######## design 1 ########
==> design_1/io_placement.png <==
Pins as bars across the die edge, other pins in gray.
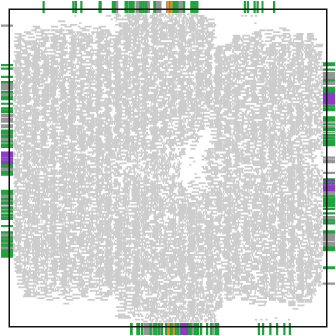

### config.mk
export PLATFORM = sky130hd
export DESIGN_NAME = tap_mem_bank
export DESIGN_NICKNAME = d
export VERILOG_FILES = /design/src/rtl/tap_mem_bank.sv
export SDC_FILE = /design/constraint.sdc
export NUM_CORES = 2
export LEC_CHECK = 0
export ABC_CLOCK_PERIOD_IN_PS = 4800
export CAP_MARGIN = 0
export CORE_MARGIN = 4
export CORE_UTILIZATION = 60
export DETAILED_ROUTE_END_ITERATION = 12
export GPL_ROUTABILITY_DRIVEN = 0
export PLACE_DENSITY = 0.74
export SETUP_SLACK_MARGIN = 0.15
export SLEW_MARGIN = 20
export SYNTH_ARGS = -nofsm -noshare
export SYNTH_HDL_FRONTEND = slang
export SYNTH_SLANG_ARGS = --single-unit
### constraint.sdc
create_clock -name clk -period 4.8 [get_ports clk]
set_clock_uncertainty 0.2 [all_clocks]
set_input_delay 0.96 -clock clk [delete_from_list [all_inputs] [get_ports clk]]
set_output_delay 0.96 -clock clk [all_outputs]
set_load 0.01 [all_outputs]
### src/rtl/tap_mem_bank.sv
// Tap-weight memory bank: LANES independent lanes with row and sub-word writes.
// Linear or counter-driven rotated reads, registered with a valid strobe.
module tap_mem_bank #(
    parameter int LANES  = 6,
    parameter int DATA_W = 32,
    parameter int ADDR_W = 4,
    parameter int LANE_W = $clog2(LANES)
) (
    input  logic                    clk,
    input  logic                    reset,
    input  logic                    wr_vld,
    input  logic [ADDR_W-1:0]       wr_address,
    input  logic [LANES*DATA_W-1:0] wr_data,
    input  logic                    sub_vld,
    input  logic [LANE_W-1:0]       sub_addr,
    input  logic [DATA_W-1:0]       sub_data,
    input  logic                    rd_vld,
    input  logic [ADDR_W-1:0]       rd_address,
    input  logic                    inter,
    input  logic                    inter_first,
    output logic [LANES*DATA_W-1:0] rd_data,
    output logic                    rd_data_vld
);

    localparam int DEPTH = 2**ADDR_W;
    localparam int EXT_W = ((ADDR_W > LANE_W) ? ADDR_W : LANE_W) + 2;
    localparam logic [LANE_W-1:0] LAST = LANE_W'(LANES - 1);

    logic [LANE_W-1:0]       r_cnt0;
    logic [ADDR_W-1:0]       r_cnt1;
    logic [LANES*DATA_W-1:0] r_rd_data;
    logic                    r_rd_vld;
    logic [LANES*DATA_W-1:0] w_rd_next;
    logic                    w_rot;

    // Rotated addressing only once the sequence has been restarted.
    assign w_rot = inter & ~inter_first;

    for (genvar k = 0; k < LANES; k++) begin : g_lane
        logic [DATA_W-1:0] r_mem [DEPTH];
        logic              w_we;
        logic [DATA_W-1:0] w_wdata;
        logic [EXT_W-1:0]  w_sum;
        logic [EXT_W-1:0]  w_mod;
        logic [ADDR_W-1:0] w_raddr;

        // A sub write owns the cycle; out-of-range lanes match nothing.
        assign w_we    = sub_vld ? (sub_addr == LANE_W'(k)) : wr_vld;
        assign w_wdata = sub_vld ? sub_data : wr_data[k*DATA_W +: DATA_W];

        // Lane rotation with a single conditional subtract.
        assign w_sum   = EXT_W'(r_cnt0) + EXT_W'(k);
        assign w_mod   = (w_sum >= EXT_W'(LANES)) ? (w_sum - EXT_W'(LANES))
                                                  : w_sum;
        assign w_raddr = w_rot ? ADDR_W'(w_mod + EXT_W'(r_cnt1))
                               : rd_address;

        // Write-first forwarding on a same-address collision.
        assign w_rd_next[k*DATA_W +: DATA_W] =
            (w_we && (wr_address == w_raddr)) ? w_wdata : r_mem[w_raddr];

        // Lane storage, deliberately not reset.
        always_ff @(posedge clk) begin
            if (w_we) begin
                r_mem[wr_address] <= w_wdata;
            end
        end
    end

    // Interleave counters advance only while inter is held.
    always_ff @(posedge clk or negedge reset) begin
        if (!reset) begin
            r_cnt0 <= '0;
            r_cnt1 <= '0;
        end else if (inter) begin
            if (inter_first) begin
                r_cnt0 <= '0;
                r_cnt1 <= '0;
            end else if (r_cnt0 == LAST) begin
                r_cnt0 <= '0;
                r_cnt1 <= r_cnt1 + ADDR_W'(LANES);
            end else begin
                r_cnt0 <= r_cnt0 + LANE_W'(1);
            end
        end
    end

    // Registered read row; holds its value when no read is issued.
    always_ff @(posedge clk or negedge reset) begin
        if (!reset) begin
            r_rd_data <= '0;
            r_rd_vld  <= 1'b0;
        end else begin
            r_rd_vld <= rd_vld;
            if (rd_vld) begin
                r_rd_data <= w_rd_next;
            end
        end
    end

    assign rd_data     = r_rd_data;
    assign rd_data_vld = r_rd_vld;

endmodule

######## design 2 ########
$ cat config.mk
export PLATFORM = sky130hd
export DESIGN_NAME = iter_muldiv
export DESIGN_NICKNAME = d
export VERILOG_FILES = /design/src/rtl/alu_pkgs.sv /design/src/rtl/muldiv_step.sv /design/src/rtl/iter_muldiv.sv
export SDC_FILE = /design/constraint.sdc
export NUM_CORES = 1
export LEC_CHECK = 0
export CAP_MARGIN = 15
export CELL_PAD_IN_SITES_DETAIL_PLACEMENT = 1
export CELL_PAD_IN_SITES_GLOBAL_PLACEMENT = 1
export CORE_ASPECT_RATIO = 0.5
export CORE_MARGIN = 2
export CORE_UTILIZATION = 40
export DETAILED_ROUTE_END_ITERATION = 8
export GPL_TIMING_DRIVEN = 0
export PLACE_DENSITY = 0.84
export SETUP_SLACK_MARGIN = 0.2
export SYNTH_ARGS = -nofsm -noshare
export SYNTH_HDL_FRONTEND = slang
export SYNTH_SLANG_ARGS = --single-unit
$ cat constraint.sdc
create_clock -name clk -period 5.2 [get_ports clk]
set_input_delay 0.78 -clock clk [delete_from_list [all_inputs] [get_ports clk]]
set_output_delay 0.78 -clock clk [all_outputs]
set_load 0.02 [all_outputs]
$ cat src/rtl/alu_pkgs.sv
// Shared types and helpers for the EXU arithmetic units.
//   muldiv_op_t    : RV32M operation select (3 bits)
//   muldiv_state_t : iterative mul/div sequencer states
//   is_div / is_signed_a / is_signed_b : op decode helpers
package alu_pkgs;

  typedef enum logic [2:0] {
    MD_MUL    = 3'd0,
    MD_MULH   = 3'd1,
    MD_MULHSU = 3'd2,
    MD_MULHU  = 3'd3,
    MD_DIV    = 3'd4,
    MD_DIVU   = 3'd5,
    MD_REM    = 3'd6,
    MD_REMU   = 3'd7
  } muldiv_op_t;

  typedef enum logic [1:0] {
    IDLE = 2'd0,
    BUSY = 2'd1,
    DONE = 2'd2
  } muldiv_state_t;

  function automatic logic is_div(input muldiv_op_t op);
    return op[2];
  endfunction

  // MUL is treated as signed; its low half is identical either way.
  function automatic logic is_signed_a(input muldiv_op_t op);
    return (op == MD_MUL) || (op == MD_MULH) || (op == MD_MULHSU) ||
           (op == MD_DIV) || (op == MD_REM);
  endfunction

  function automatic logic is_signed_b(input muldiv_op_t op);
    return (op == MD_MUL) || (op == MD_MULH) || (op == MD_DIV) || (op == MD_REM);
  endfunction

endpackage

$ cat src/rtl/muldiv_step.sv
// One combinational iteration of the iterative mul/div datapath.
//   div_i  : 1 = restoring-divide step, 0 = shift-add multiply step
//   acc_i  : 2*WIDTH partial register
//            multiply: {partial product, remaining multiplier bits}
//            divide  : {partial remainder, remaining dividend / quotient bits}
//   opnd_i : multiplicand (multiply) or divisor (divide) magnitude
//   acc_o  : partial register after this iteration
module muldiv_step #(
  parameter int unsigned WIDTH = 32
) (
  input  logic                 div_i,
  input  logic [2*WIDTH-1:0]   acc_i,
  input  logic [WIDTH-1:0]     opnd_i,
  output logic [2*WIDTH-1:0]   acc_o
);

  logic [WIDTH:0] sum;
  logic [WIDTH:0] rem_sh;
  logic [WIDTH:0] diff;

  // The partial remainder is always below the divisor, so the shifted value
  // fits in WIDTH+1 bits and the MSB of the WIDTH+1-bit difference is the
  // borrow (set exactly when the trial subtraction goes negative).
  always_comb begin
    sum    = {1'b0, acc_i[2*WIDTH-1:WIDTH]} + (acc_i[0] ? {1'b0, opnd_i} : '0);
    rem_sh = {acc_i[2*WIDTH-1:WIDTH], acc_i[WIDTH-1]};
    diff   = rem_sh - {1'b0, opnd_i};
    if (!div_i) begin
      acc_o = {sum, acc_i[WIDTH-1:1]};
    end else if (!diff[WIDTH]) begin
      acc_o = {diff[WIDTH-1:0], acc_i[WIDTH-2:0], 1'b1};
    end else begin
      acc_o = {rem_sh[WIDTH-1:0], acc_i[WIDTH-2:0], 1'b0};
    end
  end

endmodule

$ cat src/rtl/iter_muldiv.sv
// Iterative RV32M multiply/divide unit: shift-add multiplier and restoring
// divider on operand magnitudes, one result bit per cycle, sign fix-up at end.
//   clk, rst             : clock, synchronous active-high reset
//   in_valid / in_ready  : request handshake (op, A, B sampled on accept)
//   op                   : muldiv_op_t operation select
//   A, B                 : rs1 / dividend, rs2 / divisor
//   out_valid / out_ready: result handshake, Result held until consumed
//   Result               : final result
//   busy                 : unit not idle
// Optional: define MULDIV_FAST_PATH_EN to finish divide-by-zero, signed
// overflow and zero-operand multiplies in one cycle (IDLE -> DONE).
module iter_muldiv
  import alu_pkgs::*;
#(
  parameter int unsigned WIDTH     = 32,
  parameter int unsigned CNT_WIDTH = $clog2(WIDTH)
) (
  input  logic             clk,
  input  logic             rst,
  input  logic             in_valid,
  output logic             in_ready,
  input  muldiv_op_t       op,
  input  logic [WIDTH-1:0] A,
  input  logic [WIDTH-1:0] B,
  output logic             out_valid,
  input  logic             out_ready,
  output logic [WIDTH-1:0] Result,
  output logic             busy
);

  muldiv_state_t          state_q, state_d;
  muldiv_op_t             op_q, op_d;
  logic                   neg_q, neg_d;
  logic                   dz_q, dz_d;
  logic [CNT_WIDTH-1:0]   cnt_q, cnt_d;
  logic [WIDTH-1:0]       dvs_q, dvs_d;
  logic [2*WIDTH-1:0]     acc_q, acc_d;
  logic [WIDTH-1:0]       res_q, res_d;

  logic                   sign_a, sign_b, neg_in;
  logic [WIDTH-1:0]       mag_a, mag_b;
  logic [2*WIDTH-1:0]     acc_nxt, prod_neg;
  logic [WIDTH-1:0]       quot, rem, fix_res;

  muldiv_step #(.WIDTH(WIDTH)) u_step (
    .div_i  (is_div(op_q)),
    .acc_i  (acc_q),
    .opnd_i (dvs_q),
    .acc_o  (acc_nxt)
  );

  always_comb begin
    sign_a = is_signed_a(op) & A[WIDTH-1];
    sign_b = is_signed_b(op) & B[WIDTH-1];
    mag_a  = sign_a ? -A : A;
    mag_b  = sign_b ? -B : B;
    neg_in = ((op == MD_REM) || (op == MD_REMU)) ? sign_a : (sign_a ^ sign_b);
  end

  // Multiply high halves need the negate across the full 2*WIDTH product;
  // quotient and remainder are negated independently.
  always_comb begin
    prod_neg = '0 - acc_nxt;
    quot     = acc_nxt[WIDTH-1:0];
    rem      = acc_nxt[2*WIDTH-1:WIDTH];
    case (op_q)
      MD_MUL:                     fix_res = neg_q ? prod_neg[WIDTH-1:0] : quot;
      MD_MULH, MD_MULHSU, MD_MULHU: fix_res = neg_q ? prod_neg[2*WIDTH-1:WIDTH] : rem;
      MD_DIV, MD_DIVU:            fix_res = (neg_q && !dz_q) ? -quot : quot;
      default:                    fix_res = neg_q ? -rem : rem;
    endcase
  end

`ifdef MULDIV_FAST_PATH_EN
  localparam logic [WIDTH-1:0] MIN_VAL = {1'b1, {(WIDTH-1){1'b0}}};
  logic             fast;
  logic [WIDTH-1:0] fast_res;

  always_comb begin
    fast     = 1'b0;
    fast_res = '0;
    if (!is_div(op)) begin
      fast     = (A == '0) || (B == '0);
      fast_res = '0;
    end else if (B == '0) begin
      fast     = 1'b1;
      fast_res = ((op == MD_DIV) || (op == MD_DIVU)) ? '1 : A;
    end else if (is_signed_a(op) && (A == MIN_VAL) && (B == '1)) begin
      fast     = 1'b1;
      fast_res = (op == MD_DIV) ? MIN_VAL : '0;
    end
  end
`endif

  always_comb begin
    state_d = state_q;
    op_d    = op_q;
    neg_d   = neg_q;
    dz_d    = dz_q;
    cnt_d   = cnt_q;
    dvs_d   = dvs_q;
    acc_d   = acc_q;
    res_d   = res_q;
    case (state_q)
      IDLE: begin
        if (in_valid) begin
          op_d  = op;
          neg_d = neg_in;
          dz_d  = (B == '0);
          cnt_d = '0;
          if (is_div(op)) begin
            acc_d = {{WIDTH{1'b0}}, mag_a};
            dvs_d = mag_b;
          end else begin
            acc_d = {{WIDTH{1'b0}}, mag_b};
            dvs_d = mag_a;
          end
          state_d = BUSY;
`ifdef MULDIV_FAST_PATH_EN
          if (fast) begin
            res_d   = fast_res;
            state_d = DONE;
          end
`endif
        end
      end
      BUSY: begin
        acc_d = acc_nxt;
        cnt_d = cnt_q + 1'b1;
        if (cnt_q == CNT_WIDTH'(WIDTH - 1)) begin
          res_d   = fix_res;
          state_d = DONE;
        end
      end
      DONE: begin
        if (out_ready) state_d = IDLE;
      end
      default: state_d = IDLE;
    endcase
  end

  always_ff @(posedge clk) begin
    if (rst) begin
      state_q <= IDLE;
      op_q    <= MD_MUL;
      neg_q   <= 1'b0;
      dz_q    <= 1'b0;
      cnt_q   <= '0;
      dvs_q   <= '0;
      acc_q   <= '0;
      res_q   <= '0;
    end else begin
      state_q <= state_d;
      op_q    <= op_d;
      neg_q   <= neg_d;
      dz_q    <= dz_d;
      cnt_q   <= cnt_d;
      dvs_q   <= dvs_d;
      acc_q   <= acc_d;
      res_q   <= res_d;
    end
  end

  assign in_ready  = (state_q == IDLE);
  assign out_valid = (state_q == DONE);
  assign busy      = (state_q != IDLE);
  assign Result    = res_q;

endmodule
######## design 3 ########
**src/rtl/sccb_pkg.sv**
```systemverilog
// Shared types and constants for the SCCB/I2C target: state encoding, bus widths,
// OV7670 address bytes and the majority helper used by the optional line filter.
`timescale 1ns/1ps
package sccb_pkg;
   localparam int SCCB_ADDR_W = 8;
   localparam int SCCB_DATA_W = 8;

   localparam logic [7:0] SCCB_OV7670_WR = 8'h42;
   localparam logic [7:0] SCCB_OV7670_RD = 8'h43;

   typedef enum logic [3:0] {
      ST_IDLE,
      ST_DEV_ADDR,
      ST_ACK_DEV,
      ST_REG_ADDR,
      ST_ACK_REG,
      ST_WR_DATA,
      ST_ACK_WR,
      ST_RD_DATA,
      ST_RD_ACK,
      ST_WAIT_STOP
   } sccb_tgt_state_t;

   function automatic logic majority3(input logic a, input logic b, input logic c);
      return (a & b) | (a & c) | (b & c);
   endfunction
endpackage

```
**src/rtl/sccb_target_if.sv**
```systemverilog
// Bus-side signals of the SCCB target: SCL/SDA lines plus register-file ports.
`timescale 1ns/1ps
interface sccb_target_if;
   import sccb_pkg::*;

   logic                   scl_in;
   logic                   sda_in;
   logic                   sda_oe;
   logic                   wr_en;
   logic [SCCB_ADDR_W-1:0] wr_addr;
   logic [SCCB_DATA_W-1:0] wr_data;
   logic [SCCB_ADDR_W-1:0] rd_addr;
   logic [SCCB_DATA_W-1:0] rd_data;
   logic                   busy;

   modport slave (
      input  scl_in, sda_in, rd_data,
      output sda_oe, wr_en, wr_addr, wr_data, rd_addr, busy
   );

   modport master (
      output scl_in, sda_in, rd_data,
      input  sda_oe, wr_en, wr_addr, wr_data, rd_addr, busy
   );
endinterface

```
**src/rtl/sccb_line_sync.sv**
```systemverilog
// Synchronises SCL/SDA and derives SCL edges plus START/STOP conditions.
// Define SCCB_TARGET_GLITCH_FILTER_EN to add a 3-sample majority filter per line.
`timescale 1ns/1ps
module sccb_line_sync
   import sccb_pkg::*;
#(
   parameter int SYNC_STAGES = 2
) (
   input  logic clk,
   input  logic reset_n,
   input  logic scl_in,
   input  logic sda_in,
   output logic sda_level,
   output logic scl_rise,
   output logic scl_fall,
   output logic start_det,
   output logic stop_det
);
   logic [SYNC_STAGES-1:0] scl_sync_reg;
   logic [SYNC_STAGES-1:0] sda_sync_reg;
   logic                   scl_line;
   logic                   sda_line;
   logic                   scl_prev_reg;
   logic                   sda_prev_reg;

   // Idle bus is high, so reset to 1 to avoid a phantom START after reset.
   always_ff @(posedge clk or negedge reset_n) begin
      if (!reset_n) begin
         scl_sync_reg <= '1;
         sda_sync_reg <= '1;
      end else begin
         scl_sync_reg <= {scl_sync_reg[SYNC_STAGES-2:0], scl_in};
         sda_sync_reg <= {sda_sync_reg[SYNC_STAGES-2:0], sda_in};
      end
   end

`ifdef SCCB_TARGET_GLITCH_FILTER_EN
   logic [1:0] scl_hist_reg;
   logic [1:0] sda_hist_reg;
   logic       scl_filt_reg;
   logic       sda_filt_reg;

   always_ff @(posedge clk or negedge reset_n) begin
      if (!reset_n) begin
         scl_hist_reg <= '1;
         sda_hist_reg <= '1;
         scl_filt_reg <= 1'b1;
         sda_filt_reg <= 1'b1;
      end else begin
         scl_hist_reg <= {scl_hist_reg[0], scl_sync_reg[SYNC_STAGES-1]};
         sda_hist_reg <= {sda_hist_reg[0], sda_sync_reg[SYNC_STAGES-1]};
         scl_filt_reg <= majority3(scl_sync_reg[SYNC_STAGES-1], scl_hist_reg[0], scl_hist_reg[1]);
         sda_filt_reg <= majority3(sda_sync_reg[SYNC_STAGES-1], sda_hist_reg[0], sda_hist_reg[1]);
      end
   end

   assign scl_line = scl_filt_reg;
   assign sda_line = sda_filt_reg;
`else
   assign scl_line = scl_sync_reg[SYNC_STAGES-1];
   assign sda_line = sda_sync_reg[SYNC_STAGES-1];
`endif

   always_ff @(posedge clk or negedge reset_n) begin
      if (!reset_n) begin
         scl_prev_reg <= 1'b1;
         sda_prev_reg <= 1'b1;
      end else begin
         scl_prev_reg <= scl_line;
         sda_prev_reg <= sda_line;
      end
   end

   assign sda_level = sda_line;
   assign scl_rise  = scl_line & ~scl_prev_reg;
   assign scl_fall  = ~scl_line & scl_prev_reg;
   assign start_det = scl_line & scl_prev_reg & sda_prev_reg & ~sda_line;
   assign stop_det  = scl_line & scl_prev_reg & ~sda_prev_reg & sda_line;
endmodule

```
**src/rtl/sccb_target.sv**
```systemverilog
// SCCB/I2C register target: address match, register pointer, write strobes and reads.
// Optional SCCB_TARGET_GLITCH_FILTER_EN enables majority filtering in sccb_line_sync.
`timescale 1ns/1ps
module sccb_target
   import sccb_pkg::*;
#(
   parameter logic [6:0] DEV_ADDR    = 7'h21,
   parameter int         SYNC_STAGES = 2
) (
   input logic          clk,
   input logic          reset_n,
   sccb_target_if.slave bus
);
   sccb_tgt_state_t  state_reg;
   logic [7:0]       shift_reg;
   logic [7:0]       ptr_reg;
   logic [7:0]       wr_addr_reg;
   logic [7:0]       wr_data_reg;
   logic [3:0]       bit_cnt_reg;
   logic             sda_oe_reg;
   logic             wr_en_reg;
   logic             busy_reg;
   logic             rw_reg;

   logic             sda_level;
   logic             scl_rise;
   logic             scl_fall;
   logic             start_det;
   logic             stop_det;
   logic [7:0]       shift_next;
   logic             byte_done;

   sccb_line_sync #(.SYNC_STAGES(SYNC_STAGES)) u_line_sync (
      .clk       (clk),
      .reset_n   (reset_n),
      .scl_in    (bus.scl_in),
      .sda_in    (bus.sda_in),
      .sda_level (sda_level),
      .scl_rise  (scl_rise),
      .scl_fall  (scl_fall),
      .start_det (start_det),
      .stop_det  (stop_det)
   );

   assign shift_next = {shift_reg[6:0], sda_level};
   assign byte_done  = scl_rise && (bit_cnt_reg == 4'd7);

   always_ff @(posedge clk or negedge reset_n) begin
      if (!reset_n) begin
         state_reg   <= ST_IDLE;
         shift_reg   <= '0;
         ptr_reg     <= '0;
         wr_addr_reg <= '0;
         wr_data_reg <= '0;
         bit_cnt_reg <= '0;
         sda_oe_reg  <= 1'b0;
         wr_en_reg   <= 1'b0;
         busy_reg    <= 1'b0;
         rw_reg      <= 1'b0;
      end else begin
         wr_en_reg <= 1'b0;
         // Bus conditions take priority over any coincident SCL edge.
         if (stop_det) begin
            state_reg   <= ST_IDLE;
            busy_reg    <= 1'b0;
            sda_oe_reg  <= 1'b0;
            bit_cnt_reg <= '0;
         end else if (start_det) begin
            state_reg   <= ST_DEV_ADDR;
            sda_oe_reg  <= 1'b0;
            bit_cnt_reg <= '0;
         end else begin
            case (state_reg)
               ST_DEV_ADDR, ST_REG_ADDR, ST_WR_DATA: begin
                  if (scl_rise) begin
                     shift_reg   <= shift_next;
                     bit_cnt_reg <= byte_done ? 4'd0 : bit_cnt_reg + 4'd1;
                  end
                  if (byte_done) begin
                     if (state_reg == ST_DEV_ADDR) begin
                        if (shift_next[7:1] == DEV_ADDR) begin
                           state_reg <= ST_ACK_DEV;
                           busy_reg  <= 1'b1;
                           rw_reg    <= shift_next[0];
                        end else begin
                           state_reg <= ST_WAIT_STOP;
                        end
                     end else if (state_reg == ST_REG_ADDR) begin
                        ptr_reg   <= shift_next;
                        state_reg <= ST_ACK_REG;
                     end else begin
                        wr_en_reg   <= 1'b1;
                        wr_addr_reg <= ptr_reg;
                        wr_data_reg <= shift_next;
                        ptr_reg     <= ptr_reg + 8'd1;
                        state_reg   <= ST_ACK_WR;
                     end
                  end
               end
               // First fall after the byte pulls SDA low, the next one ends the ACK.
               ST_ACK_DEV, ST_ACK_REG, ST_ACK_WR: begin
                  if (scl_fall) begin
                     if (!sda_oe_reg) begin
                        sda_oe_reg <= 1'b1;
                     end else if (state_reg == ST_ACK_DEV && rw_reg) begin
                        sda_oe_reg  <= ~bus.rd_data[7];
                        shift_reg   <= {bus.rd_data[6:0], 1'b0};
                        bit_cnt_reg <= 4'd1;
                        state_reg   <= ST_RD_DATA;
                     end else begin
                        sda_oe_reg <= 1'b0;
                        state_reg  <= (state_reg == ST_ACK_DEV) ? ST_REG_ADDR : ST_WR_DATA;
                     end
                  end
               end
               ST_RD_DATA: begin
                  if (scl_fall) begin
                     if (bit_cnt_reg == 4'd0) begin
                        sda_oe_reg  <= ~bus.rd_data[7];
                        shift_reg   <= {bus.rd_data[6:0], 1'b0};
                        bit_cnt_reg <= 4'd1;
                     end else if (bit_cnt_reg < 4'd8) begin
                        sda_oe_reg  <= ~shift_reg[7];
                        shift_reg   <= {shift_reg[6:0], 1'b0};
                        bit_cnt_reg <= bit_cnt_reg + 4'd1;
                     end else begin
                        sda_oe_reg  <= 1'b0;
                        ptr_reg     <= ptr_reg + 8'd1;
                        bit_cnt_reg <= '0;
                        state_reg   <= ST_RD_ACK;
                     end
                  end
               end
               ST_RD_ACK: begin
                  if (scl_rise) begin
                     state_reg <= sda_level ? ST_WAIT_STOP : ST_RD_DATA;
                  end
               end
               default: ;
            endcase
         end
      end
   end

   assign bus.sda_oe  = sda_oe_reg;
   assign bus.wr_en   = wr_en_reg;
   assign bus.wr_addr = wr_addr_reg;
   assign bus.wr_data = wr_data_reg;
   assign bus.rd_addr = ptr_reg;
   assign bus.busy    = busy_reg;
endmodule

```
**src/flat_wrapper.sv**
```systemverilog
// flat-port wrapper written by rule: the top's interface ports become plain ports
module sccb_target_flat import sccb_pkg::*;
#(
   parameter logic [6:0] DEV_ADDR    = 7'h21,
   parameter int         SYNC_STAGES = 2
)
  (clk, reset_n, bus_scl_in, bus_sda_in, bus_rd_data, bus_sda_oe, bus_wr_en, bus_wr_addr, bus_wr_data, bus_rd_addr, bus_busy);
  sccb_target_if bus_i ();
  input logic clk;
  input logic reset_n;
  input wire logic [$bits(bus_i.scl_in)-1:0] bus_scl_in;
  input wire logic [$bits(bus_i.sda_in)-1:0] bus_sda_in;
  input wire logic [$bits(bus_i.rd_data)-1:0] bus_rd_data;
  output wire logic [$bits(bus_i.sda_oe)-1:0] bus_sda_oe;
  output wire logic [$bits(bus_i.wr_en)-1:0] bus_wr_en;
  output wire logic [$bits(bus_i.wr_addr)-1:0] bus_wr_addr;
  output wire logic [$bits(bus_i.wr_data)-1:0] bus_wr_data;
  output wire logic [$bits(bus_i.rd_addr)-1:0] bus_rd_addr;
  output wire logic [$bits(bus_i.busy)-1:0] bus_busy;
  assign bus_i.scl_in = bus_scl_in;
  assign bus_i.sda_in = bus_sda_in;
  assign bus_i.rd_data = bus_rd_data;
  assign bus_sda_oe = bus_i.sda_oe;
  assign bus_wr_en = bus_i.wr_en;
  assign bus_wr_addr = bus_i.wr_addr;
  assign bus_wr_data = bus_i.wr_data;
  assign bus_rd_addr = bus_i.rd_addr;
  assign bus_busy = bus_i.busy;
  sccb_target #(.DEV_ADDR(DEV_ADDR), .SYNC_STAGES(SYNC_STAGES)) u_core (.clk(clk), .reset_n(reset_n), .bus(bus_i));
endmodule
```
**config.mk**
```make
export PLATFORM = sky130hd
export DESIGN_NAME = sccb_target_flat
export DESIGN_NICKNAME = d
export VERILOG_FILES = /design/src/rtl/sccb_pkg.sv /design/src/rtl/sccb_target_if.sv /design/src/rtl/sccb_line_sync.sv /design/src/rtl/sccb_target.sv /design/src/flat_wrapper.sv
export SDC_FILE = /design/constraint.sdc
export NUM_CORES = 1
export LEC_CHECK = 0
export CORE_MARGIN = 1.5
export CORE_UTILIZATION = 54
export DETAILED_ROUTE_END_ITERATION = 12
export PLACE_DENSITY = 0.9
export SYNTH_ARGS = -nofsm -noshare
export SYNTH_HDL_FRONTEND = slang
export SYNTH_SLANG_ARGS = --single-unit
export TNS_END_PERCENT = 10
```
**constraint.sdc**
```tcl
create_clock -name clk -period 2.85 [get_ports clk]
set_input_delay 0.855 -clock clk [delete_from_list [all_inputs] [get_ports clk]]
set_output_delay 0.855 -clock clk [all_outputs]
set_load 0.1 [all_outputs]
```
==> design_2/clk_routes.png <==
The bar under the picture is 100 um long.
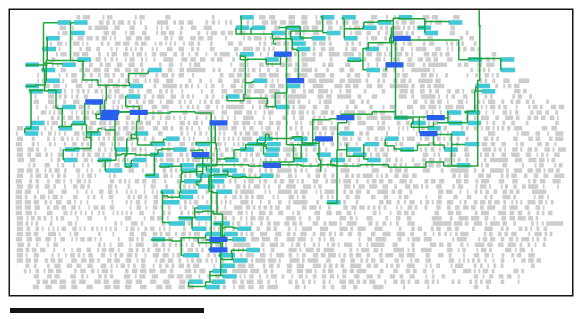
flip-flops -> cyan  # count 140
clock drivers -> blue  # count 17
clock wires -> green  # length 2510 um
routed clock nets = 18
clk ins delay skew pair: 0.46 ns
Power Clock: 1.29 mW

==> flow_summary.toml, design 2 <==
# yosys + openroad results
[outcome]
status = "finished, violations left"
violations = "negative setup slack"

[route]
drt_iter0_markers = 2612
dr_total_vias = 21000

[sta]
fin_crit_sh = 1.02
finalSetupViolations = 9
layout_setup_ws_ns = -0.108

[floorplan]
die_w_um = 289
boundaryPins = 106
core-area_sq_um = 40200

[yosys]
ys_sh_adder = 0.0564
ys_cells = 2373

[setup_path]
worstPathArrival_ns = 5.70
cpPeakStageDelay_ns = 0.62

[global_route]
antenna_found_initial = 4
busiest_layer = "met1"

[cts]
cts.sinks = 140

[min_path]
hold_path.class = "reg -> reg"

[cells_and_area]
final_cell_mix = "nand2_1 (258), nor2_1 (250), a21oi_1 (207)"
[design 2: worst max-delay path, delay by kind of cell (launching register included)]
| family | cells | cell delay, ns |
|---|---|---|
| buf+inv | 5 | 0.78 |
| xor+xnor | 1 | 0.12 |
| flops | 1 | 0.41 |
| fa+ha+maj | 2 | 0.62 |
| compound gates | 8 | 1.71 |
| simple gates | 4 | 1.58 |
[design 2: layout make-up]
cell class	count	area [sq um]
diodes	1	2.50
inverters	66	253
fillers	5180	20000
flip-flops and latches	140	2890
well taps	540	676
repair buffers	171	1560
plain buffers	173	841
clock inverters	15	155
multi-input cells	1994	13500
clock buffers	17	425
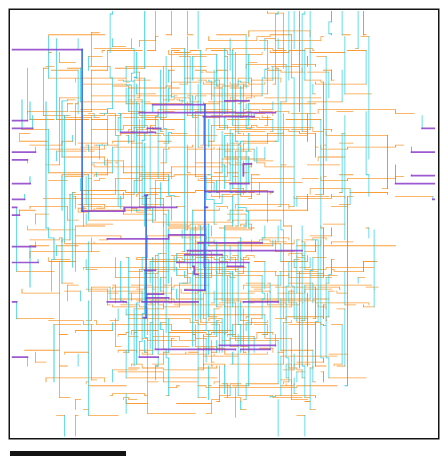
(design_3/wires.png)
The bar under the picture is 20 um long.
metal 2 -> cyan  # wire length 2720 um
metal 3 -> purple  # wire length 284 um
metal 4 -> blue  # wire length 80.9 um
metal 1 -> orange  # wire length 2670 um
vias: 2068
Routed WL: 5760 um

==> flow_summary.toml, design 3 <==
# yosys + openroad results
[outcome]
status = "finished clean"

[cells_and_area]
nets = 305

[route]
vias_per_cell = 5.79

[power]
intPower_mw = 1.39

[cts]
cts_tree = "yes"
clkLatencyLatePin_ns = 0.31
cts-buffers-inserted = 5

[yosys]
ys_area_sq_um = 2710
async_reset_ff_frac = 1.00

[global_route]
grt_pass1_wl_um = 9700

[sta]
worst_slew_pin_slew_ns = 0.566
hold_ws_ns = 0.349
final-hold-violation-count = 0

[min_path]
worstHoldPathCells = 0

[floorplan]
boundaryPins = 39

[setup_path]
worstPathArrival_ns = 2.28

[placed_design]
dp_cells = 349
-- design 3: kinds of logic after synthesis --
kind of cell    Yosys count
flops                    50
simple gates             76
xor+xnor                  2
buf+inv                  21
fa+ha+maj                 4
compound gates           71
mux                      28
-- design 3: area by class of cell --
class                      instances  area [sq um]
tap                               67          83.8
clock buffer                       5          68.8
multi-input combinational        181          1330
timing repair buffer              43           345
inverter                           8          30.0
clock inverter                     3          48.8
sequential                        50          1260
fill                             375          1620
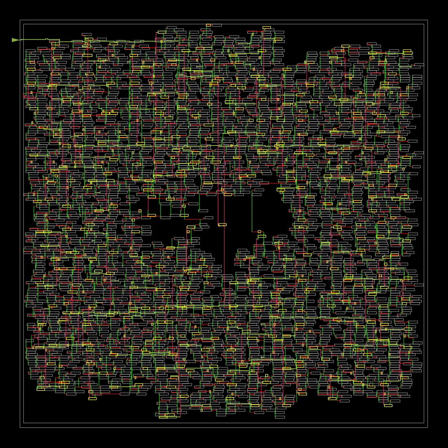
(design_1/clocks.png)
clock sink total: 3271
registers: 3271
TritonCTS Buffers: 336
clock buffer count: 477
clk ins delay skew pair: 0.95 ns

About design_1/io_placement.png:
wr_address -> orange  # pins 4, direction input, edge 2 bottom, 2 top
wr_vld -> cyan  # pins 1, direction input, edge bottom
rd_data -> green  # pins 192, direction output, edge 53 left, 52 right, 49 top, 38 bottom
sub_data -> purple  # pins 32, direction input, edge 15 right, 10 bottom, 7 left

==> flow_summary.toml, design 1 <==
# yosys + openroad results
[setup_path]
crit_path_end = "rd_data[56]$_DFFE_PN0P_"
crit_slowest_cell = "or4_2"
worstPathArrival_ns = 5.11
crit_top_cell = "inv_1"
criticalPathCategory = "reg -> reg"
crit_cells = 15
worst-path-buf-inv = 4
crit_path_cell_trace = "buf_4 > ha_1 > xnor2_2 > inv_1 > a221oi_1 > a21oi_1 > inv_1 > fa_1 > nor2_1 > a21oi_4 > xnor2_1 > or4_2 > o21a_1 > buf_6 > a311o_1"
cp_top_family = "AND-OR/OR-AND gates"

[cts]
h-tree-depth = 5
postCtsSetupBuffers = 0
cts_hold_buffers = 1
cts_buffer_depth = 4

[power]
switching_share = 0.244
power.leakage_nw = 53.7

[yosys]
xor_area_frac = 0.00249
yosys_warnings = 0
synth-seq-cells = 3271
top_cell_area_share = 0.696

[sta]
worst_slew_pin_slew_ns = 1.29
fin_setup_tns_ns = 0

[route]
vias_per_cell = 6.57
dr_total_vias = 83700

[outcome]
status = "finished clean"

[floorplan]
fp-utilization = 0.603

[placed_design]
pre_cts_slack_ns = 0.159
## design 1: sequential cells by signal, indices dropped and copies added, names as in the netlist
register	flops
g_lane.r_mem	3072
r_cnt0	3
r_cnt1	3
rd_data	192
rd_data_vld	1
## design 1: area by class of cell
class                      instances  area share
sequential                      3271       0.626
tap                             2958      0.0238
clock buffer                     477      0.0612
antenna                           45    0.000725
inverter                         302     0.00733
clock inverter                   122     0.00758
multi-input combinational       4670       0.213
timing repair buffer             893      0.0600

######## design 4 ########
==> config.mk <==
export PLATFORM = sky130hd
export DESIGN_NAME = axis_test_pattern_gen
export DESIGN_NICKNAME = d
export VERILOG_FILES = /design/src/rtl/axis_test_pattern_gen.sv
export SDC_FILE = /design/constraint.sdc
export NUM_CORES = 1
export LEC_CHECK = 0
export CAP_MARGIN = 20
export CORE_MARGIN = 2
export CORE_UTILIZATION = 25
export CTS_CLUSTER_DIAMETER = 40
export DETAILED_ROUTE_END_ITERATION = 10
export GPL_ROUTABILITY_DRIVEN = 0
export HOLD_SLACK_MARGIN = 0.15
export MAX_ROUTING_LAYER = met4
export PLACE_DENSITY = 0.56
export SLEW_MARGIN = 30
export SYNTH_ARGS = -nofsm -noshare
export SYNTH_HDL_FRONTEND = slang
export SYNTH_SLANG_ARGS = --single-unit
==> constraint.sdc <==
create_clock -name i_axi_clk -period 4.7 [get_ports i_axi_clk]
set_input_delay 1.175 -clock i_axi_clk [delete_from_list [all_inputs] [get_ports i_axi_clk]]
set_output_delay 1.175 -clock i_axi_clk [all_outputs]
set_load 0.02 [all_outputs]
==> src/rtl/axis_test_pattern_gen.sv <==
// AXI-Stream video test-pattern source: raster of WxH pixels, SOF on tuser[0], EOL on tlast.
// Optional inter-frame idle gap is built only when TPG_FRAME_GAP_EN is defined.
module axis_test_pattern_gen #(
   parameter int AXIS_DATA_WIDTH      = 8,
   parameter int AXIS_DATA_USER_WIDTH = 1,
   parameter int IMG_WIDTH_MAX        = 16,
   parameter int IMG_HEIGHT_MAX       = 16
) (
   input  logic                            i_axi_clk,
   input  logic                            i_axi_rst,
   input  logic                            i_enable,
   input  logic [IMG_WIDTH_MAX-1:0]        i_width,
   input  logic [IMG_HEIGHT_MAX-1:0]       i_height,
   input  logic [1:0]                      i_pattern,
   input  logic [31:0]                     i_frame_gap,
   output logic [AXIS_DATA_USER_WIDTH-1:0] o_axis_out_tuser,
   output logic                            o_axis_out_tvalid,
   input  logic                            i_axis_out_tready,
   output logic                            o_axis_out_tlast,
   output logic [AXIS_DATA_WIDTH-1:0]      o_axis_out_tdata,
   output logic [31:0]                     o_frame_count,
   output logic                            o_busy
);

   localparam int WH_W   = (IMG_WIDTH_MAX > IMG_HEIGHT_MAX) ? IMG_WIDTH_MAX : IMG_HEIGHT_MAX;
   localparam int WHD_W  = (WH_W > AXIS_DATA_WIDTH) ? WH_W : AXIS_DATA_WIDTH;
   localparam int FULL_W = (WHD_W > 32) ? WHD_W : 32;

   typedef enum logic [1:0] {
      S_IDLE   = 2'd0,
      S_ACTIVE = 2'd1
`ifdef TPG_FRAME_GAP_EN
      , S_GAP  = 2'd2
`endif
   } state_t;

   state_t                     state_reg, state_next;
   logic [IMG_WIDTH_MAX-1:0]   x_reg, x_next, width_reg, width_next;
   logic [IMG_HEIGHT_MAX-1:0]  y_reg, y_next, height_reg, height_next;
   logic [1:0]                 pattern_reg, pattern_next;
   logic [31:0]                frame_count_reg, frame_count_next;
   logic                       tvalid_reg, tvalid_next;
   logic                       tuser_reg, tuser_next;
   logic                       tlast_reg, tlast_next;
   logic [AXIS_DATA_WIDTH-1:0] tdata_reg, tdata_next;
`ifdef TPG_FRAME_GAP_EN
   logic [31:0]                gap_reg, gap_next;
   logic [31:0]                gap_cnt_reg, gap_cnt_next;
`else
   logic                       unused_frame_gap;
   assign unused_frame_gap = ^i_frame_gap;
`endif

   logic              accept, start_ok, start_frame, last_x, last_pix;
   logic [FULL_W-1:0] xf, yf, pix_full;

   always_comb begin
      state_next       = state_reg;
      x_next           = x_reg;
      y_next           = y_reg;
      width_next       = width_reg;
      height_next      = height_reg;
      pattern_next     = pattern_reg;
      frame_count_next = frame_count_reg;
`ifdef TPG_FRAME_GAP_EN
      gap_next         = gap_reg;
      gap_cnt_next     = gap_cnt_reg;
`endif
      start_frame      = 1'b0;
      accept           = tvalid_reg & i_axis_out_tready;
      start_ok         = i_enable && (i_width != '0) && (i_height != '0);
      last_x           = (x_reg == width_reg - 1'b1);
      last_pix         = last_x && (y_reg == height_reg - 1'b1);

      case (state_reg)
         S_IDLE: begin
            if (start_ok) start_frame = 1'b1;
         end
         S_ACTIVE: begin
            if (accept) begin
               if (last_pix) begin
                  frame_count_next = frame_count_reg + 32'd1;
`ifdef TPG_FRAME_GAP_EN
                  if (gap_reg != 32'd0) begin
                     state_next   = S_GAP;
                     gap_cnt_next = gap_reg;
                  end else
`endif
                  if (start_ok) start_frame = 1'b1;
                  else          state_next  = S_IDLE;
               end else if (last_x) begin
                  x_next = '0;
                  y_next = y_reg + 1'b1;
               end else begin
                  x_next = x_reg + 1'b1;
               end
            end
         end
`ifdef TPG_FRAME_GAP_EN
         S_GAP: begin
            // Leaving on count==1 gives exactly G idle cycles after the last accept
            if (gap_cnt_reg == 32'd1) begin
               if (start_ok) start_frame = 1'b1;
               else          state_next  = S_IDLE;
            end else begin
               gap_cnt_next = gap_cnt_reg - 32'd1;
            end
         end
`endif
         default: state_next = S_IDLE;
      endcase

      if (start_frame) begin
         state_next   = S_ACTIVE;
         width_next   = i_width;
         height_next  = i_height;
         pattern_next = i_pattern;
         x_next       = '0;
         y_next       = '0;
`ifdef TPG_FRAME_GAP_EN
         gap_next     = i_frame_gap;
`endif
      end

      // Beat registers are loaded from the next pixel so outputs stay registered
      xf = FULL_W'(x_next);
      yf = FULL_W'(y_next);
      case (pattern_next)
         2'd0:    pix_full = xf;
         2'd1:    pix_full = yf;
         2'd2:    pix_full = (xf[3] ^ yf[3]) ? '1 : '0;
         default: pix_full = FULL_W'(frame_count_next);
      endcase

      tvalid_next = (state_next == S_ACTIVE);
      tuser_next  = tvalid_next && (x_next == '0) && (y_next == '0);
      tlast_next  = tvalid_next && (x_next == width_next - 1'b1);
      tdata_next  = tvalid_next ? AXIS_DATA_WIDTH'(pix_full) : '0;
   end

   always_ff @(posedge i_axi_clk or negedge i_axi_rst) begin
      if (!i_axi_rst) begin
         state_reg       <= S_IDLE;
         x_reg           <= '0;
         y_reg           <= '0;
         width_reg       <= '0;
         height_reg      <= '0;
         pattern_reg     <= '0;
         frame_count_reg <= '0;
         tvalid_reg      <= 1'b0;
         tuser_reg       <= 1'b0;
         tlast_reg       <= 1'b0;
         tdata_reg       <= '0;
`ifdef TPG_FRAME_GAP_EN
         gap_reg         <= '0;
         gap_cnt_reg     <= '0;
`endif
      end else begin
         state_reg       <= state_next;
         x_reg           <= x_next;
         y_reg           <= y_next;
         width_reg       <= width_next;
         height_reg      <= height_next;
         pattern_reg     <= pattern_next;
         frame_count_reg <= frame_count_next;
         tvalid_reg      <= tvalid_next;
         tuser_reg       <= tuser_next;
         tlast_reg       <= tlast_next;
         tdata_reg       <= tdata_next;
`ifdef TPG_FRAME_GAP_EN
         gap_reg         <= gap_next;
         gap_cnt_reg     <= gap_cnt_next;
`endif
      end
   end

   always_comb begin
      o_axis_out_tuser    = '0;
      o_axis_out_tuser[0] = tuser_reg;
   end

   assign o_axis_out_tvalid = tvalid_reg;
   assign o_axis_out_tlast  = tlast_reg;
   assign o_axis_out_tdata  = tdata_reg;
   assign o_frame_count     = frame_count_reg;
   assign o_busy            = (state_reg != S_IDLE);

endmodule
######## design 5 ########
--- src/rtl/axis_lrelu_seq.sv ---
// Per-channel scale, shift and leaky-ReLU over AXI-Stream, with a config frame ahead of each data frame.
// Latency: 2 cycles from slave handshake to m_axis_tvalid (multiply stage, then shift/leak/saturate stage).
// Backpressure: the whole pipeline stalls on !m_axis_tready; the slave side is closed while a frame drains.
module axis_lrelu_seq #(
    parameter int CHANNELS          = 4,
    parameter int WORD_WIDTH_IN     = 16,
    parameter int WORD_WIDTH_OUT    = 8,
    parameter int WORD_WIDTH_CONFIG = 8,
    parameter int TUSER_WIDTH       = 8,
    parameter int CFG_BEATS_3X3     = 3,
    parameter int CFG_BEATS_1X1     = 1,
    parameter int SHIFT             = 4,
    parameter int ALPHA_SHIFT       = 3,
    parameter int INDEX_IS_3X3      = 0,
    parameter int INDEX_IS_RELU     = 1
) (
    input  logic                                aclk,
    input  logic                                aresetn,
    input  logic                                s_axis_tvalid,
    output logic                                s_axis_tready,
    input  logic [CHANNELS*WORD_WIDTH_IN-1:0]   s_axis_tdata,
    input  logic [TUSER_WIDTH-1:0]              s_axis_tuser,
    input  logic                                s_axis_tlast,
    output logic                                m_axis_tvalid,
    input  logic                                m_axis_tready,
    output logic [CHANNELS*WORD_WIDTH_OUT-1:0]  m_axis_tdata,
    output logic                                m_axis_tlast
);

    localparam int WI    = WORD_WIDTH_IN;
    localparam int WO    = WORD_WIDTH_OUT;
    localparam int WC    = WORD_WIDTH_CONFIG;
    localparam int PW    = WI + WC;
    localparam int DEPTH = (CFG_BEATS_3X3 > CFG_BEATS_1X1) ? CFG_BEATS_3X3 : CFG_BEATS_1X1;
    localparam int AW    = (DEPTH > 1) ? $clog2(DEPTH) : 1;
    localparam int CW    = $clog2(DEPTH + 1);

    localparam logic [1:0] CFG_HDR  = 2'd0;
    localparam logic [1:0] CFG_BODY = 2'd1;
    localparam logic [1:0] PASS     = 2'd2;
    localparam logic [1:0] DRAIN    = 2'd3;

    localparam logic signed [PW-1:0] OMAX = {{(PW-WO+1){1'b0}}, {(WO-1){1'b1}}};
    localparam logic signed [PW-1:0] OMIN = {{(PW-WO+1){1'b1}}, {(WO-1){1'b0}}};

    typedef struct packed {
        logic vld;
        logic last;
        logic relu;
    } meta_t;

    logic [1:0]               state, state_nxt;
    logic                     mode_3x3, mode_relu;
    logic [CW-1:0]            nbeats, wr_addr, rd_addr;
    logic [CW-1:0]            last_row, hdr_nbeats;
    logic                     hdr_is_3x3;
    logic [1:0]               inflight, inflight_nxt;
    logic [CHANNELS*WC-1:0]   cfg_ram [DEPTH];
    logic [CHANNELS*WC-1:0]   cfg_word, scale_row;

    logic                     pipe_en, s_hs, s_data_hs, m_hs;
    meta_t                    s1_meta;
    logic [CHANNELS*PW-1:0]   s1_prod, s1_prod_nxt;
    logic                     m_vld, m_last;
    logic [CHANNELS*WO-1:0]   m_dat, m_dat_nxt;
    logic                     unused_bits;

    function automatic logic [PW-1:0] mul_word(input logic [WI-1:0] x, input logic [WC-1:0] s);
        logic signed [PW-1:0] xe;
        logic signed [PW-1:0] se;
        xe = {{WC{x[WI-1]}}, x};
        se = {{WI{s[WC-1]}}, s};
        return xe * se;
    endfunction

    function automatic logic [WO-1:0] act_word(input logic [PW-1:0] p, input logic relu);
        logic signed [PW-1:0] q;
        q = $signed(p) >>> SHIFT;
        if (relu && q[PW-1]) begin
            q = q >>> ALPHA_SHIFT;
        end
        if (q > OMAX) begin
            return OMAX[WO-1:0];
        end else if (q < OMIN) begin
            return OMIN[WO-1:0];
        end
        return q[WO-1:0];
    endfunction

    // A full output register only blocks the pipe when the sink refuses it.
    assign pipe_en       = !m_vld || m_axis_tready;
    assign s_axis_tready = aresetn && (state != DRAIN) && pipe_en;
    assign s_hs          = s_axis_tvalid && s_axis_tready;
    assign s_data_hs     = s_hs && (state == PASS);
    assign m_hs          = m_vld && m_axis_tready;

    assign hdr_is_3x3    = s_axis_tuser[INDEX_IS_3X3];
    assign hdr_nbeats    = hdr_is_3x3 ? CW'(CFG_BEATS_3X3) : CW'(CFG_BEATS_1X1);
    assign last_row      = nbeats - CW'(1);
    assign scale_row     = cfg_ram[rd_addr[AW-1:0]];

    assign m_axis_tvalid = m_vld;
    assign m_axis_tdata  = m_dat;
    assign m_axis_tlast  = m_last;

    // mode_3x3 is only kept for observability; other tuser bits carry no meaning here.
    assign unused_bits   = ^{mode_3x3, s_axis_tuser};

    always_comb begin
        cfg_word = '0;
        for (int c = 0; c < CHANNELS; c++) begin
            cfg_word[c*WC +: WC] = s_axis_tdata[c*WI +: WC];
        end
    end

    always_comb begin
        s1_prod_nxt = '0;
        for (int c = 0; c < CHANNELS; c++) begin
            s1_prod_nxt[c*PW +: PW] = mul_word(s_axis_tdata[c*WI +: WI], scale_row[c*WC +: WC]);
        end
    end

    always_comb begin
        m_dat_nxt = '0;
        for (int c = 0; c < CHANNELS; c++) begin
            m_dat_nxt[c*WO +: WO] = act_word(s1_prod[c*PW +: PW], s1_meta.relu);
        end
    end

    always_comb begin
        inflight_nxt = inflight + {1'b0, s_data_hs} - {1'b0, m_hs};
    end

    always_comb begin
        state_nxt = state;
        case (state)
            CFG_HDR: begin
                if (s_hs) begin
                    state_nxt = (hdr_nbeats > CW'(1)) ? CFG_BODY : PASS;
                end
            end
            CFG_BODY: begin
                if (s_hs && (wr_addr == last_row)) begin
                    state_nxt = PASS;
                end
            end
            PASS: begin
                if (s_data_hs && s_axis_tlast) begin
                    state_nxt = DRAIN;
                end
            end
            default: begin
                if (inflight_nxt == 2'd0) begin
                    state_nxt = CFG_HDR;
                end
            end
        endcase
    end

    // Scale rows are not reset; a fresh config frame always precedes their use.
    always_ff @(posedge aclk) begin
        if (s_hs && (state == CFG_HDR)) begin
            cfg_ram[0] <= cfg_word;
        end else if (s_hs && (state == CFG_BODY)) begin
            cfg_ram[wr_addr[AW-1:0]] <= cfg_word;
        end
    end

    always_ff @(posedge aclk) begin
        if (!aresetn) begin
            state     <= CFG_HDR;
            mode_3x3  <= 1'b0;
            mode_relu <= 1'b0;
            nbeats    <= '0;
            wr_addr   <= '0;
            rd_addr   <= '0;
            inflight  <= 2'd0;
        end else begin
            state    <= state_nxt;
            inflight <= inflight_nxt;
            case (state)
                CFG_HDR: begin
                    if (s_hs) begin
                        mode_3x3  <= hdr_is_3x3;
                        mode_relu <= s_axis_tuser[INDEX_IS_RELU];
                        nbeats    <= hdr_nbeats;
                        wr_addr   <= CW'(1);
                        rd_addr   <= '0;
                    end
                end
                CFG_BODY: begin
                    if (s_hs) begin
                        wr_addr <= wr_addr + CW'(1);
                        if (wr_addr == last_row) begin
                            rd_addr <= '0;
                        end
                    end
                end
                PASS: begin
                    if (s_data_hs) begin
                        rd_addr <= (rd_addr == last_row) ? '0 : rd_addr + CW'(1);
                    end
                end
                default: begin
                end
            endcase
        end
    end

    // Each beat carries its own leak flag so a stalled beat keeps the mode it was accepted under.
    always_ff @(posedge aclk) begin
        if (!aresetn) begin
            s1_meta <= '0;
            s1_prod <= '0;
            m_vld   <= 1'b0;
            m_last  <= 1'b0;
            m_dat   <= '0;
        end else if (pipe_en) begin
            s1_meta.vld  <= s_data_hs;
            s1_meta.last <= s_data_hs && s_axis_tlast;
            s1_meta.relu <= mode_relu;
            s1_prod      <= s1_prod_nxt;
            m_vld        <= s1_meta.vld;
            m_last       <= s1_meta.last;
            m_dat        <= m_dat_nxt;
        end
    end

endmodule

--- config.mk ---
export PLATFORM = sky130hd
export DESIGN_NAME = axis_lrelu_seq
export DESIGN_NICKNAME = d
export VERILOG_FILES = /design/src/rtl/axis_lrelu_seq.sv
export SDC_FILE = /design/constraint.sdc
export NUM_CORES = 2
export LEC_CHECK = 0
export ABC_AREA = 1
export CORE_MARGIN = 3
export CORE_UTILIZATION = 57
export DETAILED_ROUTE_END_ITERATION = 10
export MAX_ROUTING_LAYER = met4
export PLACE_DENSITY = 0.78
export SYNTH_ARGS = -nofsm -noshare
export SYNTH_HDL_FRONTEND = slang
export SYNTH_SLANG_ARGS = --single-unit
--- constraint.sdc ---
create_clock -name aclk -period 4.88 [get_ports aclk]
set_input_delay 0.976 -clock aclk [delete_from_list [all_inputs] [get_ports aclk]]
set_output_delay 0.976 -clock aclk [all_outputs]
set_load 0.03 [all_outputs]
######## design 6 ########
==> src/rtl/chirp_source.sv <==
// chirp_source: linear-frequency sweep generator feeding a 3-stage 4x(1-x) sine pipeline.
module chirp_source #(
   parameter int WIDTH   = 16,
   parameter int PHASE_W = 32
) (
   input  logic                      clk,
   input  logic                      rst,
   input  logic                      en,
   input  logic                      start,
   input  logic [PHASE_W-1:0]        freqStart,
   input  logic [PHASE_W-1:0]        freqStep,
   input  logic [31:0]               length,
   output logic                      busy,
   output logic                      done,
   output logic signed [WIDTH-1:0]   out,
   output logic                      outValid
);
   localparam int N = WIDTH - 1;
   localparam logic [2*N:0] FULL = (2*N+1)'(1) << N;
   typedef enum logic [1:0] {IDLE = 2'd0, RUN = 2'd1, DRAIN = 2'd2} state_t;
   state_t state, state_nx;
   logic [PHASE_W-1:0] phase, freq, step;
   logic [31:0] count;
   logic accept, zero_req, issue, last;
   logic [N-1:0] x1;
   logic sign1, v1, l1;
   logic [2*N:0] xw, m2;
   logic sign2, v2, l2;
   logic [N+2:0] mag_raw;
   logic [N-1:0] mag;
   always_ff @(posedge clk or negedge rst)
      if (!rst) state <= IDLE;
      else state <= state_nx;
   always_comb begin
      state_nx = state;
      case (state)
         IDLE:    state_nx = accept ? RUN : IDLE;
         RUN:     state_nx = (issue && last) ? DRAIN : RUN;
         DRAIN:   state_nx = done ? IDLE : DRAIN;
         default: state_nx = IDLE;
      endcase
   end
   always_comb begin
      accept   = state == IDLE && start && length != '0;
      zero_req = state == IDLE && start && length == '0;
      issue    = state == RUN && en;
      last     = count == 32'd1;
      busy     = state != IDLE;
   end
   always_ff @(posedge clk or negedge rst)
      if (!rst) begin
         phase <= '0;
         freq  <= '0;
         step  <= '0;
         count <= '0;
      end else if (accept) begin
         phase <= '0;
         freq  <= freqStart;
         step  <= freqStep;
         count <= length;
      end else if (issue) begin
         phase <= phase + freq;
         freq  <= freq + step;
         count <= count - 32'd1;
      end
   // S1: fold phase into half-cycle position x and sign
   always_ff @(posedge clk or negedge rst)
      if (!rst) begin
         x1    <= '0;
         sign1 <= 1'b0;
         v1    <= 1'b0;
         l1    <= 1'b0;
      end else begin
         x1    <= phase[PHASE_W-2 -: N];
         sign1 <= phase[PHASE_W-1];
         v1    <= issue;
         l1    <= issue && last;
      end
   always_comb begin
      xw      = {{(N+1){1'b0}}, x1};
      mag_raw = m2[2*N:N-2];
      mag     = |mag_raw[N+2:N] ? '1 : mag_raw[N-1:0];
   end
   always_ff @(posedge clk or negedge rst)
      if (!rst) begin
         m2    <= '0;
         sign2 <= 1'b0;
         v2    <= 1'b0;
         l2    <= 1'b0;
      end else begin
         m2    <= xw * (FULL - xw);
         sign2 <= sign1;
         v2    <= v1;
         l2    <= l1;
      end
   always_ff @(posedge clk or negedge rst)
      if (!rst) begin
         out      <= '0;
         outValid <= 1'b0;
         done     <= 1'b0;
      end else begin
         if (v2) out <= sign2 ? -{1'b0, mag} : {1'b0, mag};
         outValid <= v2;
         done     <= (v2 && l2) || zero_req;
      end
endmodule

==> config.mk <==
export PLATFORM = sky130hd
export DESIGN_NAME = chirp_source
export DESIGN_NICKNAME = d
export VERILOG_FILES = /design/src/rtl/chirp_source.sv
export SDC_FILE = /design/constraint.sdc
export NUM_CORES = 1
export LEC_CHECK = 0
export CAP_MARGIN = 5
export CORE_MARGIN = 5
export CORE_UTILIZATION = 26
export CTS_BUF_LIST = sky130_fd_sc_hd__clkbuf_8
export DETAILED_ROUTE_END_ITERATION = 16
export PLACE_DENSITY = 0.41
export SYNTH_ARGS = -nofsm -noshare
export SYNTH_HDL_FRONTEND = slang
export SYNTH_SLANG_ARGS = --single-unit
export TNS_END_PERCENT = 50
==> constraint.sdc <==
create_clock -name clk -period 9.15 [get_ports clk]
set_clock_uncertainty 0.05 [all_clocks]
set_input_delay 2.745 -clock clk [delete_from_list [all_inputs] [get_ports clk]]
set_output_delay 2.745 -clock clk [all_outputs]
set_load 0.01 [all_outputs]
==> design_4/flops_by_reg.png <==
Other sequential cells in the stronger gray, the rest of the logic in the fainter gray.
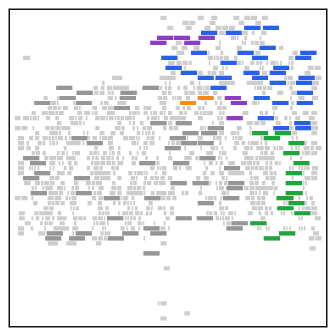
pattern_reg -> orange  # placed flops 2
o_axis_out_tdata -> purple  # placed flops 8, where top middle
height_reg -> green  # placed flops 16, where right middle
o_frame_count -> blue  # placed flops 32, where top right
not colored = 53
final core area utilization: 0.330
Flop area: 2780 sq um
Seq area share: 0.304

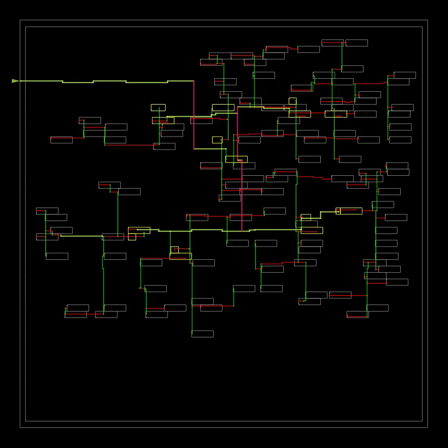
(design_4/clocks.png)
clock skew: 0.0156 ns
registers: 111
clk ins delay skew pair: 0.36 ns

==> flow_summary.toml, design 4 <==
# yosys + openroad results
[setup_path]
start_kind = "flip-flop"
worst-path-buf-inv = 1
crit_path_cell_trace = "or4_1 > a211o_1 > a2111oi_2 > nand4b_1 > a2111oi_4 > and4_4 > o21ba_4 > nand2_1 > a21boi_1 > ha_1 > buf_4 > nand3_1 > or3b_1 > a2111oi_2 > o2111a_1"
cpPeakStageDelay_ns = 0.54
startpoint = "height_reg[8]$_DFFE_PN0N_"

[outcome]
status = "finished clean"

[cells_and_area]
nets = 1021
antenna_cells = 0

[sta]
finalMaxSlewViolations = 0
fin_setup_tns_ns = 0

[yosys]
compound_area_frac = 0.134
largest_area_cell = "dfrtp_1"
top_logic_kind = "simple AND/OR/NAND/NOR gates"

[cts]
clkTransAtPathRegs_ns = 0.09
cts-buffers-inserted = 9
cts_hold_buffers = 0

[run]
cap_viol_max_count = 0

[route]
vias_per_cell = 4.78
ant_nets = 0

[floorplan]
rows = 61
## design 4: cell usage in the layout, fill, tap and decap left out, drive strengths merged, types with 13 or more instances in the layout
cell type	n
dfrtp	111
nand2	104
buf	85
nor2	81
clkdlybuf4s50	80
xnor2	71
nand3	36
inv	35
a21oi	34
o21ai	32
xor2	29
nor4	25
nor3	22
mux2i	19
and3	16
or3	15
nand4	13
o211ai	13
## design 4: layer usage
metal  vias up  part of all wire  global-route usage
li1       3129                 -                   -
met1      3040              0.48               0.198
met2       158              0.46               0.228
met3        15             0.048              0.0249
met4         0            0.0087              0.0247
met5         -                 0                   -
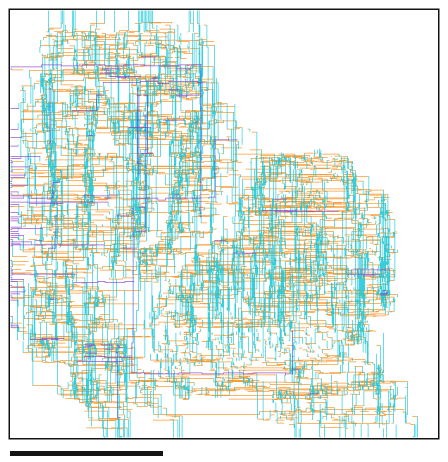
(design_6/wires.png)
The bar under the picture is 100 um long.
metal 2 -> cyan  # wire length 25.4 mm
metal 1 -> orange  # wire length 24.9 mm
metal 4 -> blue  # wire length 607 um
metal 3 -> purple  # wire length 1470 um

==> flow_summary.toml, design 6 <==
# yosys + openroad results
[route]
ant_nets = 0
drc = 0

[setup_path]
crit_path_end = "m2[30]$_DFF_PN0_"
crit_slowest_cell = "dfrtp_1"
criticalPathCategory = "reg -> reg"

[yosys]
top_cell_area_share = 0.248
synth.most_common_cell = "inv_1"

[floorplan]
die_y_um = 280
core-area_sq_um = 71700

[sta]
finalMaxSlewViolations = 0

[cts]
clkLatencyLatePin_ns = 0.56
cts_resized = 0

[placed_design]
gp_congestion = 0.811
portBuffers = 118

[outcome]
status = "finished clean"
-- design 6: logic make-up after synthesis --
kind of cell / Yosys count / synth area share
and+or+nand+nor: 660 / 0.179
AOI/OAI and AO/OA: 422 / 0.146
adders and majority gates: 371 / 0.318
buffers and inverters: 340 / 0.0679
DFF: 187 / 0.248
xor gates and xnor gates: 78 / 0.0361
muxes: 10 / 0.00583
other: 2 / 0.000397
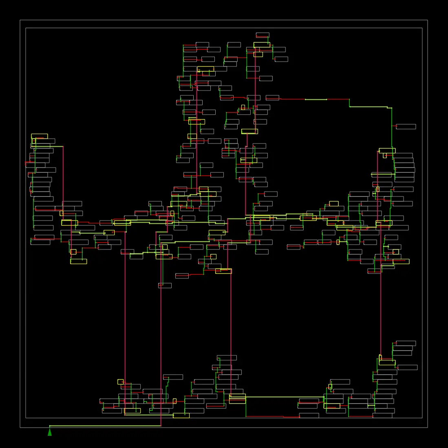
(design_5/clocks.png)
clock sink total: 226
clock skew: 0.0285 ns
clock buffer count: 36

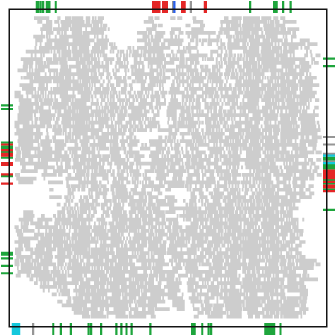
(design_5/io_placement.png)
Pins as bars across the die edge, other pins in gray.
s_axis_tdata -> green  # pins 64, direction input, edge 26 bottom, 14 top, 13 left, 11 right
m_axis_tvalid -> blue  # pins 1, direction output, edge top
s_axis_tuser -> cyan  # pins 8, direction input, edge 6 bottom, 2 right
m_axis_tdata -> red  # pins 32, direction output, edge 15 top, 9 right, 8 left
all pins by edge = 33 bottom, 32 top, 26 right, 21 left
Die Y-Extent: 230 um
# port buffers: 105
Die W: 230 um

==> flow_summary.toml, design 5 <==
# yosys + openroad results
[outcome]
status = "finished clean"

[cts]
cts_resized = 12
cts-buffers-inserted = 26

[cells_and_area]
layout-drive-gt1-share = 0.188

[route]
dr.pass1.iters = 6
routed-wl-met3_um = 5090

[min_path]
worstHoldPathCells = 2

[yosys]
yosys_most_used_dff = "dfxtp_1"
mappedNetlistArea_sq_um = 28700
syn_avg_cell_area_sq_um = 7.52

[setup_path]
criticalPathCategory = "in -> reg"
cpPeakStageDelay_ns = 0.55

[sta]
rsz0062_at_grt = "yes"
-- design 5: cell type report --
class	instances	area, sq um	share of cell area
Antenna cell	2	5.00	0.000140
Clock inverter	11	83.8	0.00235
Timing Repair Buffer	507	4380	0.123
Clock buffer	36	752	0.0210
Inverter	897	3390	0.0949
Sequential cell	226	5490	0.154
Tap cell	664	831	0.0232
Multi-Input combinational cell	2602	20800	0.582

######## design 7 ########
==> design_7/wires.png <==
The bar under the picture is 20 um long.
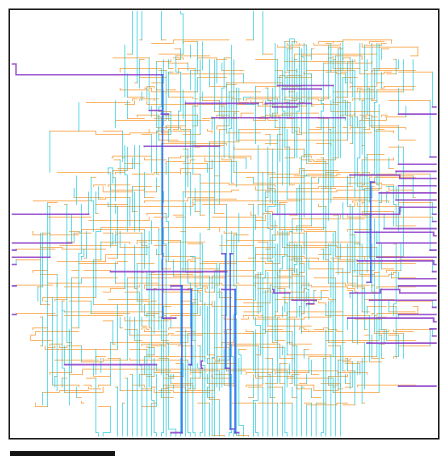

<file path="config.mk">
export PLATFORM = sky130hd
export DESIGN_NAME = bus_arbiter
export DESIGN_NICKNAME = d
export VERILOG_FILES = /design/src/rtl/bus_arb_pkg.sv /design/src/rtl/bus_arbiter_rr_pick.sv /design/src/rtl/bus_arbiter.sv
export SDC_FILE = /design/constraint.sdc
export NUM_CORES = 1
export LEC_CHECK = 0
export ABC_AREA = 1
export CORE_MARGIN = 4
export CORE_UTILIZATION = 38
export CTS_BUF_LIST = sky130_fd_sc_hd__clkbuf_16
export CTS_CLUSTER_DIAMETER = 150
export DETAILED_ROUTE_END_ITERATION = 12
export GPL_TIMING_DRIVEN = 1
export HOLD_SLACK_MARGIN = 0.08
export PLACE_DENSITY_LB_ADDON = 0.15
export SYNTH_ARGS = -nofsm -noshare
export SYNTH_HDL_FRONTEND = slang
export SYNTH_SLANG_ARGS = --single-unit
</file>
<file path="constraint.sdc">
create_clock -name clk -period 1.35 [get_ports clk]
set_input_delay 0.2025 -clock clk [delete_from_list [all_inputs] [get_ports clk]]
set_output_delay 0.2025 -clock clk [all_outputs]
set_load 0.02 [all_outputs]
</file>
<file path="src/rtl/bus_arb_pkg.sv">
// Shared types and helpers for the round-robin bus arbiter.
// Pure declarations: no latency, no flow control.
package bus_arb_pkg;

    localparam int ARB_STATE_W = 2;

    typedef enum logic [ARB_STATE_W-1:0] {
        ARB_IDLE  = 2'd0,
        ARB_GRANT = 2'd1,
        ARB_TURN  = 2'd2
    } arb_state_t;

    // Index width for a count of n items; a single item still needs one bit.
    function automatic int idx_width(input int n);
        return (n > 1) ? $clog2(n) : 1;
    endfunction

endpackage

</file>
<file path="src/rtl/bus_arbiter_rr_pick.sv">
// Combinational round-robin picker: first set req at or above ptr, wrapping.
// Zero latency; no backpressure (pure function of its inputs).
module rr_pick
    import bus_arb_pkg::*;
#(
    parameter  int NREQ = 4,
    localparam int IW   = idx_width(NREQ)
) (
    input  logic [NREQ-1:0] req,
    input  logic [IW-1:0]   ptr,
    output logic [IW-1:0]   idx,
    output logic            any
);

    int cand;

    // Scanning from the far end down lets the candidate nearest ptr win last.
    always_comb begin
        idx  = '0;
        any  = 1'b0;
        cand = 0;
        for (int k = NREQ - 1; k >= 0; k--) begin
            cand = int'(ptr) + k;
            if (cand >= NREQ) begin
                cand = cand - NREQ;
            end
            if (req[cand]) begin
                idx = IW'(cand);
                any = 1'b1;
            end
        end
    end

endmodule

</file>
<file path="src/rtl/bus_arbiter.sv">
// Round-robin owner of a shared tri-state bus with bounded tenure and a one-cycle turnaround.
// Grant 1 cycle after request; data registered 1 cycle after each transfer; a dropped req releases the bus.
module bus_arbiter
    import bus_arb_pkg::*;
#(
    parameter  int NREQ     = 4,
    parameter  int N        = 16,
    parameter  int MAX_HOLD = 8,
    localparam int IW       = idx_width(NREQ)
) (
    input  logic              clk,
    input  logic              rst_n,
    input  logic [NREQ-1:0]   req,
    input  logic [NREQ*N-1:0] din,
    output logic [NREQ-1:0]   gnt,
    output logic [IW-1:0]     sel,
    output logic              bus_en,
    output logic [N-1:0]      dout,
    output logic              dout_valid
);

    localparam int HW = idx_width(MAX_HOLD);

    arb_state_t      state_q, state_d;
    logic [NREQ-1:0] gnt_q, gnt_d;
    logic [IW-1:0]   sel_q, sel_d;
    logic            bus_en_q, bus_en_d;
    logic [N-1:0]    dout_q, dout_d;
    logic            dout_valid_q, dout_valid_d;
    logic [IW-1:0]   rr_ptr_q, rr_ptr_d;
    logic [HW-1:0]   hold_cnt_q, hold_cnt_d;

    logic [IW-1:0]   pick_idx;
    logic            pick_any;
    logic [N-1:0]    owner_dat;
    logic [IW-1:0]   next_ptr;
    logic            last_xfer;

    rr_pick #(.NREQ(NREQ)) u_pick (
        .req (req),
        .ptr (rr_ptr_q),
        .idx (pick_idx),
        .any (pick_any)
    );

    assign owner_dat = din[int'(sel_q)*N +: N];
    assign next_ptr  = (sel_q == IW'(NREQ - 1)) ? '0 : sel_q + 1'b1;
    assign last_xfer = (hold_cnt_q == HW'(MAX_HOLD - 1));

    always_comb begin
        state_d      = state_q;
        gnt_d        = gnt_q;
        sel_d        = sel_q;
        bus_en_d     = bus_en_q;
        dout_d       = dout_q;
        dout_valid_d = 1'b0;
        rr_ptr_d     = rr_ptr_q;
        hold_cnt_d   = hold_cnt_q;

        unique case (state_q)
            ARB_IDLE, ARB_TURN: begin
                gnt_d    = '0;
                bus_en_d = 1'b0;
                state_d  = ARB_IDLE;
                if (pick_any) begin
                    state_d         = ARB_GRANT;
                    gnt_d[pick_idx] = 1'b1;
                    sel_d           = pick_idx;
                    bus_en_d        = 1'b1;
                    hold_cnt_d      = '0;
                end
            end
            ARB_GRANT: begin
                if (req[sel_q]) begin
                    dout_d       = owner_dat;
                    dout_valid_d = 1'b1;
                    hold_cnt_d   = hold_cnt_q + 1'b1;
                end
                // Tenure ends on the last allowed transfer or when the owner lets go.
                if (!req[sel_q] || last_xfer) begin
                    state_d  = ARB_TURN;
                    gnt_d    = '0;
                    bus_en_d = 1'b0;
                    rr_ptr_d = next_ptr;
                end
            end
            default: begin
                state_d  = ARB_IDLE;
                gnt_d    = '0;
                bus_en_d = 1'b0;
            end
        endcase
    end

    always_ff @(posedge clk or negedge rst_n) begin
        if (!rst_n) begin
            state_q      <= ARB_IDLE;
            gnt_q        <= '0;
            sel_q        <= '0;
            bus_en_q     <= 1'b0;
            dout_q       <= '0;
            dout_valid_q <= 1'b0;
            rr_ptr_q     <= '0;
            hold_cnt_q   <= '0;
        end else begin
            state_q      <= state_d;
            gnt_q        <= gnt_d;
            sel_q        <= sel_d;
            bus_en_q     <= bus_en_d;
            dout_q       <= dout_d;
            dout_valid_q <= dout_valid_d;
            rr_ptr_q     <= rr_ptr_d;
            hold_cnt_q   <= hold_cnt_d;
        end
    end

    assign gnt        = gnt_q;
    assign sel        = sel_q;
    assign bus_en     = bus_en_q;
    assign dout       = dout_q;
    assign dout_valid = dout_valid_q;

endmodule

</file>
######## design 8 ########
## src/rtl/slot_reels.sv

```systemverilog
// Three-reel spin front end: reels cycle 0..VAL_MAX on a divided tick, ordered key presses
// stop them one by one, and a final key_3 press reseeds them from a free-running LFSR.
module slot_reels #(
    parameter int unsigned SPIN_DIV = 4,
    parameter int unsigned VAL_MAX  = 9,
    parameter logic [15:0] SEED     = 16'hACE1
) (
    input  logic       clk,
    input  logic       reset,
    input  logic       key_1,
    input  logic       key_2,
    input  logic       key_3,
    output logic [4:0] randomNum1,
    output logic [4:0] randomNum2,
    output logic [4:0] randomNum3,
    output logic [2:0] locked,
    output logic       round_done
);

    localparam int unsigned CW   = $clog2(SPIN_DIV);
    localparam logic [3:0]  VMAX = 4'(VAL_MAX);

    typedef enum logic [1:0] {StSpin, StStop1, StStop2, StDone} state_e;

    state_e          state_q, state_d;
    logic [CW-1:0]   cnt_q, cnt_d;
    logic [15:0]     lfsr_q, lfsr_d;
    logic [2:0]      sync1_q, sync2_q, prev_q;
    logic [2:0]      fall;
    logic            tick;
    logic            restart;
    logic [2:0]      step_en;
    logic [2:0][3:0] reel_q, reel_d;
    logic [2:0][3:0] slice;

    function automatic logic [3:0] reel_step(input logic [3:0] v);
        return (v == VMAX) ? 4'd0 : v + 4'd1;
    endfunction

    function automatic logic [3:0] fold(input logic [3:0] s);
        return (s > VMAX) ? s - 4'(VAL_MAX + 1) : s;
    endfunction

    // Falling edge of the synchronized (active-low) key, one pulse per press.
    assign fall  = prev_q & ~sync2_q;
    assign tick  = (cnt_q == CW'(SPIN_DIV - 1));
    assign slice = {lfsr_q[13:10], lfsr_q[8:5], lfsr_q[3:0]};

    always_ff @(posedge clk) begin
        if (reset) begin
            state_q <= StSpin;
        end else begin
            state_q <= state_d;
        end
    end

    always_comb begin
        state_d = state_q;
        unique case (state_q)
            StSpin:  if (fall[0]) state_d = StStop1;
            StStop1: if (fall[1]) state_d = StStop2;
            StStop2: if (fall[2]) state_d = StDone;
            StDone:  if (fall[2]) state_d = StSpin;
            default: state_d = StSpin;
        endcase
    end

    always_comb begin
        locked     = 3'b000;
        round_done = 1'b0;
        unique case (state_q)
            StSpin:  locked = 3'b000;
            StStop1: locked = 3'b001;
            StStop2: locked = 3'b011;
            StDone: begin
                locked     = 3'b111;
                round_done = 1'b1;
            end
            default: locked = 3'b000;
        endcase
    end

    always_comb begin
        cnt_d   = tick ? '0 : cnt_q + CW'(1);
        lfsr_d  = {1'b0, lfsr_q[15:1]} ^ (lfsr_q[0] ? 16'hB400 : 16'h0000);
        restart = (state_q == StDone) && fall[2];
        // A reel stopping this cycle keeps its pre-tick value.
        step_en[0] = (state_q == StSpin) && !fall[0];
        step_en[1] = ((state_q == StSpin) || (state_q == StStop1))
                     && !((state_q == StStop1) && fall[1]);
        step_en[2] = (state_q != StDone) && !((state_q == StStop2) && fall[2]);
        for (int i = 0; i < 3; i++) begin
            reel_d[i] = reel_q[i];
            if (restart) begin
                reel_d[i] = fold(slice[i]);
            end else if (tick && step_en[i]) begin
                reel_d[i] = reel_step(reel_q[i]);
            end
        end
    end

    always_ff @(posedge clk) begin
        if (reset) begin
            cnt_q   <= '0;
            lfsr_q  <= SEED;
            sync1_q <= 3'b111;
            sync2_q <= 3'b111;
            prev_q  <= 3'b111;
            reel_q  <= '0;
        end else begin
            cnt_q   <= cnt_d;
            lfsr_q  <= lfsr_d;
            sync1_q <= {key_3, key_2, key_1};
            sync2_q <= sync1_q;
            prev_q  <= sync2_q;
            reel_q  <= reel_d;
        end
    end

    assign randomNum1 = {1'b0, reel_q[0]};
    assign randomNum2 = {1'b0, reel_q[1]};
    assign randomNum3 = {1'b0, reel_q[2]};

endmodule

```

## config.mk

```make
export PLATFORM = sky130hd
export DESIGN_NAME = slot_reels
export DESIGN_NICKNAME = d
export VERILOG_FILES = /design/src/rtl/slot_reels.sv
export SDC_FILE = /design/constraint.sdc
export NUM_CORES = 1
export LEC_CHECK = 0
export CELL_PAD_IN_SITES_DETAIL_PLACEMENT = 1
export CELL_PAD_IN_SITES_GLOBAL_PLACEMENT = 1
export CORE_AREA = 2 2 68 70
export DETAILED_ROUTE_END_ITERATION = 10
export DIE_AREA = 0 0 70 72
export GPL_TIMING_DRIVEN = 0
export PLACE_DENSITY = 0.81
export SLEW_MARGIN = 0
export SYNTH_ARGS = -nofsm -noshare
export SYNTH_HDL_FRONTEND = slang
export SYNTH_SLANG_ARGS = --single-unit
```

## constraint.sdc

```tcl
create_clock -name clk -period 2.95 [get_ports clk]
set_clock_uncertainty 0.2 [all_clocks]
set_input_delay 0.59 -clock clk [delete_from_list [all_inputs] [get_ports clk]]
set_output_delay 0.59 -clock clk [all_outputs]
set_load 0.005 [all_outputs]
```

==> design_8/flops_by_reg.png <==
Other sequential cells in the stronger gray, the rest of the logic in the fainter gray.
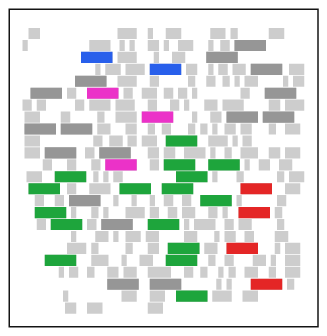
state_q -> blue  # placed flops 2
prev_q -> magenta  # placed flops 3
randomNum3 -> red  # placed flops 4
lfsr_q -> green  # placed flops 16
not colored = 16

==> flow_summary.toml, design 8 <==
# yosys + openroad results
[power]
p_comb_mw = 0.219

[route]
dr_total_vias = 1442
wl_um = 3790

[sta]
layout_setup_ws_ns = 0.446
final-hold-violation-count = 0

[outcome]
status = "finished clean"

[floorplan]
boundaryPins = 24
tap_cells = 52

[placed_design]
post_dp_cell_area_sq_um = 2100

[cts]
cts.sinks = 41
cts_buffer_depth = 2
cts_hold_buffers = 0

[yosys]
xor_area_frac = 0.0384
ys_sh_adder = 0.0618

[cells_and_area]
final_common_cell = "dfxtp_1"
comb_share = 0.415
comb_area_sq_um = 912

[min_path]
min_to = "sync2_q[1]$_SDFF_PP1_"
design 8: how the worst max path moves through the flow:
stage	start	end	slack [ns]	cells past startpoint
after global placement	state_q[0]$_SDFFE_PP0P_	locked[1]	0.78	4
final	state_q[0]$_SDFFE_PP0P_	locked[1]	0.45	4
after CTS	state_q[0]$_SDFFE_PP0P_	locked[1]	0.42	4
after global routing	state_q[0]$_SDFFE_PP0P_	locked[1]	0.35	4
after detailed placement	state_q[0]$_SDFFE_PP0P_	locked[1]	0.76	4
after floorplan	state_q[0]$_SDFFE_PP0P_	state_q[1]$_SDFFE_PP0P_	1.09	6
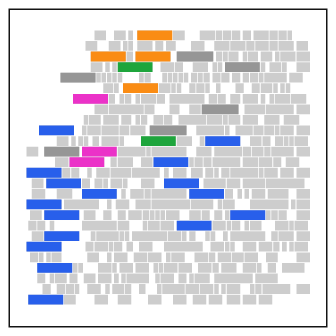
(design_7/flops_by_reg.png)
Other sequential cells in the stronger gray, the rest of the logic in the fainter gray.
dout -> blue  # placed flops 16
gnt -> orange  # placed flops 4, where top middle
hold_cnt_q -> magenta  # placed flops 3
state_q -> green  # placed flops 2

Notes on design_7/wires.png above:
metal 1 -> orange  # wire length 3190 um
metal 4 -> blue  # wire length 190 um
metal 2 -> cyan  # wire length 4150 um
metal 3 -> purple  # wire length 485 um

==> flow_summary.toml, design 7 <==
# yosys + openroad results
[outcome]
status = "finished, violations left"
violations = "negative setup slack"

[sta]
fin_skew_ns = 0.00759
finalSetupViolations = 30
layout_setup_ws_ns = -0.171
hold_ws_ns = 0.299

[cells_and_area]
antenna_cells = 0

[setup_path]
cp_max_fo = 25
regToRegSetupSlack_ns = -0.17
r2r_end = "dout[7]$_DFFE_PN0P_"

[route]
avgRoutedWirePerCell_um = 16.8
dr_total_vias = 2404

[cts]
cts_resized = 65

[placed_design]
pre_cts_slack_ns = -0.336

[global_route]
antenna_found_initial = 0

[yosys]
fp_nets = 363
## design 7: sequential cells by signal (all words and copies together), names as in the netlist
name	cells
dout_valid	1
rr_ptr_q	2
state_q	2
bus_en	1
gnt	4
hold_cnt_q	3
sel	2
dout	16
## design 7: cell type report
cell class,count,area [sq um],area share
flip-flops and latches,31,779,0.197
repair buffers,122,1320,0.334
well taps,70,87.6,0.0221
multi-input cells,226,1540,0.390
clock buffers,5,125,0.0316
clock inverters,3,12.5,0.00316
inverters,19,90.1,0.0227

######## design 9 ########
==> design_9/clocks.png <==
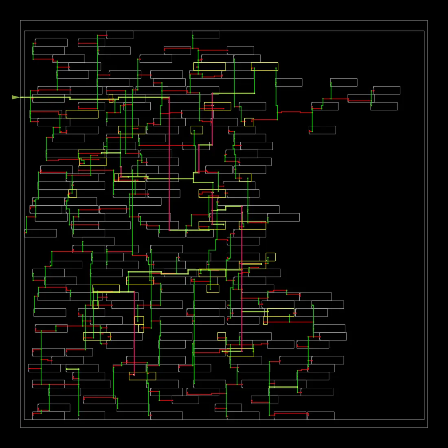

===== src/rtl/regfile_writeback_queue.sv =====
// Write-back front end for the 32x32 register file: merges ALU and memory results
// into a small in-order queue and drains one entry per cycle onto the write port.
module regfile_writeback_queue #(
  parameter int DATA_W = 32,
  parameter int ADDR_W = 5,
  parameter int DEPTH  = 4
) (
  input  logic                      clk,
  input  logic                      rst_n,
  input  logic                      AluValid,
  input  logic [ADDR_W-1:0]         AluReg,
  input  logic [DATA_W-1:0]         AluData,
  output logic                      AluReady,
  input  logic                      MemValid,
  input  logic [ADDR_W-1:0]         MemReg,
  input  logic [DATA_W-1:0]         MemData,
  output logic                      MemReady,
  input  logic                      WbStall,
  output logic [ADDR_W-1:0]         WriteReg,
  output logic [DATA_W-1:0]         WriteData,
  output logic                      RegWriteActive,
  output logic [31:0]               PendingMask,
  output logic [$clog2(DEPTH):0]    Count
);

  localparam int PTR_W = $clog2(DEPTH);
  localparam int CNT_W = PTR_W + 1;

  logic [ADDR_W-1:0] qReg  [DEPTH];
  logic [DATA_W-1:0] qData [DEPTH];

  logic [PTR_W-1:0] wrPtr;
  logic [PTR_W-1:0] rdPtr;
  logic [PTR_W-1:0] memSlot;
  logic [CNT_W-1:0] freeSlots;
  logic [CNT_W-1:0] enqCount;
  logic             aluEnq;
  logic             memEnq;
  logic             doPop;

  // Readiness looks only at registered occupancy; a same-cycle pop is not credited,
  // which keeps Ready off the WbStall path.
  always_comb begin
    freeSlots = CNT_W'(DEPTH) - Count;
    AluReady  = (freeSlots >= CNT_W'(1));
    MemReady  = AluValid ? (freeSlots >= CNT_W'(2)) : (freeSlots >= CNT_W'(1));
  end

  // Writes to register 0 finish the handshake but never occupy a slot.
  always_comb begin
    aluEnq   = AluValid && AluReady && (AluReg != '0);
    memEnq   = MemValid && MemReady && (MemReg != '0);
    enqCount = CNT_W'(aluEnq) + CNT_W'(memEnq);
    memSlot  = wrPtr + PTR_W'(aluEnq);
    doPop    = (Count != '0) && !WbStall;
  end

  // NOTE: queue storage has no reset; only the rdPtr..rdPtr+Count-1 window is
  // ever read, so clearing it would only add reset fan-out.
  always_ff @(posedge clk) begin
    if (aluEnq) begin
      qReg[wrPtr]  <= AluReg;
      qData[wrPtr] <= AluData;
    end
    if (memEnq) begin
      qReg[memSlot]  <= MemReg;
      qData[memSlot] <= MemData;
    end
  end

  // NOTE: sequential state uses non-blocking assignments so every register
  // samples pre-edge values regardless of statement order.
  always_ff @(posedge clk or negedge rst_n) begin
    if (!rst_n) begin
      wrPtr <= '0;
      rdPtr <= '0;
      Count <= '0;
    end else begin
      wrPtr <= wrPtr + PTR_W'(enqCount);
      rdPtr <= rdPtr + PTR_W'(doPop);
      Count <= Count + enqCount - CNT_W'(doPop);
    end
  end

  // Write port registers: data holds when idle, strobe is a single-cycle pulse.
  always_ff @(posedge clk or negedge rst_n) begin
    if (!rst_n) begin
      WriteReg       <= '0;
      WriteData      <= '0;
      RegWriteActive <= 1'b0;
    end else begin
      RegWriteActive <= doPop;
      if (doPop) begin
        WriteReg  <= qReg[rdPtr];
        WriteData <= qData[rdPtr];
      end
    end
  end

  // NOTE: combinational blocks assign a default before any conditional update,
  // so no path leaves an output unassigned and no latch is inferred.
  always_comb begin
    PendingMask = '0;
    for (int i = 0; i < DEPTH; i++) begin
      if (CNT_W'(i) < Count) begin
        PendingMask[qReg[rdPtr + PTR_W'(i)]] = 1'b1;
      end
    end
  end

endmodule


===== config.mk =====
export PLATFORM = sky130hd
export DESIGN_NAME = regfile_writeback_queue
export DESIGN_NICKNAME = d
export VERILOG_FILES = /design/src/rtl/regfile_writeback_queue.sv
export SDC_FILE = /design/constraint.sdc
export NUM_CORES = 1
export LEC_CHECK = 0
export CAP_MARGIN = 20
export CORE_UTILIZATION = 55
export DETAILED_ROUTE_END_ITERATION = 10
export GPL_TIMING_DRIVEN = 0
export HOLD_SLACK_MARGIN = 0.05
export MAX_ROUTING_LAYER = met4
export PLACE_DENSITY = 0.92
export SYNTH_ARGS = -nofsm -noshare
export SYNTH_HDL_FRONTEND = slang
export SYNTH_SLANG_ARGS = --single-unit
export TNS_END_PERCENT = 30

===== constraint.sdc =====
create_clock -name clk -period 5.05 [get_ports clk]
set_clock_uncertainty 0.2 [all_clocks]
set_input_delay 1.515 -clock clk [delete_from_list [all_inputs] [get_ports clk]]
set_output_delay 1.515 -clock clk [all_outputs]
set_load 0.05 [all_outputs]

######## design 10 ########
$ cat src/rtl/mem_arb_pkg.sv
// Shared types and constants for the memory-port arbiter.
package mem_arb_pkg;

  typedef enum logic [1:0] {
    IDLE = 2'd0,
    BUSY = 2'd1,
    DONE = 2'd2
  } state_t;

  typedef enum logic {
    OWN_IF = 1'b0,
    OWN_D  = 1'b1
  } owner_t;

  localparam logic [31:0] ABORT_DATA = 32'hDEAD_BEEF;

endpackage

$ cat src/rtl/arb_watchdog.sv
// Counts BUSY cycles without a memory acknowledge; expired marks the abort cycle.
// The count saturates at TIMEOUT and never wraps.
module arb_watchdog #(
  parameter int TIMEOUT = 255
) (
  input  logic clk,
  input  logic rst,
  input  logic clear,
  input  logic enable,
  output logic expired
);

  localparam int CW = (TIMEOUT > 1) ? $clog2(TIMEOUT + 1) : 1;
  localparam logic [CW-1:0] LIMIT = CW'(TIMEOUT);

  logic [CW-1:0] count;

  // cycle counter, cleared whenever the arbiter is not waiting on memory
  always_ff @(posedge clk or posedge rst) begin
    if (rst) begin
      count <= '0;
    end else if (clear) begin
      count <= '0;
    end else if (enable && (count != LIMIT)) begin
      count <= count + CW'(1);
    end else begin
      count <= count;
    end
  end

  assign expired = enable && (count == LIMIT);

endmodule

$ cat src/rtl/mem_port_arbiter.sv
// Shares one memory port between instruction fetch and data access, with a timeout watchdog.
// Define ARB_RR_EN for round-robin arbitration; default is fixed priority, data first.
module mem_port_arbiter
  import mem_arb_pkg::*;
#(
  parameter int ADDR_W  = 32,
  parameter int DATA_W  = 32,
  parameter int TIMEOUT = 255
) (
  input  logic              clk,
  input  logic              rst,
  input  logic              if_req,
  input  logic [ADDR_W-1:0] if_addr,
  output logic [DATA_W-1:0] if_rdata,
  output logic              if_ack,
  output logic              if_stall,
  input  logic              d_req,
  input  logic              d_we,
  input  logic [ADDR_W-1:0] d_addr,
  input  logic [DATA_W-1:0] d_wdata,
  output logic [DATA_W-1:0] d_rdata,
  output logic              d_ack,
  output logic              d_stall,
  output logic              mem_req,
  output logic              mem_we,
  output logic [ADDR_W-1:0] mem_addr,
  output logic [DATA_W-1:0] mem_wdata,
  input  logic [DATA_W-1:0] mem_rdata,
  input  logic              mem_ack,
  output logic              err
);

  state_t              state, state_nx;
  owner_t              owner, owner_nx;
  logic                grant_d;
  logic                expired;
  logic                mem_req_nx, mem_we_nx;
  logic [ADDR_W-1:0]   mem_addr_nx;
  logic [DATA_W-1:0]   mem_wdata_nx, if_rdata_nx, d_rdata_nx, fill_data;
  logic                if_ack_nx, d_ack_nx, err_nx;

`ifdef ARB_RR_EN
  owner_t last_grant;

  // remembers who won the most recent grant so ties alternate
  always_ff @(posedge clk or posedge rst) begin
    if (rst) begin
      last_grant <= OWN_IF;
    end else if ((state == IDLE) && (if_req || d_req)) begin
      last_grant <= grant_d ? OWN_D : OWN_IF;
    end else begin
      last_grant <= last_grant;
    end
  end

  assign grant_d = d_req && (!if_req || (last_grant == OWN_IF));
`else
  // the MEM stage holds the older instruction, so data always wins a tie
  assign grant_d = d_req;
`endif

  generate
    if (TIMEOUT != 0) begin : g_wd
      arb_watchdog #(.TIMEOUT(TIMEOUT)) u_wd (
        .clk     (clk),
        .rst     (rst),
        .clear   (state != BUSY),
        .enable  (state == BUSY),
        .expired (expired)
      );
    end else begin : g_no_wd
      assign expired = 1'b0;
    end
  endgenerate

  assign fill_data = mem_ack ? mem_rdata : DATA_W'(ABORT_DATA);

  // next state and next values of every registered output
  always_comb begin
    state_nx     = state;
    owner_nx     = owner;
    mem_req_nx   = mem_req;
    mem_we_nx    = mem_we;
    mem_addr_nx  = mem_addr;
    mem_wdata_nx = mem_wdata;
    if_rdata_nx  = if_rdata;
    d_rdata_nx   = d_rdata;
    if_ack_nx    = 1'b0;
    d_ack_nx     = 1'b0;
    err_nx       = 1'b0;
    case (state)
      IDLE: begin
        if (if_req || d_req) begin
          state_nx   = BUSY;
          mem_req_nx = 1'b1;
          if (grant_d) begin
            owner_nx     = OWN_D;
            mem_we_nx    = d_we;
            mem_addr_nx  = d_addr;
            mem_wdata_nx = d_wdata;
          end else begin
            owner_nx     = OWN_IF;
            mem_we_nx    = 1'b0;
            mem_addr_nx  = if_addr;
            mem_wdata_nx = '0;
          end
        end else begin
          state_nx = IDLE;
        end
      end
      BUSY: begin
        // an ack in the expiry cycle still counts as a normal completion
        if (mem_ack || expired) begin
          state_nx   = DONE;
          mem_req_nx = 1'b0;
          err_nx     = !mem_ack;
          if (owner == OWN_D) begin
            d_rdata_nx = fill_data;
            d_ack_nx   = 1'b1;
          end else begin
            if_rdata_nx = fill_data;
            if_ack_nx   = 1'b1;
          end
        end else begin
          state_nx = BUSY;
        end
      end
      DONE: begin
        state_nx = IDLE;
      end
      default: begin
        state_nx   = IDLE;
        mem_req_nx = 1'b0;
      end
    endcase
  end

  // state and output registers
  always_ff @(posedge clk or posedge rst) begin
    if (rst) begin
      state     <= IDLE;
      owner     <= OWN_IF;
      mem_req   <= 1'b0;
      mem_we    <= 1'b0;
      mem_addr  <= '0;
      mem_wdata <= '0;
      if_rdata  <= '0;
      d_rdata   <= '0;
      if_ack    <= 1'b0;
      d_ack     <= 1'b0;
      err       <= 1'b0;
    end else begin
      state     <= state_nx;
      owner     <= owner_nx;
      mem_req   <= mem_req_nx;
      mem_we    <= mem_we_nx;
      mem_addr  <= mem_addr_nx;
      mem_wdata <= mem_wdata_nx;
      if_rdata  <= if_rdata_nx;
      d_rdata   <= d_rdata_nx;
      if_ack    <= if_ack_nx;
      d_ack     <= d_ack_nx;
      err       <= err_nx;
    end
  end

  assign if_stall = if_req & ~if_ack;
  assign d_stall  = d_req & ~d_ack;

endmodule

$ cat config.mk
export PLATFORM = sky130hd
export DESIGN_NAME = mem_port_arbiter
export DESIGN_NICKNAME = d
export VERILOG_FILES = /design/src/rtl/mem_arb_pkg.sv /design/src/rtl/arb_watchdog.sv /design/src/rtl/mem_port_arbiter.sv
export SDC_FILE = /design/constraint.sdc
export NUM_CORES = 1
export LEC_CHECK = 0
export ABC_CLOCK_PERIOD_IN_PS = 6350
export CELL_PAD_IN_SITES_DETAIL_PLACEMENT = 0
export CELL_PAD_IN_SITES_GLOBAL_PLACEMENT = 1
export CORE_UTILIZATION = 30
export DETAILED_ROUTE_END_ITERATION = 12
export PLACE_DENSITY_LB_ADDON = 0.1
export RECOVER_POWER = 25
export SYNTH_ARGS = -nofsm -noshare
export SYNTH_HDL_FRONTEND = slang
export SYNTH_SLANG_ARGS = --single-unit
$ cat constraint.sdc
create_clock -name clk -period 6.35 [get_ports clk]
set_clock_uncertainty 0.1 [all_clocks]
set_input_delay 1.27 -clock clk [delete_from_list [all_inputs] [get_ports clk]]
set_output_delay 1.27 -clock clk [all_outputs]
set_load 0.03 [all_outputs]
######## design 11 ########
$ cat src/rtl/reg_check_pkg.sv
`default_nettype none
// ============================================================================
//  Module      : reg_check_pkg
//  Description : Shared FSM state encoding and default parameter values for
//                the register-file result checker.
//  Revision    : 1.0 - initial release
// ============================================================================
package reg_check_pkg;

    localparam int c_dw_default      = 8;
    localparam int c_aw_default      = 3;
    localparam int c_nchk_default    = 4;
    localparam int c_timeout_default = 255;
    localparam int c_req_len_default = 1;

    typedef enum logic [2:0] {
        ST_IDLE   = 3'd0,
        ST_REQ    = 3'd1,
        ST_WAIT   = 3'd2,
        ST_CHECK  = 3'd3,
        ST_REPORT = 3'd4
    } state_t;

endpackage
`default_nettype wire

$ cat src/rtl/wait_timer.sv
`default_nettype none
// ============================================================================
//  Module      : wait_timer
//  Description : Counts enabled cycles; expired is high on the LIMIT-th
//                consecutive enabled cycle since the last clear.
//  Revision    : 1.0 - initial release
// ============================================================================
module wait_timer #(
    parameter int LIMIT = 255
) (
    input  logic clk,
    input  logic reset,
    input  logic clear,
    input  logic enable,
    output logic expired
);

    localparam int c_cw = (LIMIT > 1) ? $clog2(LIMIT) : 1;

    logic [c_cw-1:0] r_count;

    // Cycle counter: cleared outside the wait window, saturates at LIMIT-1
    always_ff @(posedge clk or negedge reset) begin
        if (!reset) begin
            r_count <= '0;
        end else if (clear) begin
            r_count <= '0;
        end else if (enable && !expired) begin
            r_count <= r_count + c_cw'(1);
        end
    end

    assign expired = enable && (r_count == c_cw'(LIMIT - 1));

endmodule
`default_nettype wire

$ cat src/rtl/reg_check_seq.sv
`default_nettype none
// ============================================================================
//  Module      : reg_check_seq
//  Description : Kicks a processor under test, waits for completion (with a
//                timeout), then walks a set of expected register values
//                through the register-file read port and reports the result.
//  Revision    : 1.0 - initial release
// ============================================================================
module reg_check_seq
    import reg_check_pkg::*;
#(
    parameter int DW      = c_dw_default,
    parameter int AW      = c_aw_default,
    parameter int NCHK    = c_nchk_default,
    parameter int TIMEOUT = c_timeout_default,
    parameter int REQ_LEN = c_req_len_default
) (
    input  logic                        clk,
    input  logic                        reset,
    input  logic                        start,
    input  logic [NCHK-1:0]             exp_en,
    input  logic [NCHK*AW-1:0]          exp_addr,
    input  logic [NCHK*DW-1:0]          exp_data,
    output logic                        dut_req,
    input  logic                        dut_done,
    output logic [AW-1:0]               rd_addr,
    input  logic [DW-1:0]               rd_data,
    output logic                        busy,
    output logic                        finished,
    output logic                        pass,
    output logic                        timed_out,
    output logic [$clog2(NCHK+1)-1:0]   err_count,
    output logic [$clog2(NCHK)-1:0]     fail_idx,
    output logic [DW-1:0]               fail_data
);

    localparam int c_sw = $clog2(NCHK);
    localparam int c_ew = $clog2(NCHK + 1);
    localparam int c_rw = (REQ_LEN > 1) ? $clog2(REQ_LEN + 1) : 1;

    state_t             r_state;
    state_t             w_state_nxt;
    logic [c_rw-1:0]    r_req_cnt;
    logic               r_done_seen;
    logic [c_sw-1:0]    r_slot;
    logic               r_pass;
    logic               r_timed_out;
    logic [c_ew-1:0]    r_err_count;
    logic [c_sw-1:0]    r_fail_idx;
    logic [DW-1:0]      r_fail_data;

    logic               w_accept;
    logic               w_req_last;
    logic               w_slot_last;
    logic               w_expired;
    logic               w_timeout_hit;
    logic [AW-1:0]      w_slot_addr;
    logic [DW-1:0]      w_slot_data;
    logic               w_mismatch;
    logic [c_ew-1:0]    w_err_nxt;

    assign w_req_last  = (r_req_cnt == c_rw'(REQ_LEN - 1));
    assign w_slot_last = (r_slot == c_sw'(NCHK - 1));
    assign w_slot_addr = exp_addr[int'(r_slot)*AW +: AW];
    assign w_slot_data = exp_data[int'(r_slot)*DW +: DW];
    assign w_mismatch  = (r_state == ST_CHECK) && exp_en[r_slot] && (rd_data != w_slot_data);
    assign w_err_nxt   = r_err_count + c_ew'(w_mismatch);
    // Completion in the last waiting cycle still counts as on time
    assign w_timeout_hit = (r_state == ST_WAIT) && !dut_done && w_expired;

    wait_timer #(
        .LIMIT   (TIMEOUT)
    ) u_wait_timer (
        .clk     (clk),
        .reset   (reset),
        .clear   (r_state != ST_WAIT),
        .enable  (r_state == ST_WAIT),
        .expired (w_expired)
    );

    // State register
    always_ff @(posedge clk or negedge reset) begin
        if (!reset) begin
            r_state <= ST_IDLE;
        end else begin
            r_state <= w_state_nxt;
        end
    end

    // Next-state decode and start acceptance
    always_comb begin
        w_state_nxt = r_state;
        w_accept    = 1'b0;
        case (r_state)
            ST_IDLE: begin
                if (start) begin
                    w_accept    = 1'b1;
                    w_state_nxt = ST_REQ;
                end
            end
            ST_REQ: begin
                if (w_req_last) begin
                    w_state_nxt = (r_done_seen || dut_done) ? ST_CHECK : ST_WAIT;
                end
            end
            ST_WAIT: begin
                if (dut_done) begin
                    w_state_nxt = ST_CHECK;
                end else if (w_expired) begin
                    w_state_nxt = ST_REPORT;
                end
            end
            ST_CHECK: begin
                if (w_slot_last) begin
                    w_state_nxt = ST_REPORT;
                end
            end
            ST_REPORT: begin
                w_state_nxt = ST_IDLE;
            end
            default: begin
                w_state_nxt = ST_IDLE;
            end
        endcase
    end

    // Sequencing counters: request length, early-done latch, slot walk
    always_ff @(posedge clk or negedge reset) begin
        if (!reset) begin
            r_req_cnt   <= '0;
            r_done_seen <= 1'b0;
            r_slot      <= '0;
        end else begin
            r_req_cnt   <= (r_state == ST_REQ) ? (r_req_cnt + c_rw'(1)) : '0;
            r_done_seen <= (r_state == ST_REQ) && (r_done_seen || dut_done);
            r_slot      <= ((r_state == ST_CHECK) && !w_slot_last) ? (r_slot + c_sw'(1)) : '0;
        end
    end

    // Result registers: cleared on acceptance, updated by checks/timeout, held otherwise
    always_ff @(posedge clk or negedge reset) begin
        if (!reset) begin
            r_pass      <= 1'b0;
            r_timed_out <= 1'b0;
            r_err_count <= '0;
            r_fail_idx  <= '0;
            r_fail_data <= '0;
        end else if (w_accept) begin
            r_pass      <= 1'b0;
            r_timed_out <= 1'b0;
            r_err_count <= '0;
            r_fail_idx  <= '0;
            r_fail_data <= '0;
        end else begin
            if (w_timeout_hit) begin
                r_timed_out <= 1'b1;
                r_pass      <= 1'b0;
            end
            if (w_mismatch) begin
                r_err_count <= w_err_nxt;
                // Only the lowest-index mismatch is recorded
                if (r_err_count == '0) begin
                    r_fail_idx  <= r_slot;
                    r_fail_data <= rd_data;
                end
            end
            // Verdict is settled on the final slot so it is valid during REPORT
            if ((r_state == ST_CHECK) && w_slot_last) begin
                r_pass <= (w_err_nxt == '0);
            end
        end
    end

    assign dut_req   = (r_state == ST_REQ);
    assign finished  = (r_state == ST_REPORT);
    // The acceptance cycle itself counts as busy; gated so reset forces it low
    assign busy      = reset && ((r_state != ST_IDLE) || start);
    assign rd_addr   = (r_state == ST_CHECK) ? w_slot_addr : '0;
    assign pass      = r_pass;
    assign timed_out = r_timed_out;
    assign err_count = r_err_count;
    assign fail_idx  = r_fail_idx;
    assign fail_data = r_fail_data;

endmodule
`default_nettype wire

$ cat config.mk
export PLATFORM = sky130hd
export DESIGN_NAME = reg_check_seq
export DESIGN_NICKNAME = d
export VERILOG_FILES = /design/src/rtl/reg_check_pkg.sv /design/src/rtl/wait_timer.sv /design/src/rtl/reg_check_seq.sv
export SDC_FILE = /design/constraint.sdc
export NUM_CORES = 1
export LEC_CHECK = 0
export CORE_MARGIN = 5
export CORE_UTILIZATION = 46
export DETAILED_ROUTE_END_ITERATION = 8
export HOLD_SLACK_MARGIN = 0.03
export PLACE_DENSITY = 0.9
export SYNTH_ARGS = -nofsm -noshare
export SYNTH_HDL_FRONTEND = slang
export SYNTH_SLANG_ARGS = --single-unit
$ cat constraint.sdc
create_clock -name clk -period 7.8 [get_ports clk]
set_clock_uncertainty 0.05 [all_clocks]
set_input_delay 1.17 -clock clk [delete_from_list [all_inputs] [get_ports clk]]
set_output_delay 1.17 -clock clk [all_outputs]
set_load 0.005 [all_outputs]
######## design 12 ########
### src/rtl/stack_pkg.sv
// Shared state encoding and debug LED mapping for the stacking-game sequencer.
package stack_pkg;

  localparam int unsigned STATE_CNT = 12;

  typedef enum logic [3:0] {
    S_IDLE     = 4'd0,
    S_ARM      = 4'd1,
    S_DRAW     = 4'd2,
    S_TICK_RST = 4'd3,
    S_WAIT     = 4'd4,
    S_CHECK    = 4'd5,
    S_HOLD     = 4'd6,
    S_ERASE    = 4'd7,
    S_LOAD     = 4'd8,
    S_NEXT_ROW = 4'd9,
    S_WIN      = 4'd10,
    S_LOSE     = 4'd11
  } state_e;

  // One-hot debug view of a state: bit index equals the enum value.
  function automatic logic [STATE_CNT-1:0] state_led_f(input state_e s);
    return STATE_CNT'(1) << s;
  endfunction

endpackage

### src/rtl/stack_tick_timer.sv
// Row-dependent move period and the tick counter that times block movement.
module stack_tick_timer #(
  parameter int unsigned FRAME_TICKS = 2_500_000,
  parameter int unsigned TICK_STEP   = 250_000,
  parameter int unsigned MIN_TICKS   = 500_000,
  parameter int unsigned ROW_W       = 4
) (
  input  logic             clk,
  input  logic             resetn,
  input  logic             clear,
  input  logic             en,
  input  logic [ROW_W-1:0] row,
  output logic             expire_c
);

  localparam int unsigned PMAX = (FRAME_TICKS > MIN_TICKS) ? FRAME_TICKS : MIN_TICKS;
  localparam int unsigned TW   = $clog2(PMAX + 1);

  logic [63:0]   dec;
  logic [63:0]   diff;
  logic [63:0]   period;
  logic [TW-1:0] cnt;

  // Period = max(FRAME_TICKS - row*TICK_STEP, MIN_TICKS), clamped before subtracting.
  always_comb begin
    dec    = 64'(row) * 64'(TICK_STEP);
    diff   = (dec >= 64'(FRAME_TICKS)) ? 64'd0 : (64'(FRAME_TICKS) - dec);
    period = (diff < 64'(MIN_TICKS)) ? 64'(MIN_TICKS) : diff;
  end

  // Expiry fires on the last count of the period while counting is enabled.
  always_comb begin
    expire_c = en && (64'(cnt) == (period - 64'd1));
  end

  // Tick counter: cleared on request, advances while enabled.
  always_ff @(posedge clk) begin
    if (resetn || clear) begin
      cnt <= '0;
    end else if (en && !expire_c) begin
      cnt <= cnt + TW'(1);
    end
  end

endmodule

### src/rtl/stack_sequencer.sv
// Control FSM for the stacking game: draw, move timing, drop/check, erase, reload.
module stack_sequencer
  import stack_pkg::*;
#(
  parameter int unsigned BLOCK_PIXELS = 16,
  parameter int unsigned FRAME_TICKS  = 2_500_000,
  parameter int unsigned TICK_STEP    = 250_000,
  parameter int unsigned MIN_TICKS    = 500_000,
  parameter int unsigned ROWS         = 8
) (
  input  logic                            clk,
  input  logic                            resetn,
  input  logic                            start,
  input  logic                            drop,
  input  logic                            miss,
  input  logic                            load_done,
  output logic [$clog2(BLOCK_PIXELS)-1:0] pix_idx,
  output logic                            write_en,
  output logic                            erase,
  output logic                            ld_xy,
  output logic [$clog2(ROWS+1)-1:0]       row,
  output logic                            win,
  output logic                            lose,
  output logic [STATE_CNT-1:0]            state_led
);

  localparam int unsigned PIX_W = $clog2(BLOCK_PIXELS);
  localparam int unsigned ROW_W = $clog2(ROWS + 1);

  state_e           state_q;
  state_e           state_d;
  logic [PIX_W-1:0] pix_d;
  logic [ROW_W-1:0] row_d;
  logic             drop_q;
  logic             drop_rise_c;
  logic             tick_clear_c;
  logic             tick_en_c;
  logic             expire_c;

  // Drop edge detect and timer controls decoded from the current state.
  always_comb begin
    drop_rise_c  = drop && !drop_q;
    tick_clear_c = (state_q == S_TICK_RST);
    tick_en_c    = (state_q == S_WAIT);
  end

  stack_tick_timer #(
    .FRAME_TICKS (FRAME_TICKS),
    .TICK_STEP   (TICK_STEP),
    .MIN_TICKS   (MIN_TICKS),
    .ROW_W       (ROW_W)
  ) u_tick_timer (
    .clk      (clk),
    .resetn   (resetn),
    .clear    (tick_clear_c),
    .en       (tick_en_c),
    .row      (row),
    .expire_c (expire_c)
  );

  // Next-state, next pixel offset and next row count.
  always_comb begin
    state_d = state_q;
    pix_d   = '0;
    row_d   = row;
    case (state_q)
      S_IDLE:     if (start) state_d = S_ARM;
      S_ARM:      if (!start) state_d = S_DRAW;
      S_DRAW: begin
        if (pix_idx == PIX_W'(BLOCK_PIXELS - 1)) state_d = S_TICK_RST;
        else                                      pix_d   = pix_idx + PIX_W'(1);
      end
      S_TICK_RST: state_d = S_WAIT;
      S_WAIT: begin
        // Drop outranks a coincident tick expiry.
        if (drop_rise_c)   state_d = S_CHECK;
        else if (expire_c) state_d = S_ERASE;
      end
      S_CHECK:    state_d = miss ? S_LOSE : S_HOLD;
      S_HOLD:     if (!drop) state_d = S_NEXT_ROW;
      S_ERASE: begin
        if (pix_idx == PIX_W'(BLOCK_PIXELS - 1)) state_d = S_LOAD;
        else                                      pix_d   = pix_idx + PIX_W'(1);
      end
      S_LOAD:     if (load_done) state_d = S_DRAW;
      S_NEXT_ROW: begin
        row_d   = row + ROW_W'(1);
        state_d = (row_d == ROW_W'(ROWS)) ? S_WIN : S_LOAD;
      end
      S_WIN:      state_d = S_WIN;
      S_LOSE:     state_d = S_LOSE;
      default:    state_d = S_IDLE;
    endcase
  end

  // State, counters and outputs registered together so outputs track the state.
  always_ff @(posedge clk) begin
    if (resetn) begin
      state_q   <= S_IDLE;
      pix_idx   <= '0;
      row       <= '0;
      drop_q    <= 1'b0;
      write_en  <= 1'b0;
      erase     <= 1'b0;
      ld_xy     <= 1'b0;
      win       <= 1'b0;
      lose      <= 1'b0;
      state_led <= state_led_f(S_IDLE);
    end else begin
      state_q   <= state_d;
      pix_idx   <= pix_d;
      row       <= row_d;
      drop_q    <= drop;
      write_en  <= (state_d == S_DRAW) || (state_d == S_ERASE);
      erase     <= (state_d == S_ERASE);
      ld_xy     <= (state_d == S_LOAD);
      win       <= (state_d == S_WIN);
      lose      <= (state_d == S_LOSE);
      state_led <= state_led_f(state_d);
    end
  end

endmodule

### config.mk
export PLATFORM = sky130hd
export DESIGN_NAME = stack_sequencer
export DESIGN_NICKNAME = d
export VERILOG_FILES = /design/src/rtl/stack_pkg.sv /design/src/rtl/stack_tick_timer.sv /design/src/rtl/stack_sequencer.sv
export SDC_FILE = /design/constraint.sdc
export NUM_CORES = 1
export LEC_CHECK = 0
export CAP_MARGIN = 25
export CELL_PAD_IN_SITES_DETAIL_PLACEMENT = 0
export CELL_PAD_IN_SITES_GLOBAL_PLACEMENT = 1
export CORE_MARGIN = 3
export CORE_UTILIZATION = 41
export CTS_CLUSTER_SIZE = 28
export DETAILED_ROUTE_END_ITERATION = 6
export PLACE_DENSITY_LB_ADDON = 0.15
export SKIP_CTS_REPAIR_TIMING = 1
export SYNTH_ARGS = -nofsm -noshare
export SYNTH_HDL_FRONTEND = slang
export SYNTH_SLANG_ARGS = --single-unit
### constraint.sdc
create_clock -name clk -period 7.3 [get_ports clk]
set_input_delay 1.46 -clock clk [delete_from_list [all_inputs] [get_ports clk]]
set_output_delay 1.46 -clock clk [all_outputs]
set_load 0.03 [all_outputs]
==> design_11/io_placement.png <==
Pins as bars across the die edge, other pins in gray.
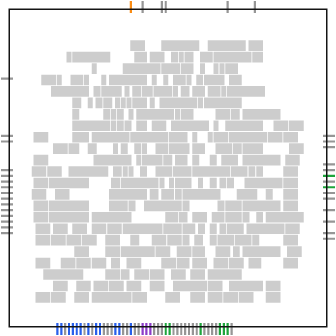
rd_data -> green  # pins 8, direction input, edge 6 bottom, 2 right
dut_done -> orange  # pins 1, direction input, edge top
exp_addr -> blue  # pins 12, direction input, edge bottom
rd_addr -> purple  # pins 3, direction output, edge bottom
all pins by edge = 46 bottom, 15 left, 14 right, 6 top
Die Y-Extent: 75.1 um
Die W: 75.1 um
# port buffers: 80

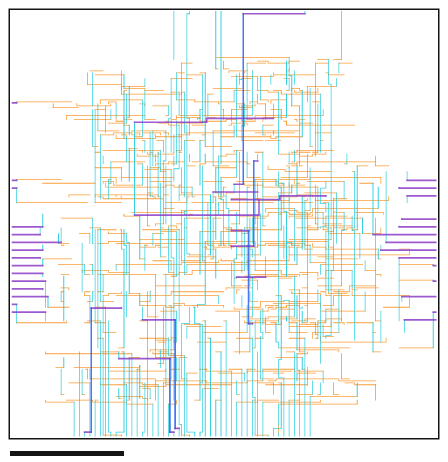
(design_11/wires.png)
The bar under the picture is 20 um long.
metal 1 -> orange  # wire length 2070 um
metal 4 -> blue  # wire length 115 um
metal 3 -> purple  # wire length 265 um
metal 2 -> cyan  # wire length 2440 um

==> flow_summary.toml, design 11 <==
# yosys + openroad results
[outcome]
status = "finished clean"

[global_route]
antenna_found_initial = 0
track_usage = 0.187

[yosys]
syn_avg_cell_area_sq_um = 11.0
yosys_most_used_dff = "dfrtp_1"

[cells_and_area]
flops = 30
final_util = 0.697
largest_cell_class = "logic gates"

[setup_path]
start_kind = "primary input"
crit_path_end = "pass$_DFFE_PN0P_"
startpoint = "exp_data[17]"

[cts]
h-tree-depth = 2
cts-buffers-inserted = 5
clkLatencyLatePin_ns = 0.28

[floorplan]
rows = 23
tap_cells = 50

[min_path]
worstHoldPathCells = 1

[sta]
hold_ws_ns = 0.397
[design 11: layer usage]
layer	track usage	up-vias
met2	0.308	51
met1	0.240	783
li1	-	808
met3	0.0454	12
met5	0	-
met4	0.0632	0
[design 11: state kept, by name, indices dropped and copies added (netlist names)]
| name | flops |
|---|---|
| fail_data | 8 |
| u_wait_timer.r_count | 8 |
| err_count | 3 |
| r_state | 3 |
| fail_idx | 2 |
| r_slot | 2 |
| pass | 1 |
| r_done_seen | 1 |
| r_req_cnt | 1 |
| timed_out | 1 |
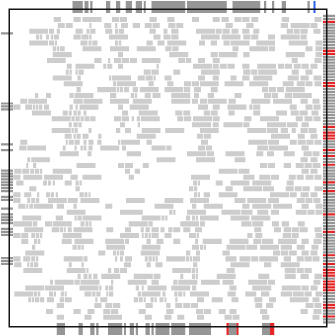
(design_10/io_placement.png)
Pins as bars across the die edge, other pins in gray.
mem_addr -> red  # pins 32, direction output, edge 28 right, 4 bottom
mem_we -> blue  # pins 1, direction output, edge top
all pins by edge = 106 right, 76 top, 60 bottom, 27 left
Die Y-Extent: 147 um
Die W: 147 um
# port buffers: 268

==> flow_summary.toml, design 10 <==
# yosys + openroad results
[cts]
clkLatencyLatePin_ns = 0.41
root_buffer = "clkbuf_16"
cts_tree = "yes"
cts_buffer_depth = 2

[yosys]
yosys_warnings = 0
syn_avg_cell_area_sq_um = 11.9
ys_cells = 533
xor_area_frac = 0
synth-edff-count = 0

[setup_path]
criticalPathCategory = "in -> out"
r2r_end = "d_rdata[30]$_DFFE_PP0P_"
crit_path_cell_trace = "clkdlybuf4s50_1 > buf_4 > nor2b_1 > clkdlybuf4s50_1"

[placed_design]
hpwl_um = 13800
pre_cts_slack_ns = 1.95
gp_congestion = 0.791

[global_route]
grt_max_degree = 102
track_usage = 0.185
grt_pass1_wl_um = 30900

[sta]
fin_crit_sh = 0.692
finalMaxSlewViolations = 0

[min_path]
hold_path.class = "reg -> reg"
min_to = "mem_wdata[2]$_DFFE_PP0N_"
worstHoldPathCells = 1

[outcome]
status = "finished clean"

[route]
dr.pass1.iters = 4
ant_nets = 0

[cells_and_area]
final-clk-cell-share = 0.0598
comb_share = 0.231
final_util = 0.479

[floorplan]
tap_cells = 270
design 10: layer usage:
| metal | vias to the layer above | share of wire | track usage | routed length (um) |
|---|---|---|---|---|
| met5 | - | 0 | 0 | 0 |
| met4 | 0 | 0.012 | 0.0454 | 244 |
| met3 | 13 | 0.063 | 0.0525 | 1260 |
| met2 | 199 | 0.49 | 0.310 | 9790 |
| met1 | 2585 | 0.44 | 0.236 | 8770 |
| li1 | 2425 | - | - | - |
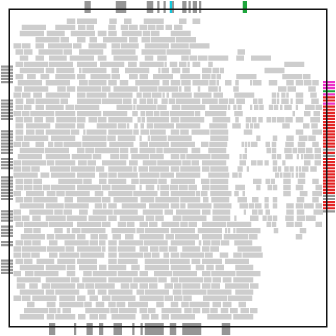
(design_9/io_placement.png)
Pins as bars across the die edge, other pins in gray.
Count -> green  # pins 3, direction output, edge 2 top, 1 right
PendingMask -> red  # pins 32, direction output, edge right
WriteReg -> magenta  # pins 5, direction output, edge right
MemValid -> cyan  # pins 1, direction input, edge top
all pins by edge = 48 left, 43 right, 40 bottom, 23 top
Die W: 140 um
# port buffers: 153

## Picture notes: design_9/clocks.png
TritonCTS Buffers: 17
registers: 193
clock buffer count: 17
clock sink total: 193

==> flow_summary.toml, design 9 <==
# yosys + openroad results
[setup_path]
crit_path_end = "PendingMask[9]"
worstPathArrival_ns = 3.34

[sta]
max_clock_freq_ghz = 0.198
fin_setup_tns_ns = -0.00681
finalSetupViolations = 1
rsz0062_at_grt = "yes"
layout_setup_ws_ns = -0.00681

[yosys]
syn_avg_cell_area_sq_um = 16.2
xor_area_frac = 0.00505
synth-seq-cells = 193
yosys_warnings = 0

[global_route]
grt_pass1_wl_um = 41700
track_usage = 0.297

[cells_and_area]
final_common_cell = "edfxtp_1"

[min_path]
worstHoldPathCells = 1

[floorplan]
dieArea_sq_um = 19500
boundaryPins = 154

[route]
drt_iter0_markers = 523

[outcome]
violations = "negative setup slack"
status = "finished, violations left"

[cts]
cts_resized = 29
design 9: metrics by stage:
step | instances | util | hold WS (ns)
after global placement | 1026 | 0.669 | 0.290
after floorplan | 644 | - | 0.301
after detailed placement | 1031 | 0.675 | 0.295
final | 1065 | 0.711 | 0.308
after global routing | 1065 | 0.711 | 0.328
after CTS | 1065 | 0.709 | 0.312
design 9: cell type report:
cell class / count / area share
repair buffers: 160 / 0.127
plain buffers: 41 / 0.0216
well taps: 229 / 0.0221
inverters: 11 / 0.00318
clock buffers: 17 / 0.0328
flip-flops and latches: 193 / 0.429
clock inverters: 15 / 0.0120
multi-input cells: 399 / 0.352
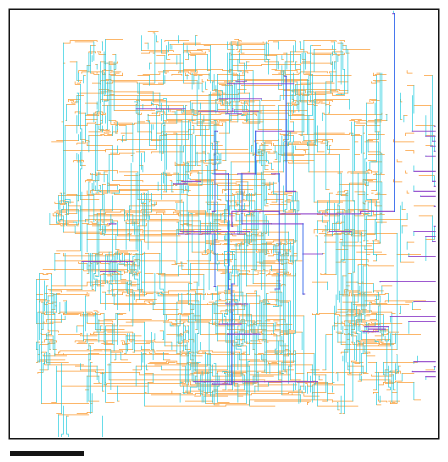
(design_12/wires.png)
The bar under the picture is 20 um long.
metal 1 -> orange  # wire length 6040 um
metal 3 -> purple  # wire length 409 um
metal 4 -> blue  # wire length 255 um
metal 2 -> cyan  # wire length 6120 um
vias: 4696
Routed WL: 12800 um
WL per Instance: 16.0 um
GRT Util Overall: 0.198

==> flow_summary.toml, design 12 <==
# yosys + openroad results
[cells_and_area]
antenna_cells = 0
comb_share = 0.673
inverters = 19
instances_no_fill = 801
final-clk-cell-share = 0.0263

[min_path]
worstHoldPathCells = 1

[setup_path]
worst-path-buf-inv = 4
worstPathArrival_ns = 7.08

[cts]
h-tree-depth = 2

[floorplan]
core-area_sq_um = 11700
fp-utilization = 0.427

[yosys]
top_logic_kind = "simple AND/OR/NAND/NOR gates"
largest_area_cell = "dfxtp_1"
postSynthSeqShare = 0.209
ys_area_sq_um = 4980

[outcome]
status = "finished clean"

[route]
drt_iter0_markers = 332

[sta]
layout_setup_ws_ns = 0.429

[global_route]
met3_usage = 0.0238
[design 12: flip-flops by register name (all words and copies together), names as in the netlist]
| signal | flops |
|---|---|
| win | 1 |
| drop_q | 1 |
| pix_idx | 4 |
| u_tick_timer.cnt | 22 |
| state_led | 12 |
| lose | 1 |
| erase | 1 |
| write_en | 1 |
| row | 4 |
| state_q | 4 |
| ld_xy | 1 |

==> screenshots <==
Sequential cells grouped by signal name.
Other sequential cells in the stronger gray, the rest of the logic in the fainter gray.
image #1
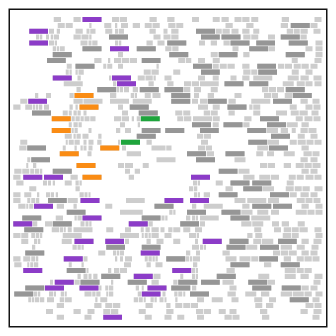
image #2
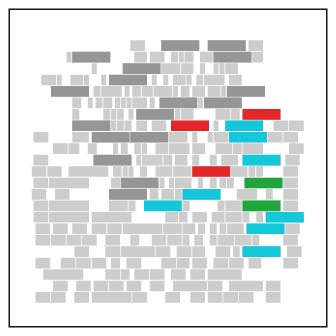
image #3
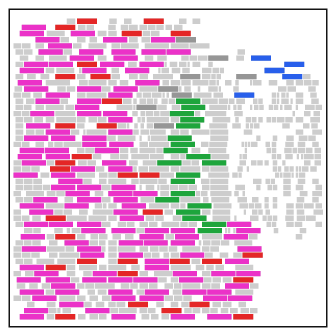
image #4
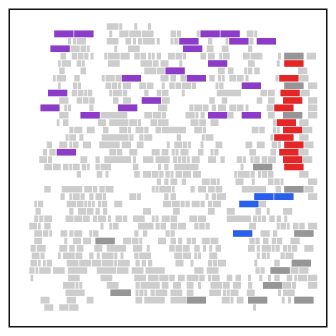
Of these, most sequential cells: image #3
Of these, fewest sequential cells: image #2
- design 9 = image #3
- design 11 = image #2
- design 12 = image #4
- design 10 = image #1


######## design 13 ########
[config.mk]
export PLATFORM = sky130hd
export DESIGN_NAME = vsq_accumulator
export DESIGN_NICKNAME = d
export VERILOG_FILES = /design/src/rtl/vsq_accumulator.sv
export SDC_FILE = /design/constraint.sdc
export NUM_CORES = 1
export LEC_CHECK = 0
export ABC_AREA = 1
export CORE_ASPECT_RATIO = 0.8
export CORE_MARGIN = 2
export CORE_UTILIZATION = 43
export CTS_CLUSTER_DIAMETER = 80
export CTS_CLUSTER_SIZE = 20
export DETAILED_ROUTE_END_ITERATION = 6
export PLACE_DENSITY = 0.78
export SLEW_MARGIN = 40
export SYNTH_ARGS = -nofsm -noshare
export SYNTH_HDL_FRONTEND = slang
export SYNTH_SLANG_ARGS = --single-unit
[constraint.sdc]
create_clock -name clk -period 3.34 [get_ports clk]
set_input_delay 0.668 -clock clk [delete_from_list [all_inputs] [get_ports clk]]
set_output_delay 0.668 -clock clk [all_outputs]
set_load 0.05 [all_outputs]
[src/rtl/vsq_accumulator.sv]
// rtl/vsq_accumulator.sv - saturating multi-vector accumulator for VSQ scaled partial sums
// Accumulates num_vec beats, then holds the result on a valid/ready output port.
module vsq_accumulator #(
  parameter int IN_W  = 24,
  parameter int ACC_W = 32,
  parameter int CNT_W = 8
) (
  input  logic             clk,
  input  logic             rst_n,
  input  logic             start,
  input  logic [CNT_W-1:0] num_vec,
  input  logic             in_valid,
  output logic             in_ready,
  input  logic [IN_W-1:0]  partial_sum_in,
  output logic             out_valid,
  input  logic             out_ready,
  output logic [ACC_W-1:0] acc_out,
  output logic             overflow,
  output logic             busy
);

  typedef enum logic [1:0] {
    IDLE  = 2'd0,
    ACCUM = 2'd1,
    HOLD  = 2'd2
  } state_t;

  state_t           state;
  state_t           state_next;
  logic [CNT_W-1:0] count;
  logic [ACC_W-1:0] acc;
  logic             ovf;
  logic [ACC_W:0]   sum;
  logic             beat;
  logic             job_start;

  // One extra bit of headroom exposes the carry used for saturation.
  assign sum       = {1'b0, acc} + {{(ACC_W + 1 - IN_W){1'b0}}, partial_sum_in};
  assign beat      = in_valid && in_ready;
  assign job_start = (state == IDLE) && start;
  assign acc_out   = acc;
  assign overflow  = ovf;

  always_ff @(posedge clk or negedge rst_n) begin
    if (!rst_n) begin
      state <= IDLE;
    end else begin
      state <= state_next;
    end
  end

  always_comb begin
    state_next = state;
    in_ready   = 1'b0;
    out_valid  = 1'b0;
    busy       = 1'b0;
    case (state)
      IDLE: begin
        if (start) begin
          state_next = (num_vec == '0) ? HOLD : ACCUM;
        end
      end
      ACCUM: begin
        in_ready = 1'b1;
        busy     = 1'b1;
        if (in_valid && (count == CNT_W'(1))) begin
          state_next = HOLD;
        end
      end
      HOLD: begin
        out_valid = 1'b1;
        busy      = 1'b1;
        if (out_ready) begin
          state_next = IDLE;
        end
      end
      default: state_next = IDLE;
    endcase
  end

  always_ff @(posedge clk or negedge rst_n) begin
    if (!rst_n) begin
      acc   <= '0;
      ovf   <= 1'b0;
      count <= '0;
    end else if (job_start) begin
      acc   <= '0;
      ovf   <= 1'b0;
      count <= num_vec;
    end else if (beat) begin
      count <= count - 1'b1;
      if (sum[ACC_W]) begin
        acc <= '1;
        ovf <= 1'b1;
      end else begin
        acc <= sum[ACC_W-1:0];
      end
    end
  end

endmodule

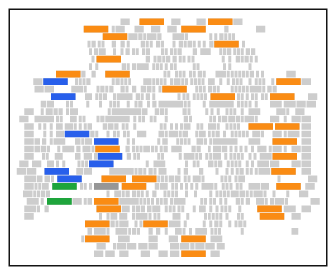
(design_13/flops_by_reg.png)
Other sequential cells in the stronger gray, the rest of the logic in the fainter gray.
state -> green  # placed flops 2
count -> blue  # placed flops 8, where left middle
acc_out -> orange  # placed flops 32
not colored = 1

==> flow_summary.toml <==
# yosys + openroad results
[yosys]
largest_area_cell = "dfrtp_1"
xor_area_frac = 0.0332
yosys_warnings = 0
postSynthSeqShare = 0.255
syn_inst = 681

[power]
power_frac_clock = 0.148
p_comb_frac = 0.642
power.switching_mw = 2.07

[outcome]
status = "finished clean"

[global_route]
grt_max_degree = 44
grt_pass1_wl_um = 19900

[floorplan]
die_w_um = 115

[route]
avgRoutedWirePerCell_um = 13.6
route.layer.met1.wl_um = 5680

[setup_path]
startpoint = "partial_sum_in[0]"
r2r_start = "acc_out[0]$_DFFE_PN0P_"
start_kind = "primary input"

[cells_and_area]
layout-drive-gt1-share = 0.0594
final_util = 0.546
seq_area_sq_um = 1080
comb_share = 0.501
instances_no_fill = 876
nonClkBufAreaFrac = 0.145

[cts]
clkTransAtPathRegs_ns = 0.07
cts_resized = 0

[sta]
worst_slew_pin_slew_ns = 0.608
period_needed_ns = 2.72
final-hold-violation-count = 0

[placed_design]
gp_congestion = 0.947

[run]
cap_viol_max_count = 0
==> registers in the layout (all words and copies together), names as in the netlist <==
register	count
overflow	1
count	8
acc_out	32
state	2
==> worst max-delay path, stage by stage <==
cell and delay [ns]:
clkdlybuf4s50_1 0.41, ha_1 0.25, fa_1 0.45, nand3_1 0.12, nand3_1 0.13, nand2_1 0.09, nand2_1 0.09, nand2_1 0.11
nand3_2 0.10, buf_4 0.21, a21boi_0 0.19, nand2_1 0.08


## Gallery

Clock distribution.
panel A
The bar under the picture is 100 um long.
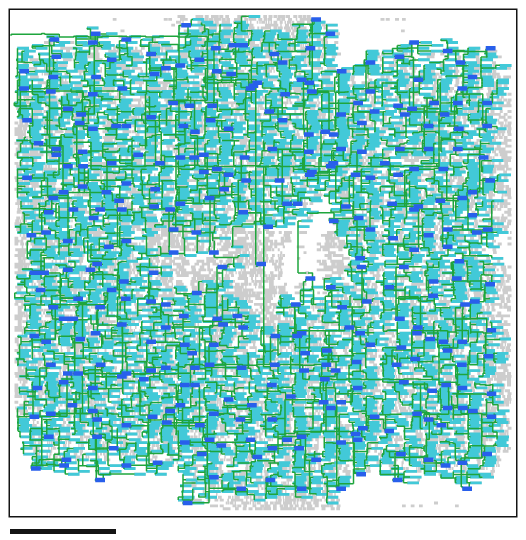
panel B
The bar under the picture is 20 um long.
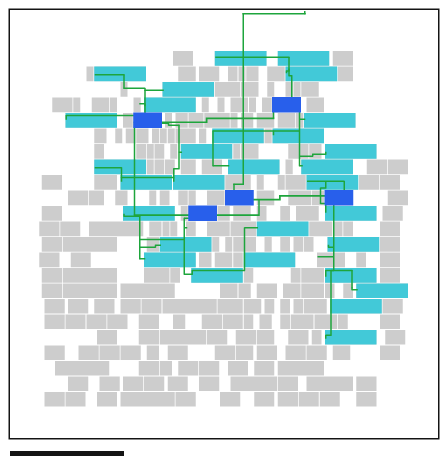
panel C
The bar under the picture is 50 um long.
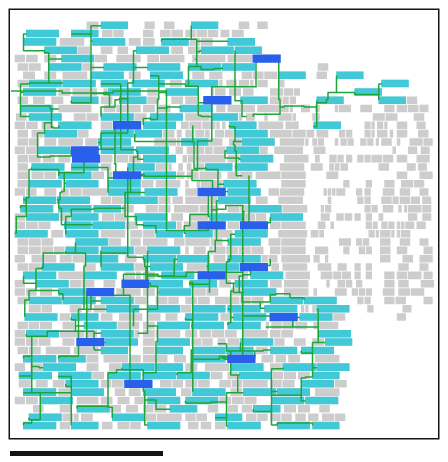
panel D
The bar under the picture is 50 um long.
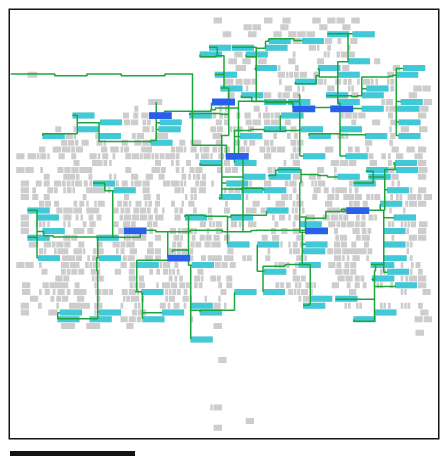
panel E
The bar under the picture is 20 um long.
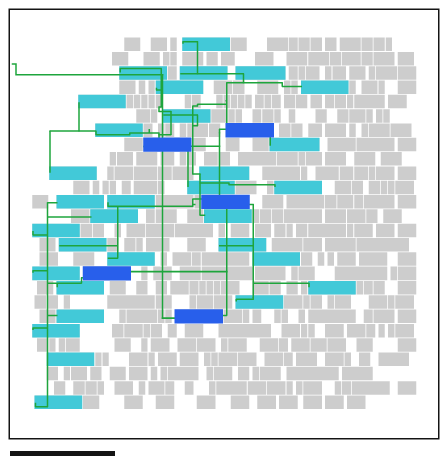
panel F
The bar under the picture is 20 um long.
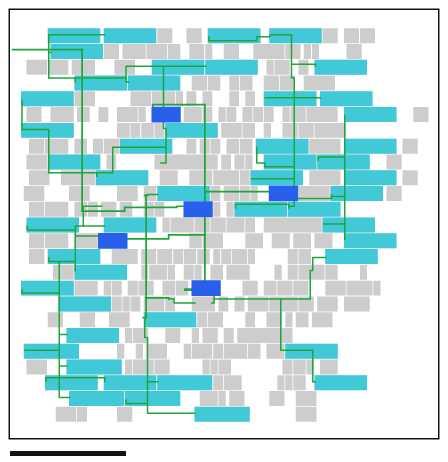
panel B: design 11
panel D: design 4
panel C: design 9
panel E: design 7
panel A: design 1
panel F: design 3


==> screenshots <==
Sequential cells grouped by signal name.
Other sequential cells in the stronger gray, the rest of the logic in the fainter gray.
(a)
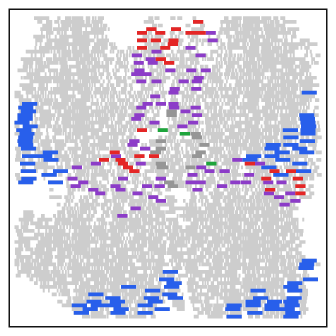
(b)
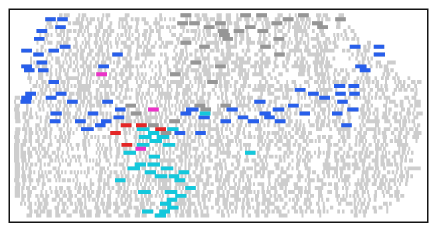
(c)
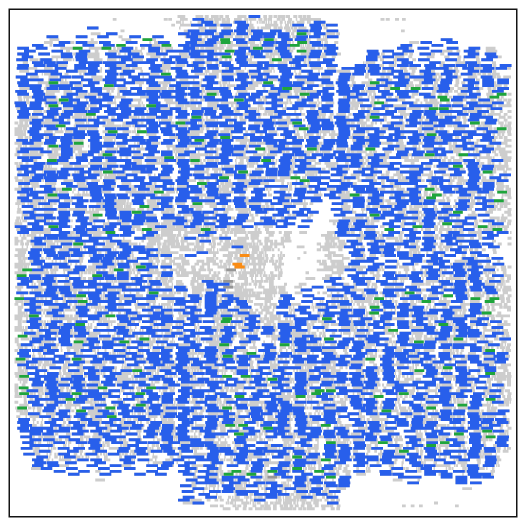
(d)
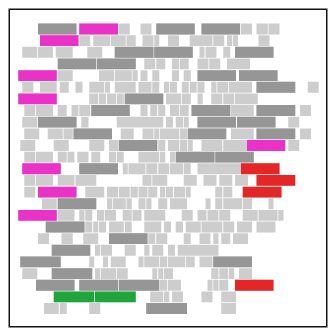
(e)
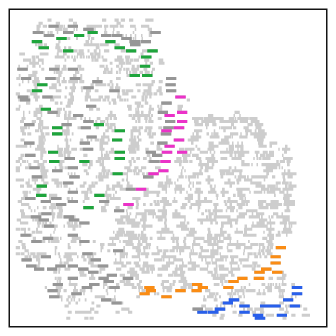
- most cells: (c)
- most sequential cells: (c)
Design 3 is (d).
Design 5 is (a).
Design 2 is (b).
Design 6 is (e).
Design 1 is (c).

No activity file was given, so power comes from the tool's default toggle rates.
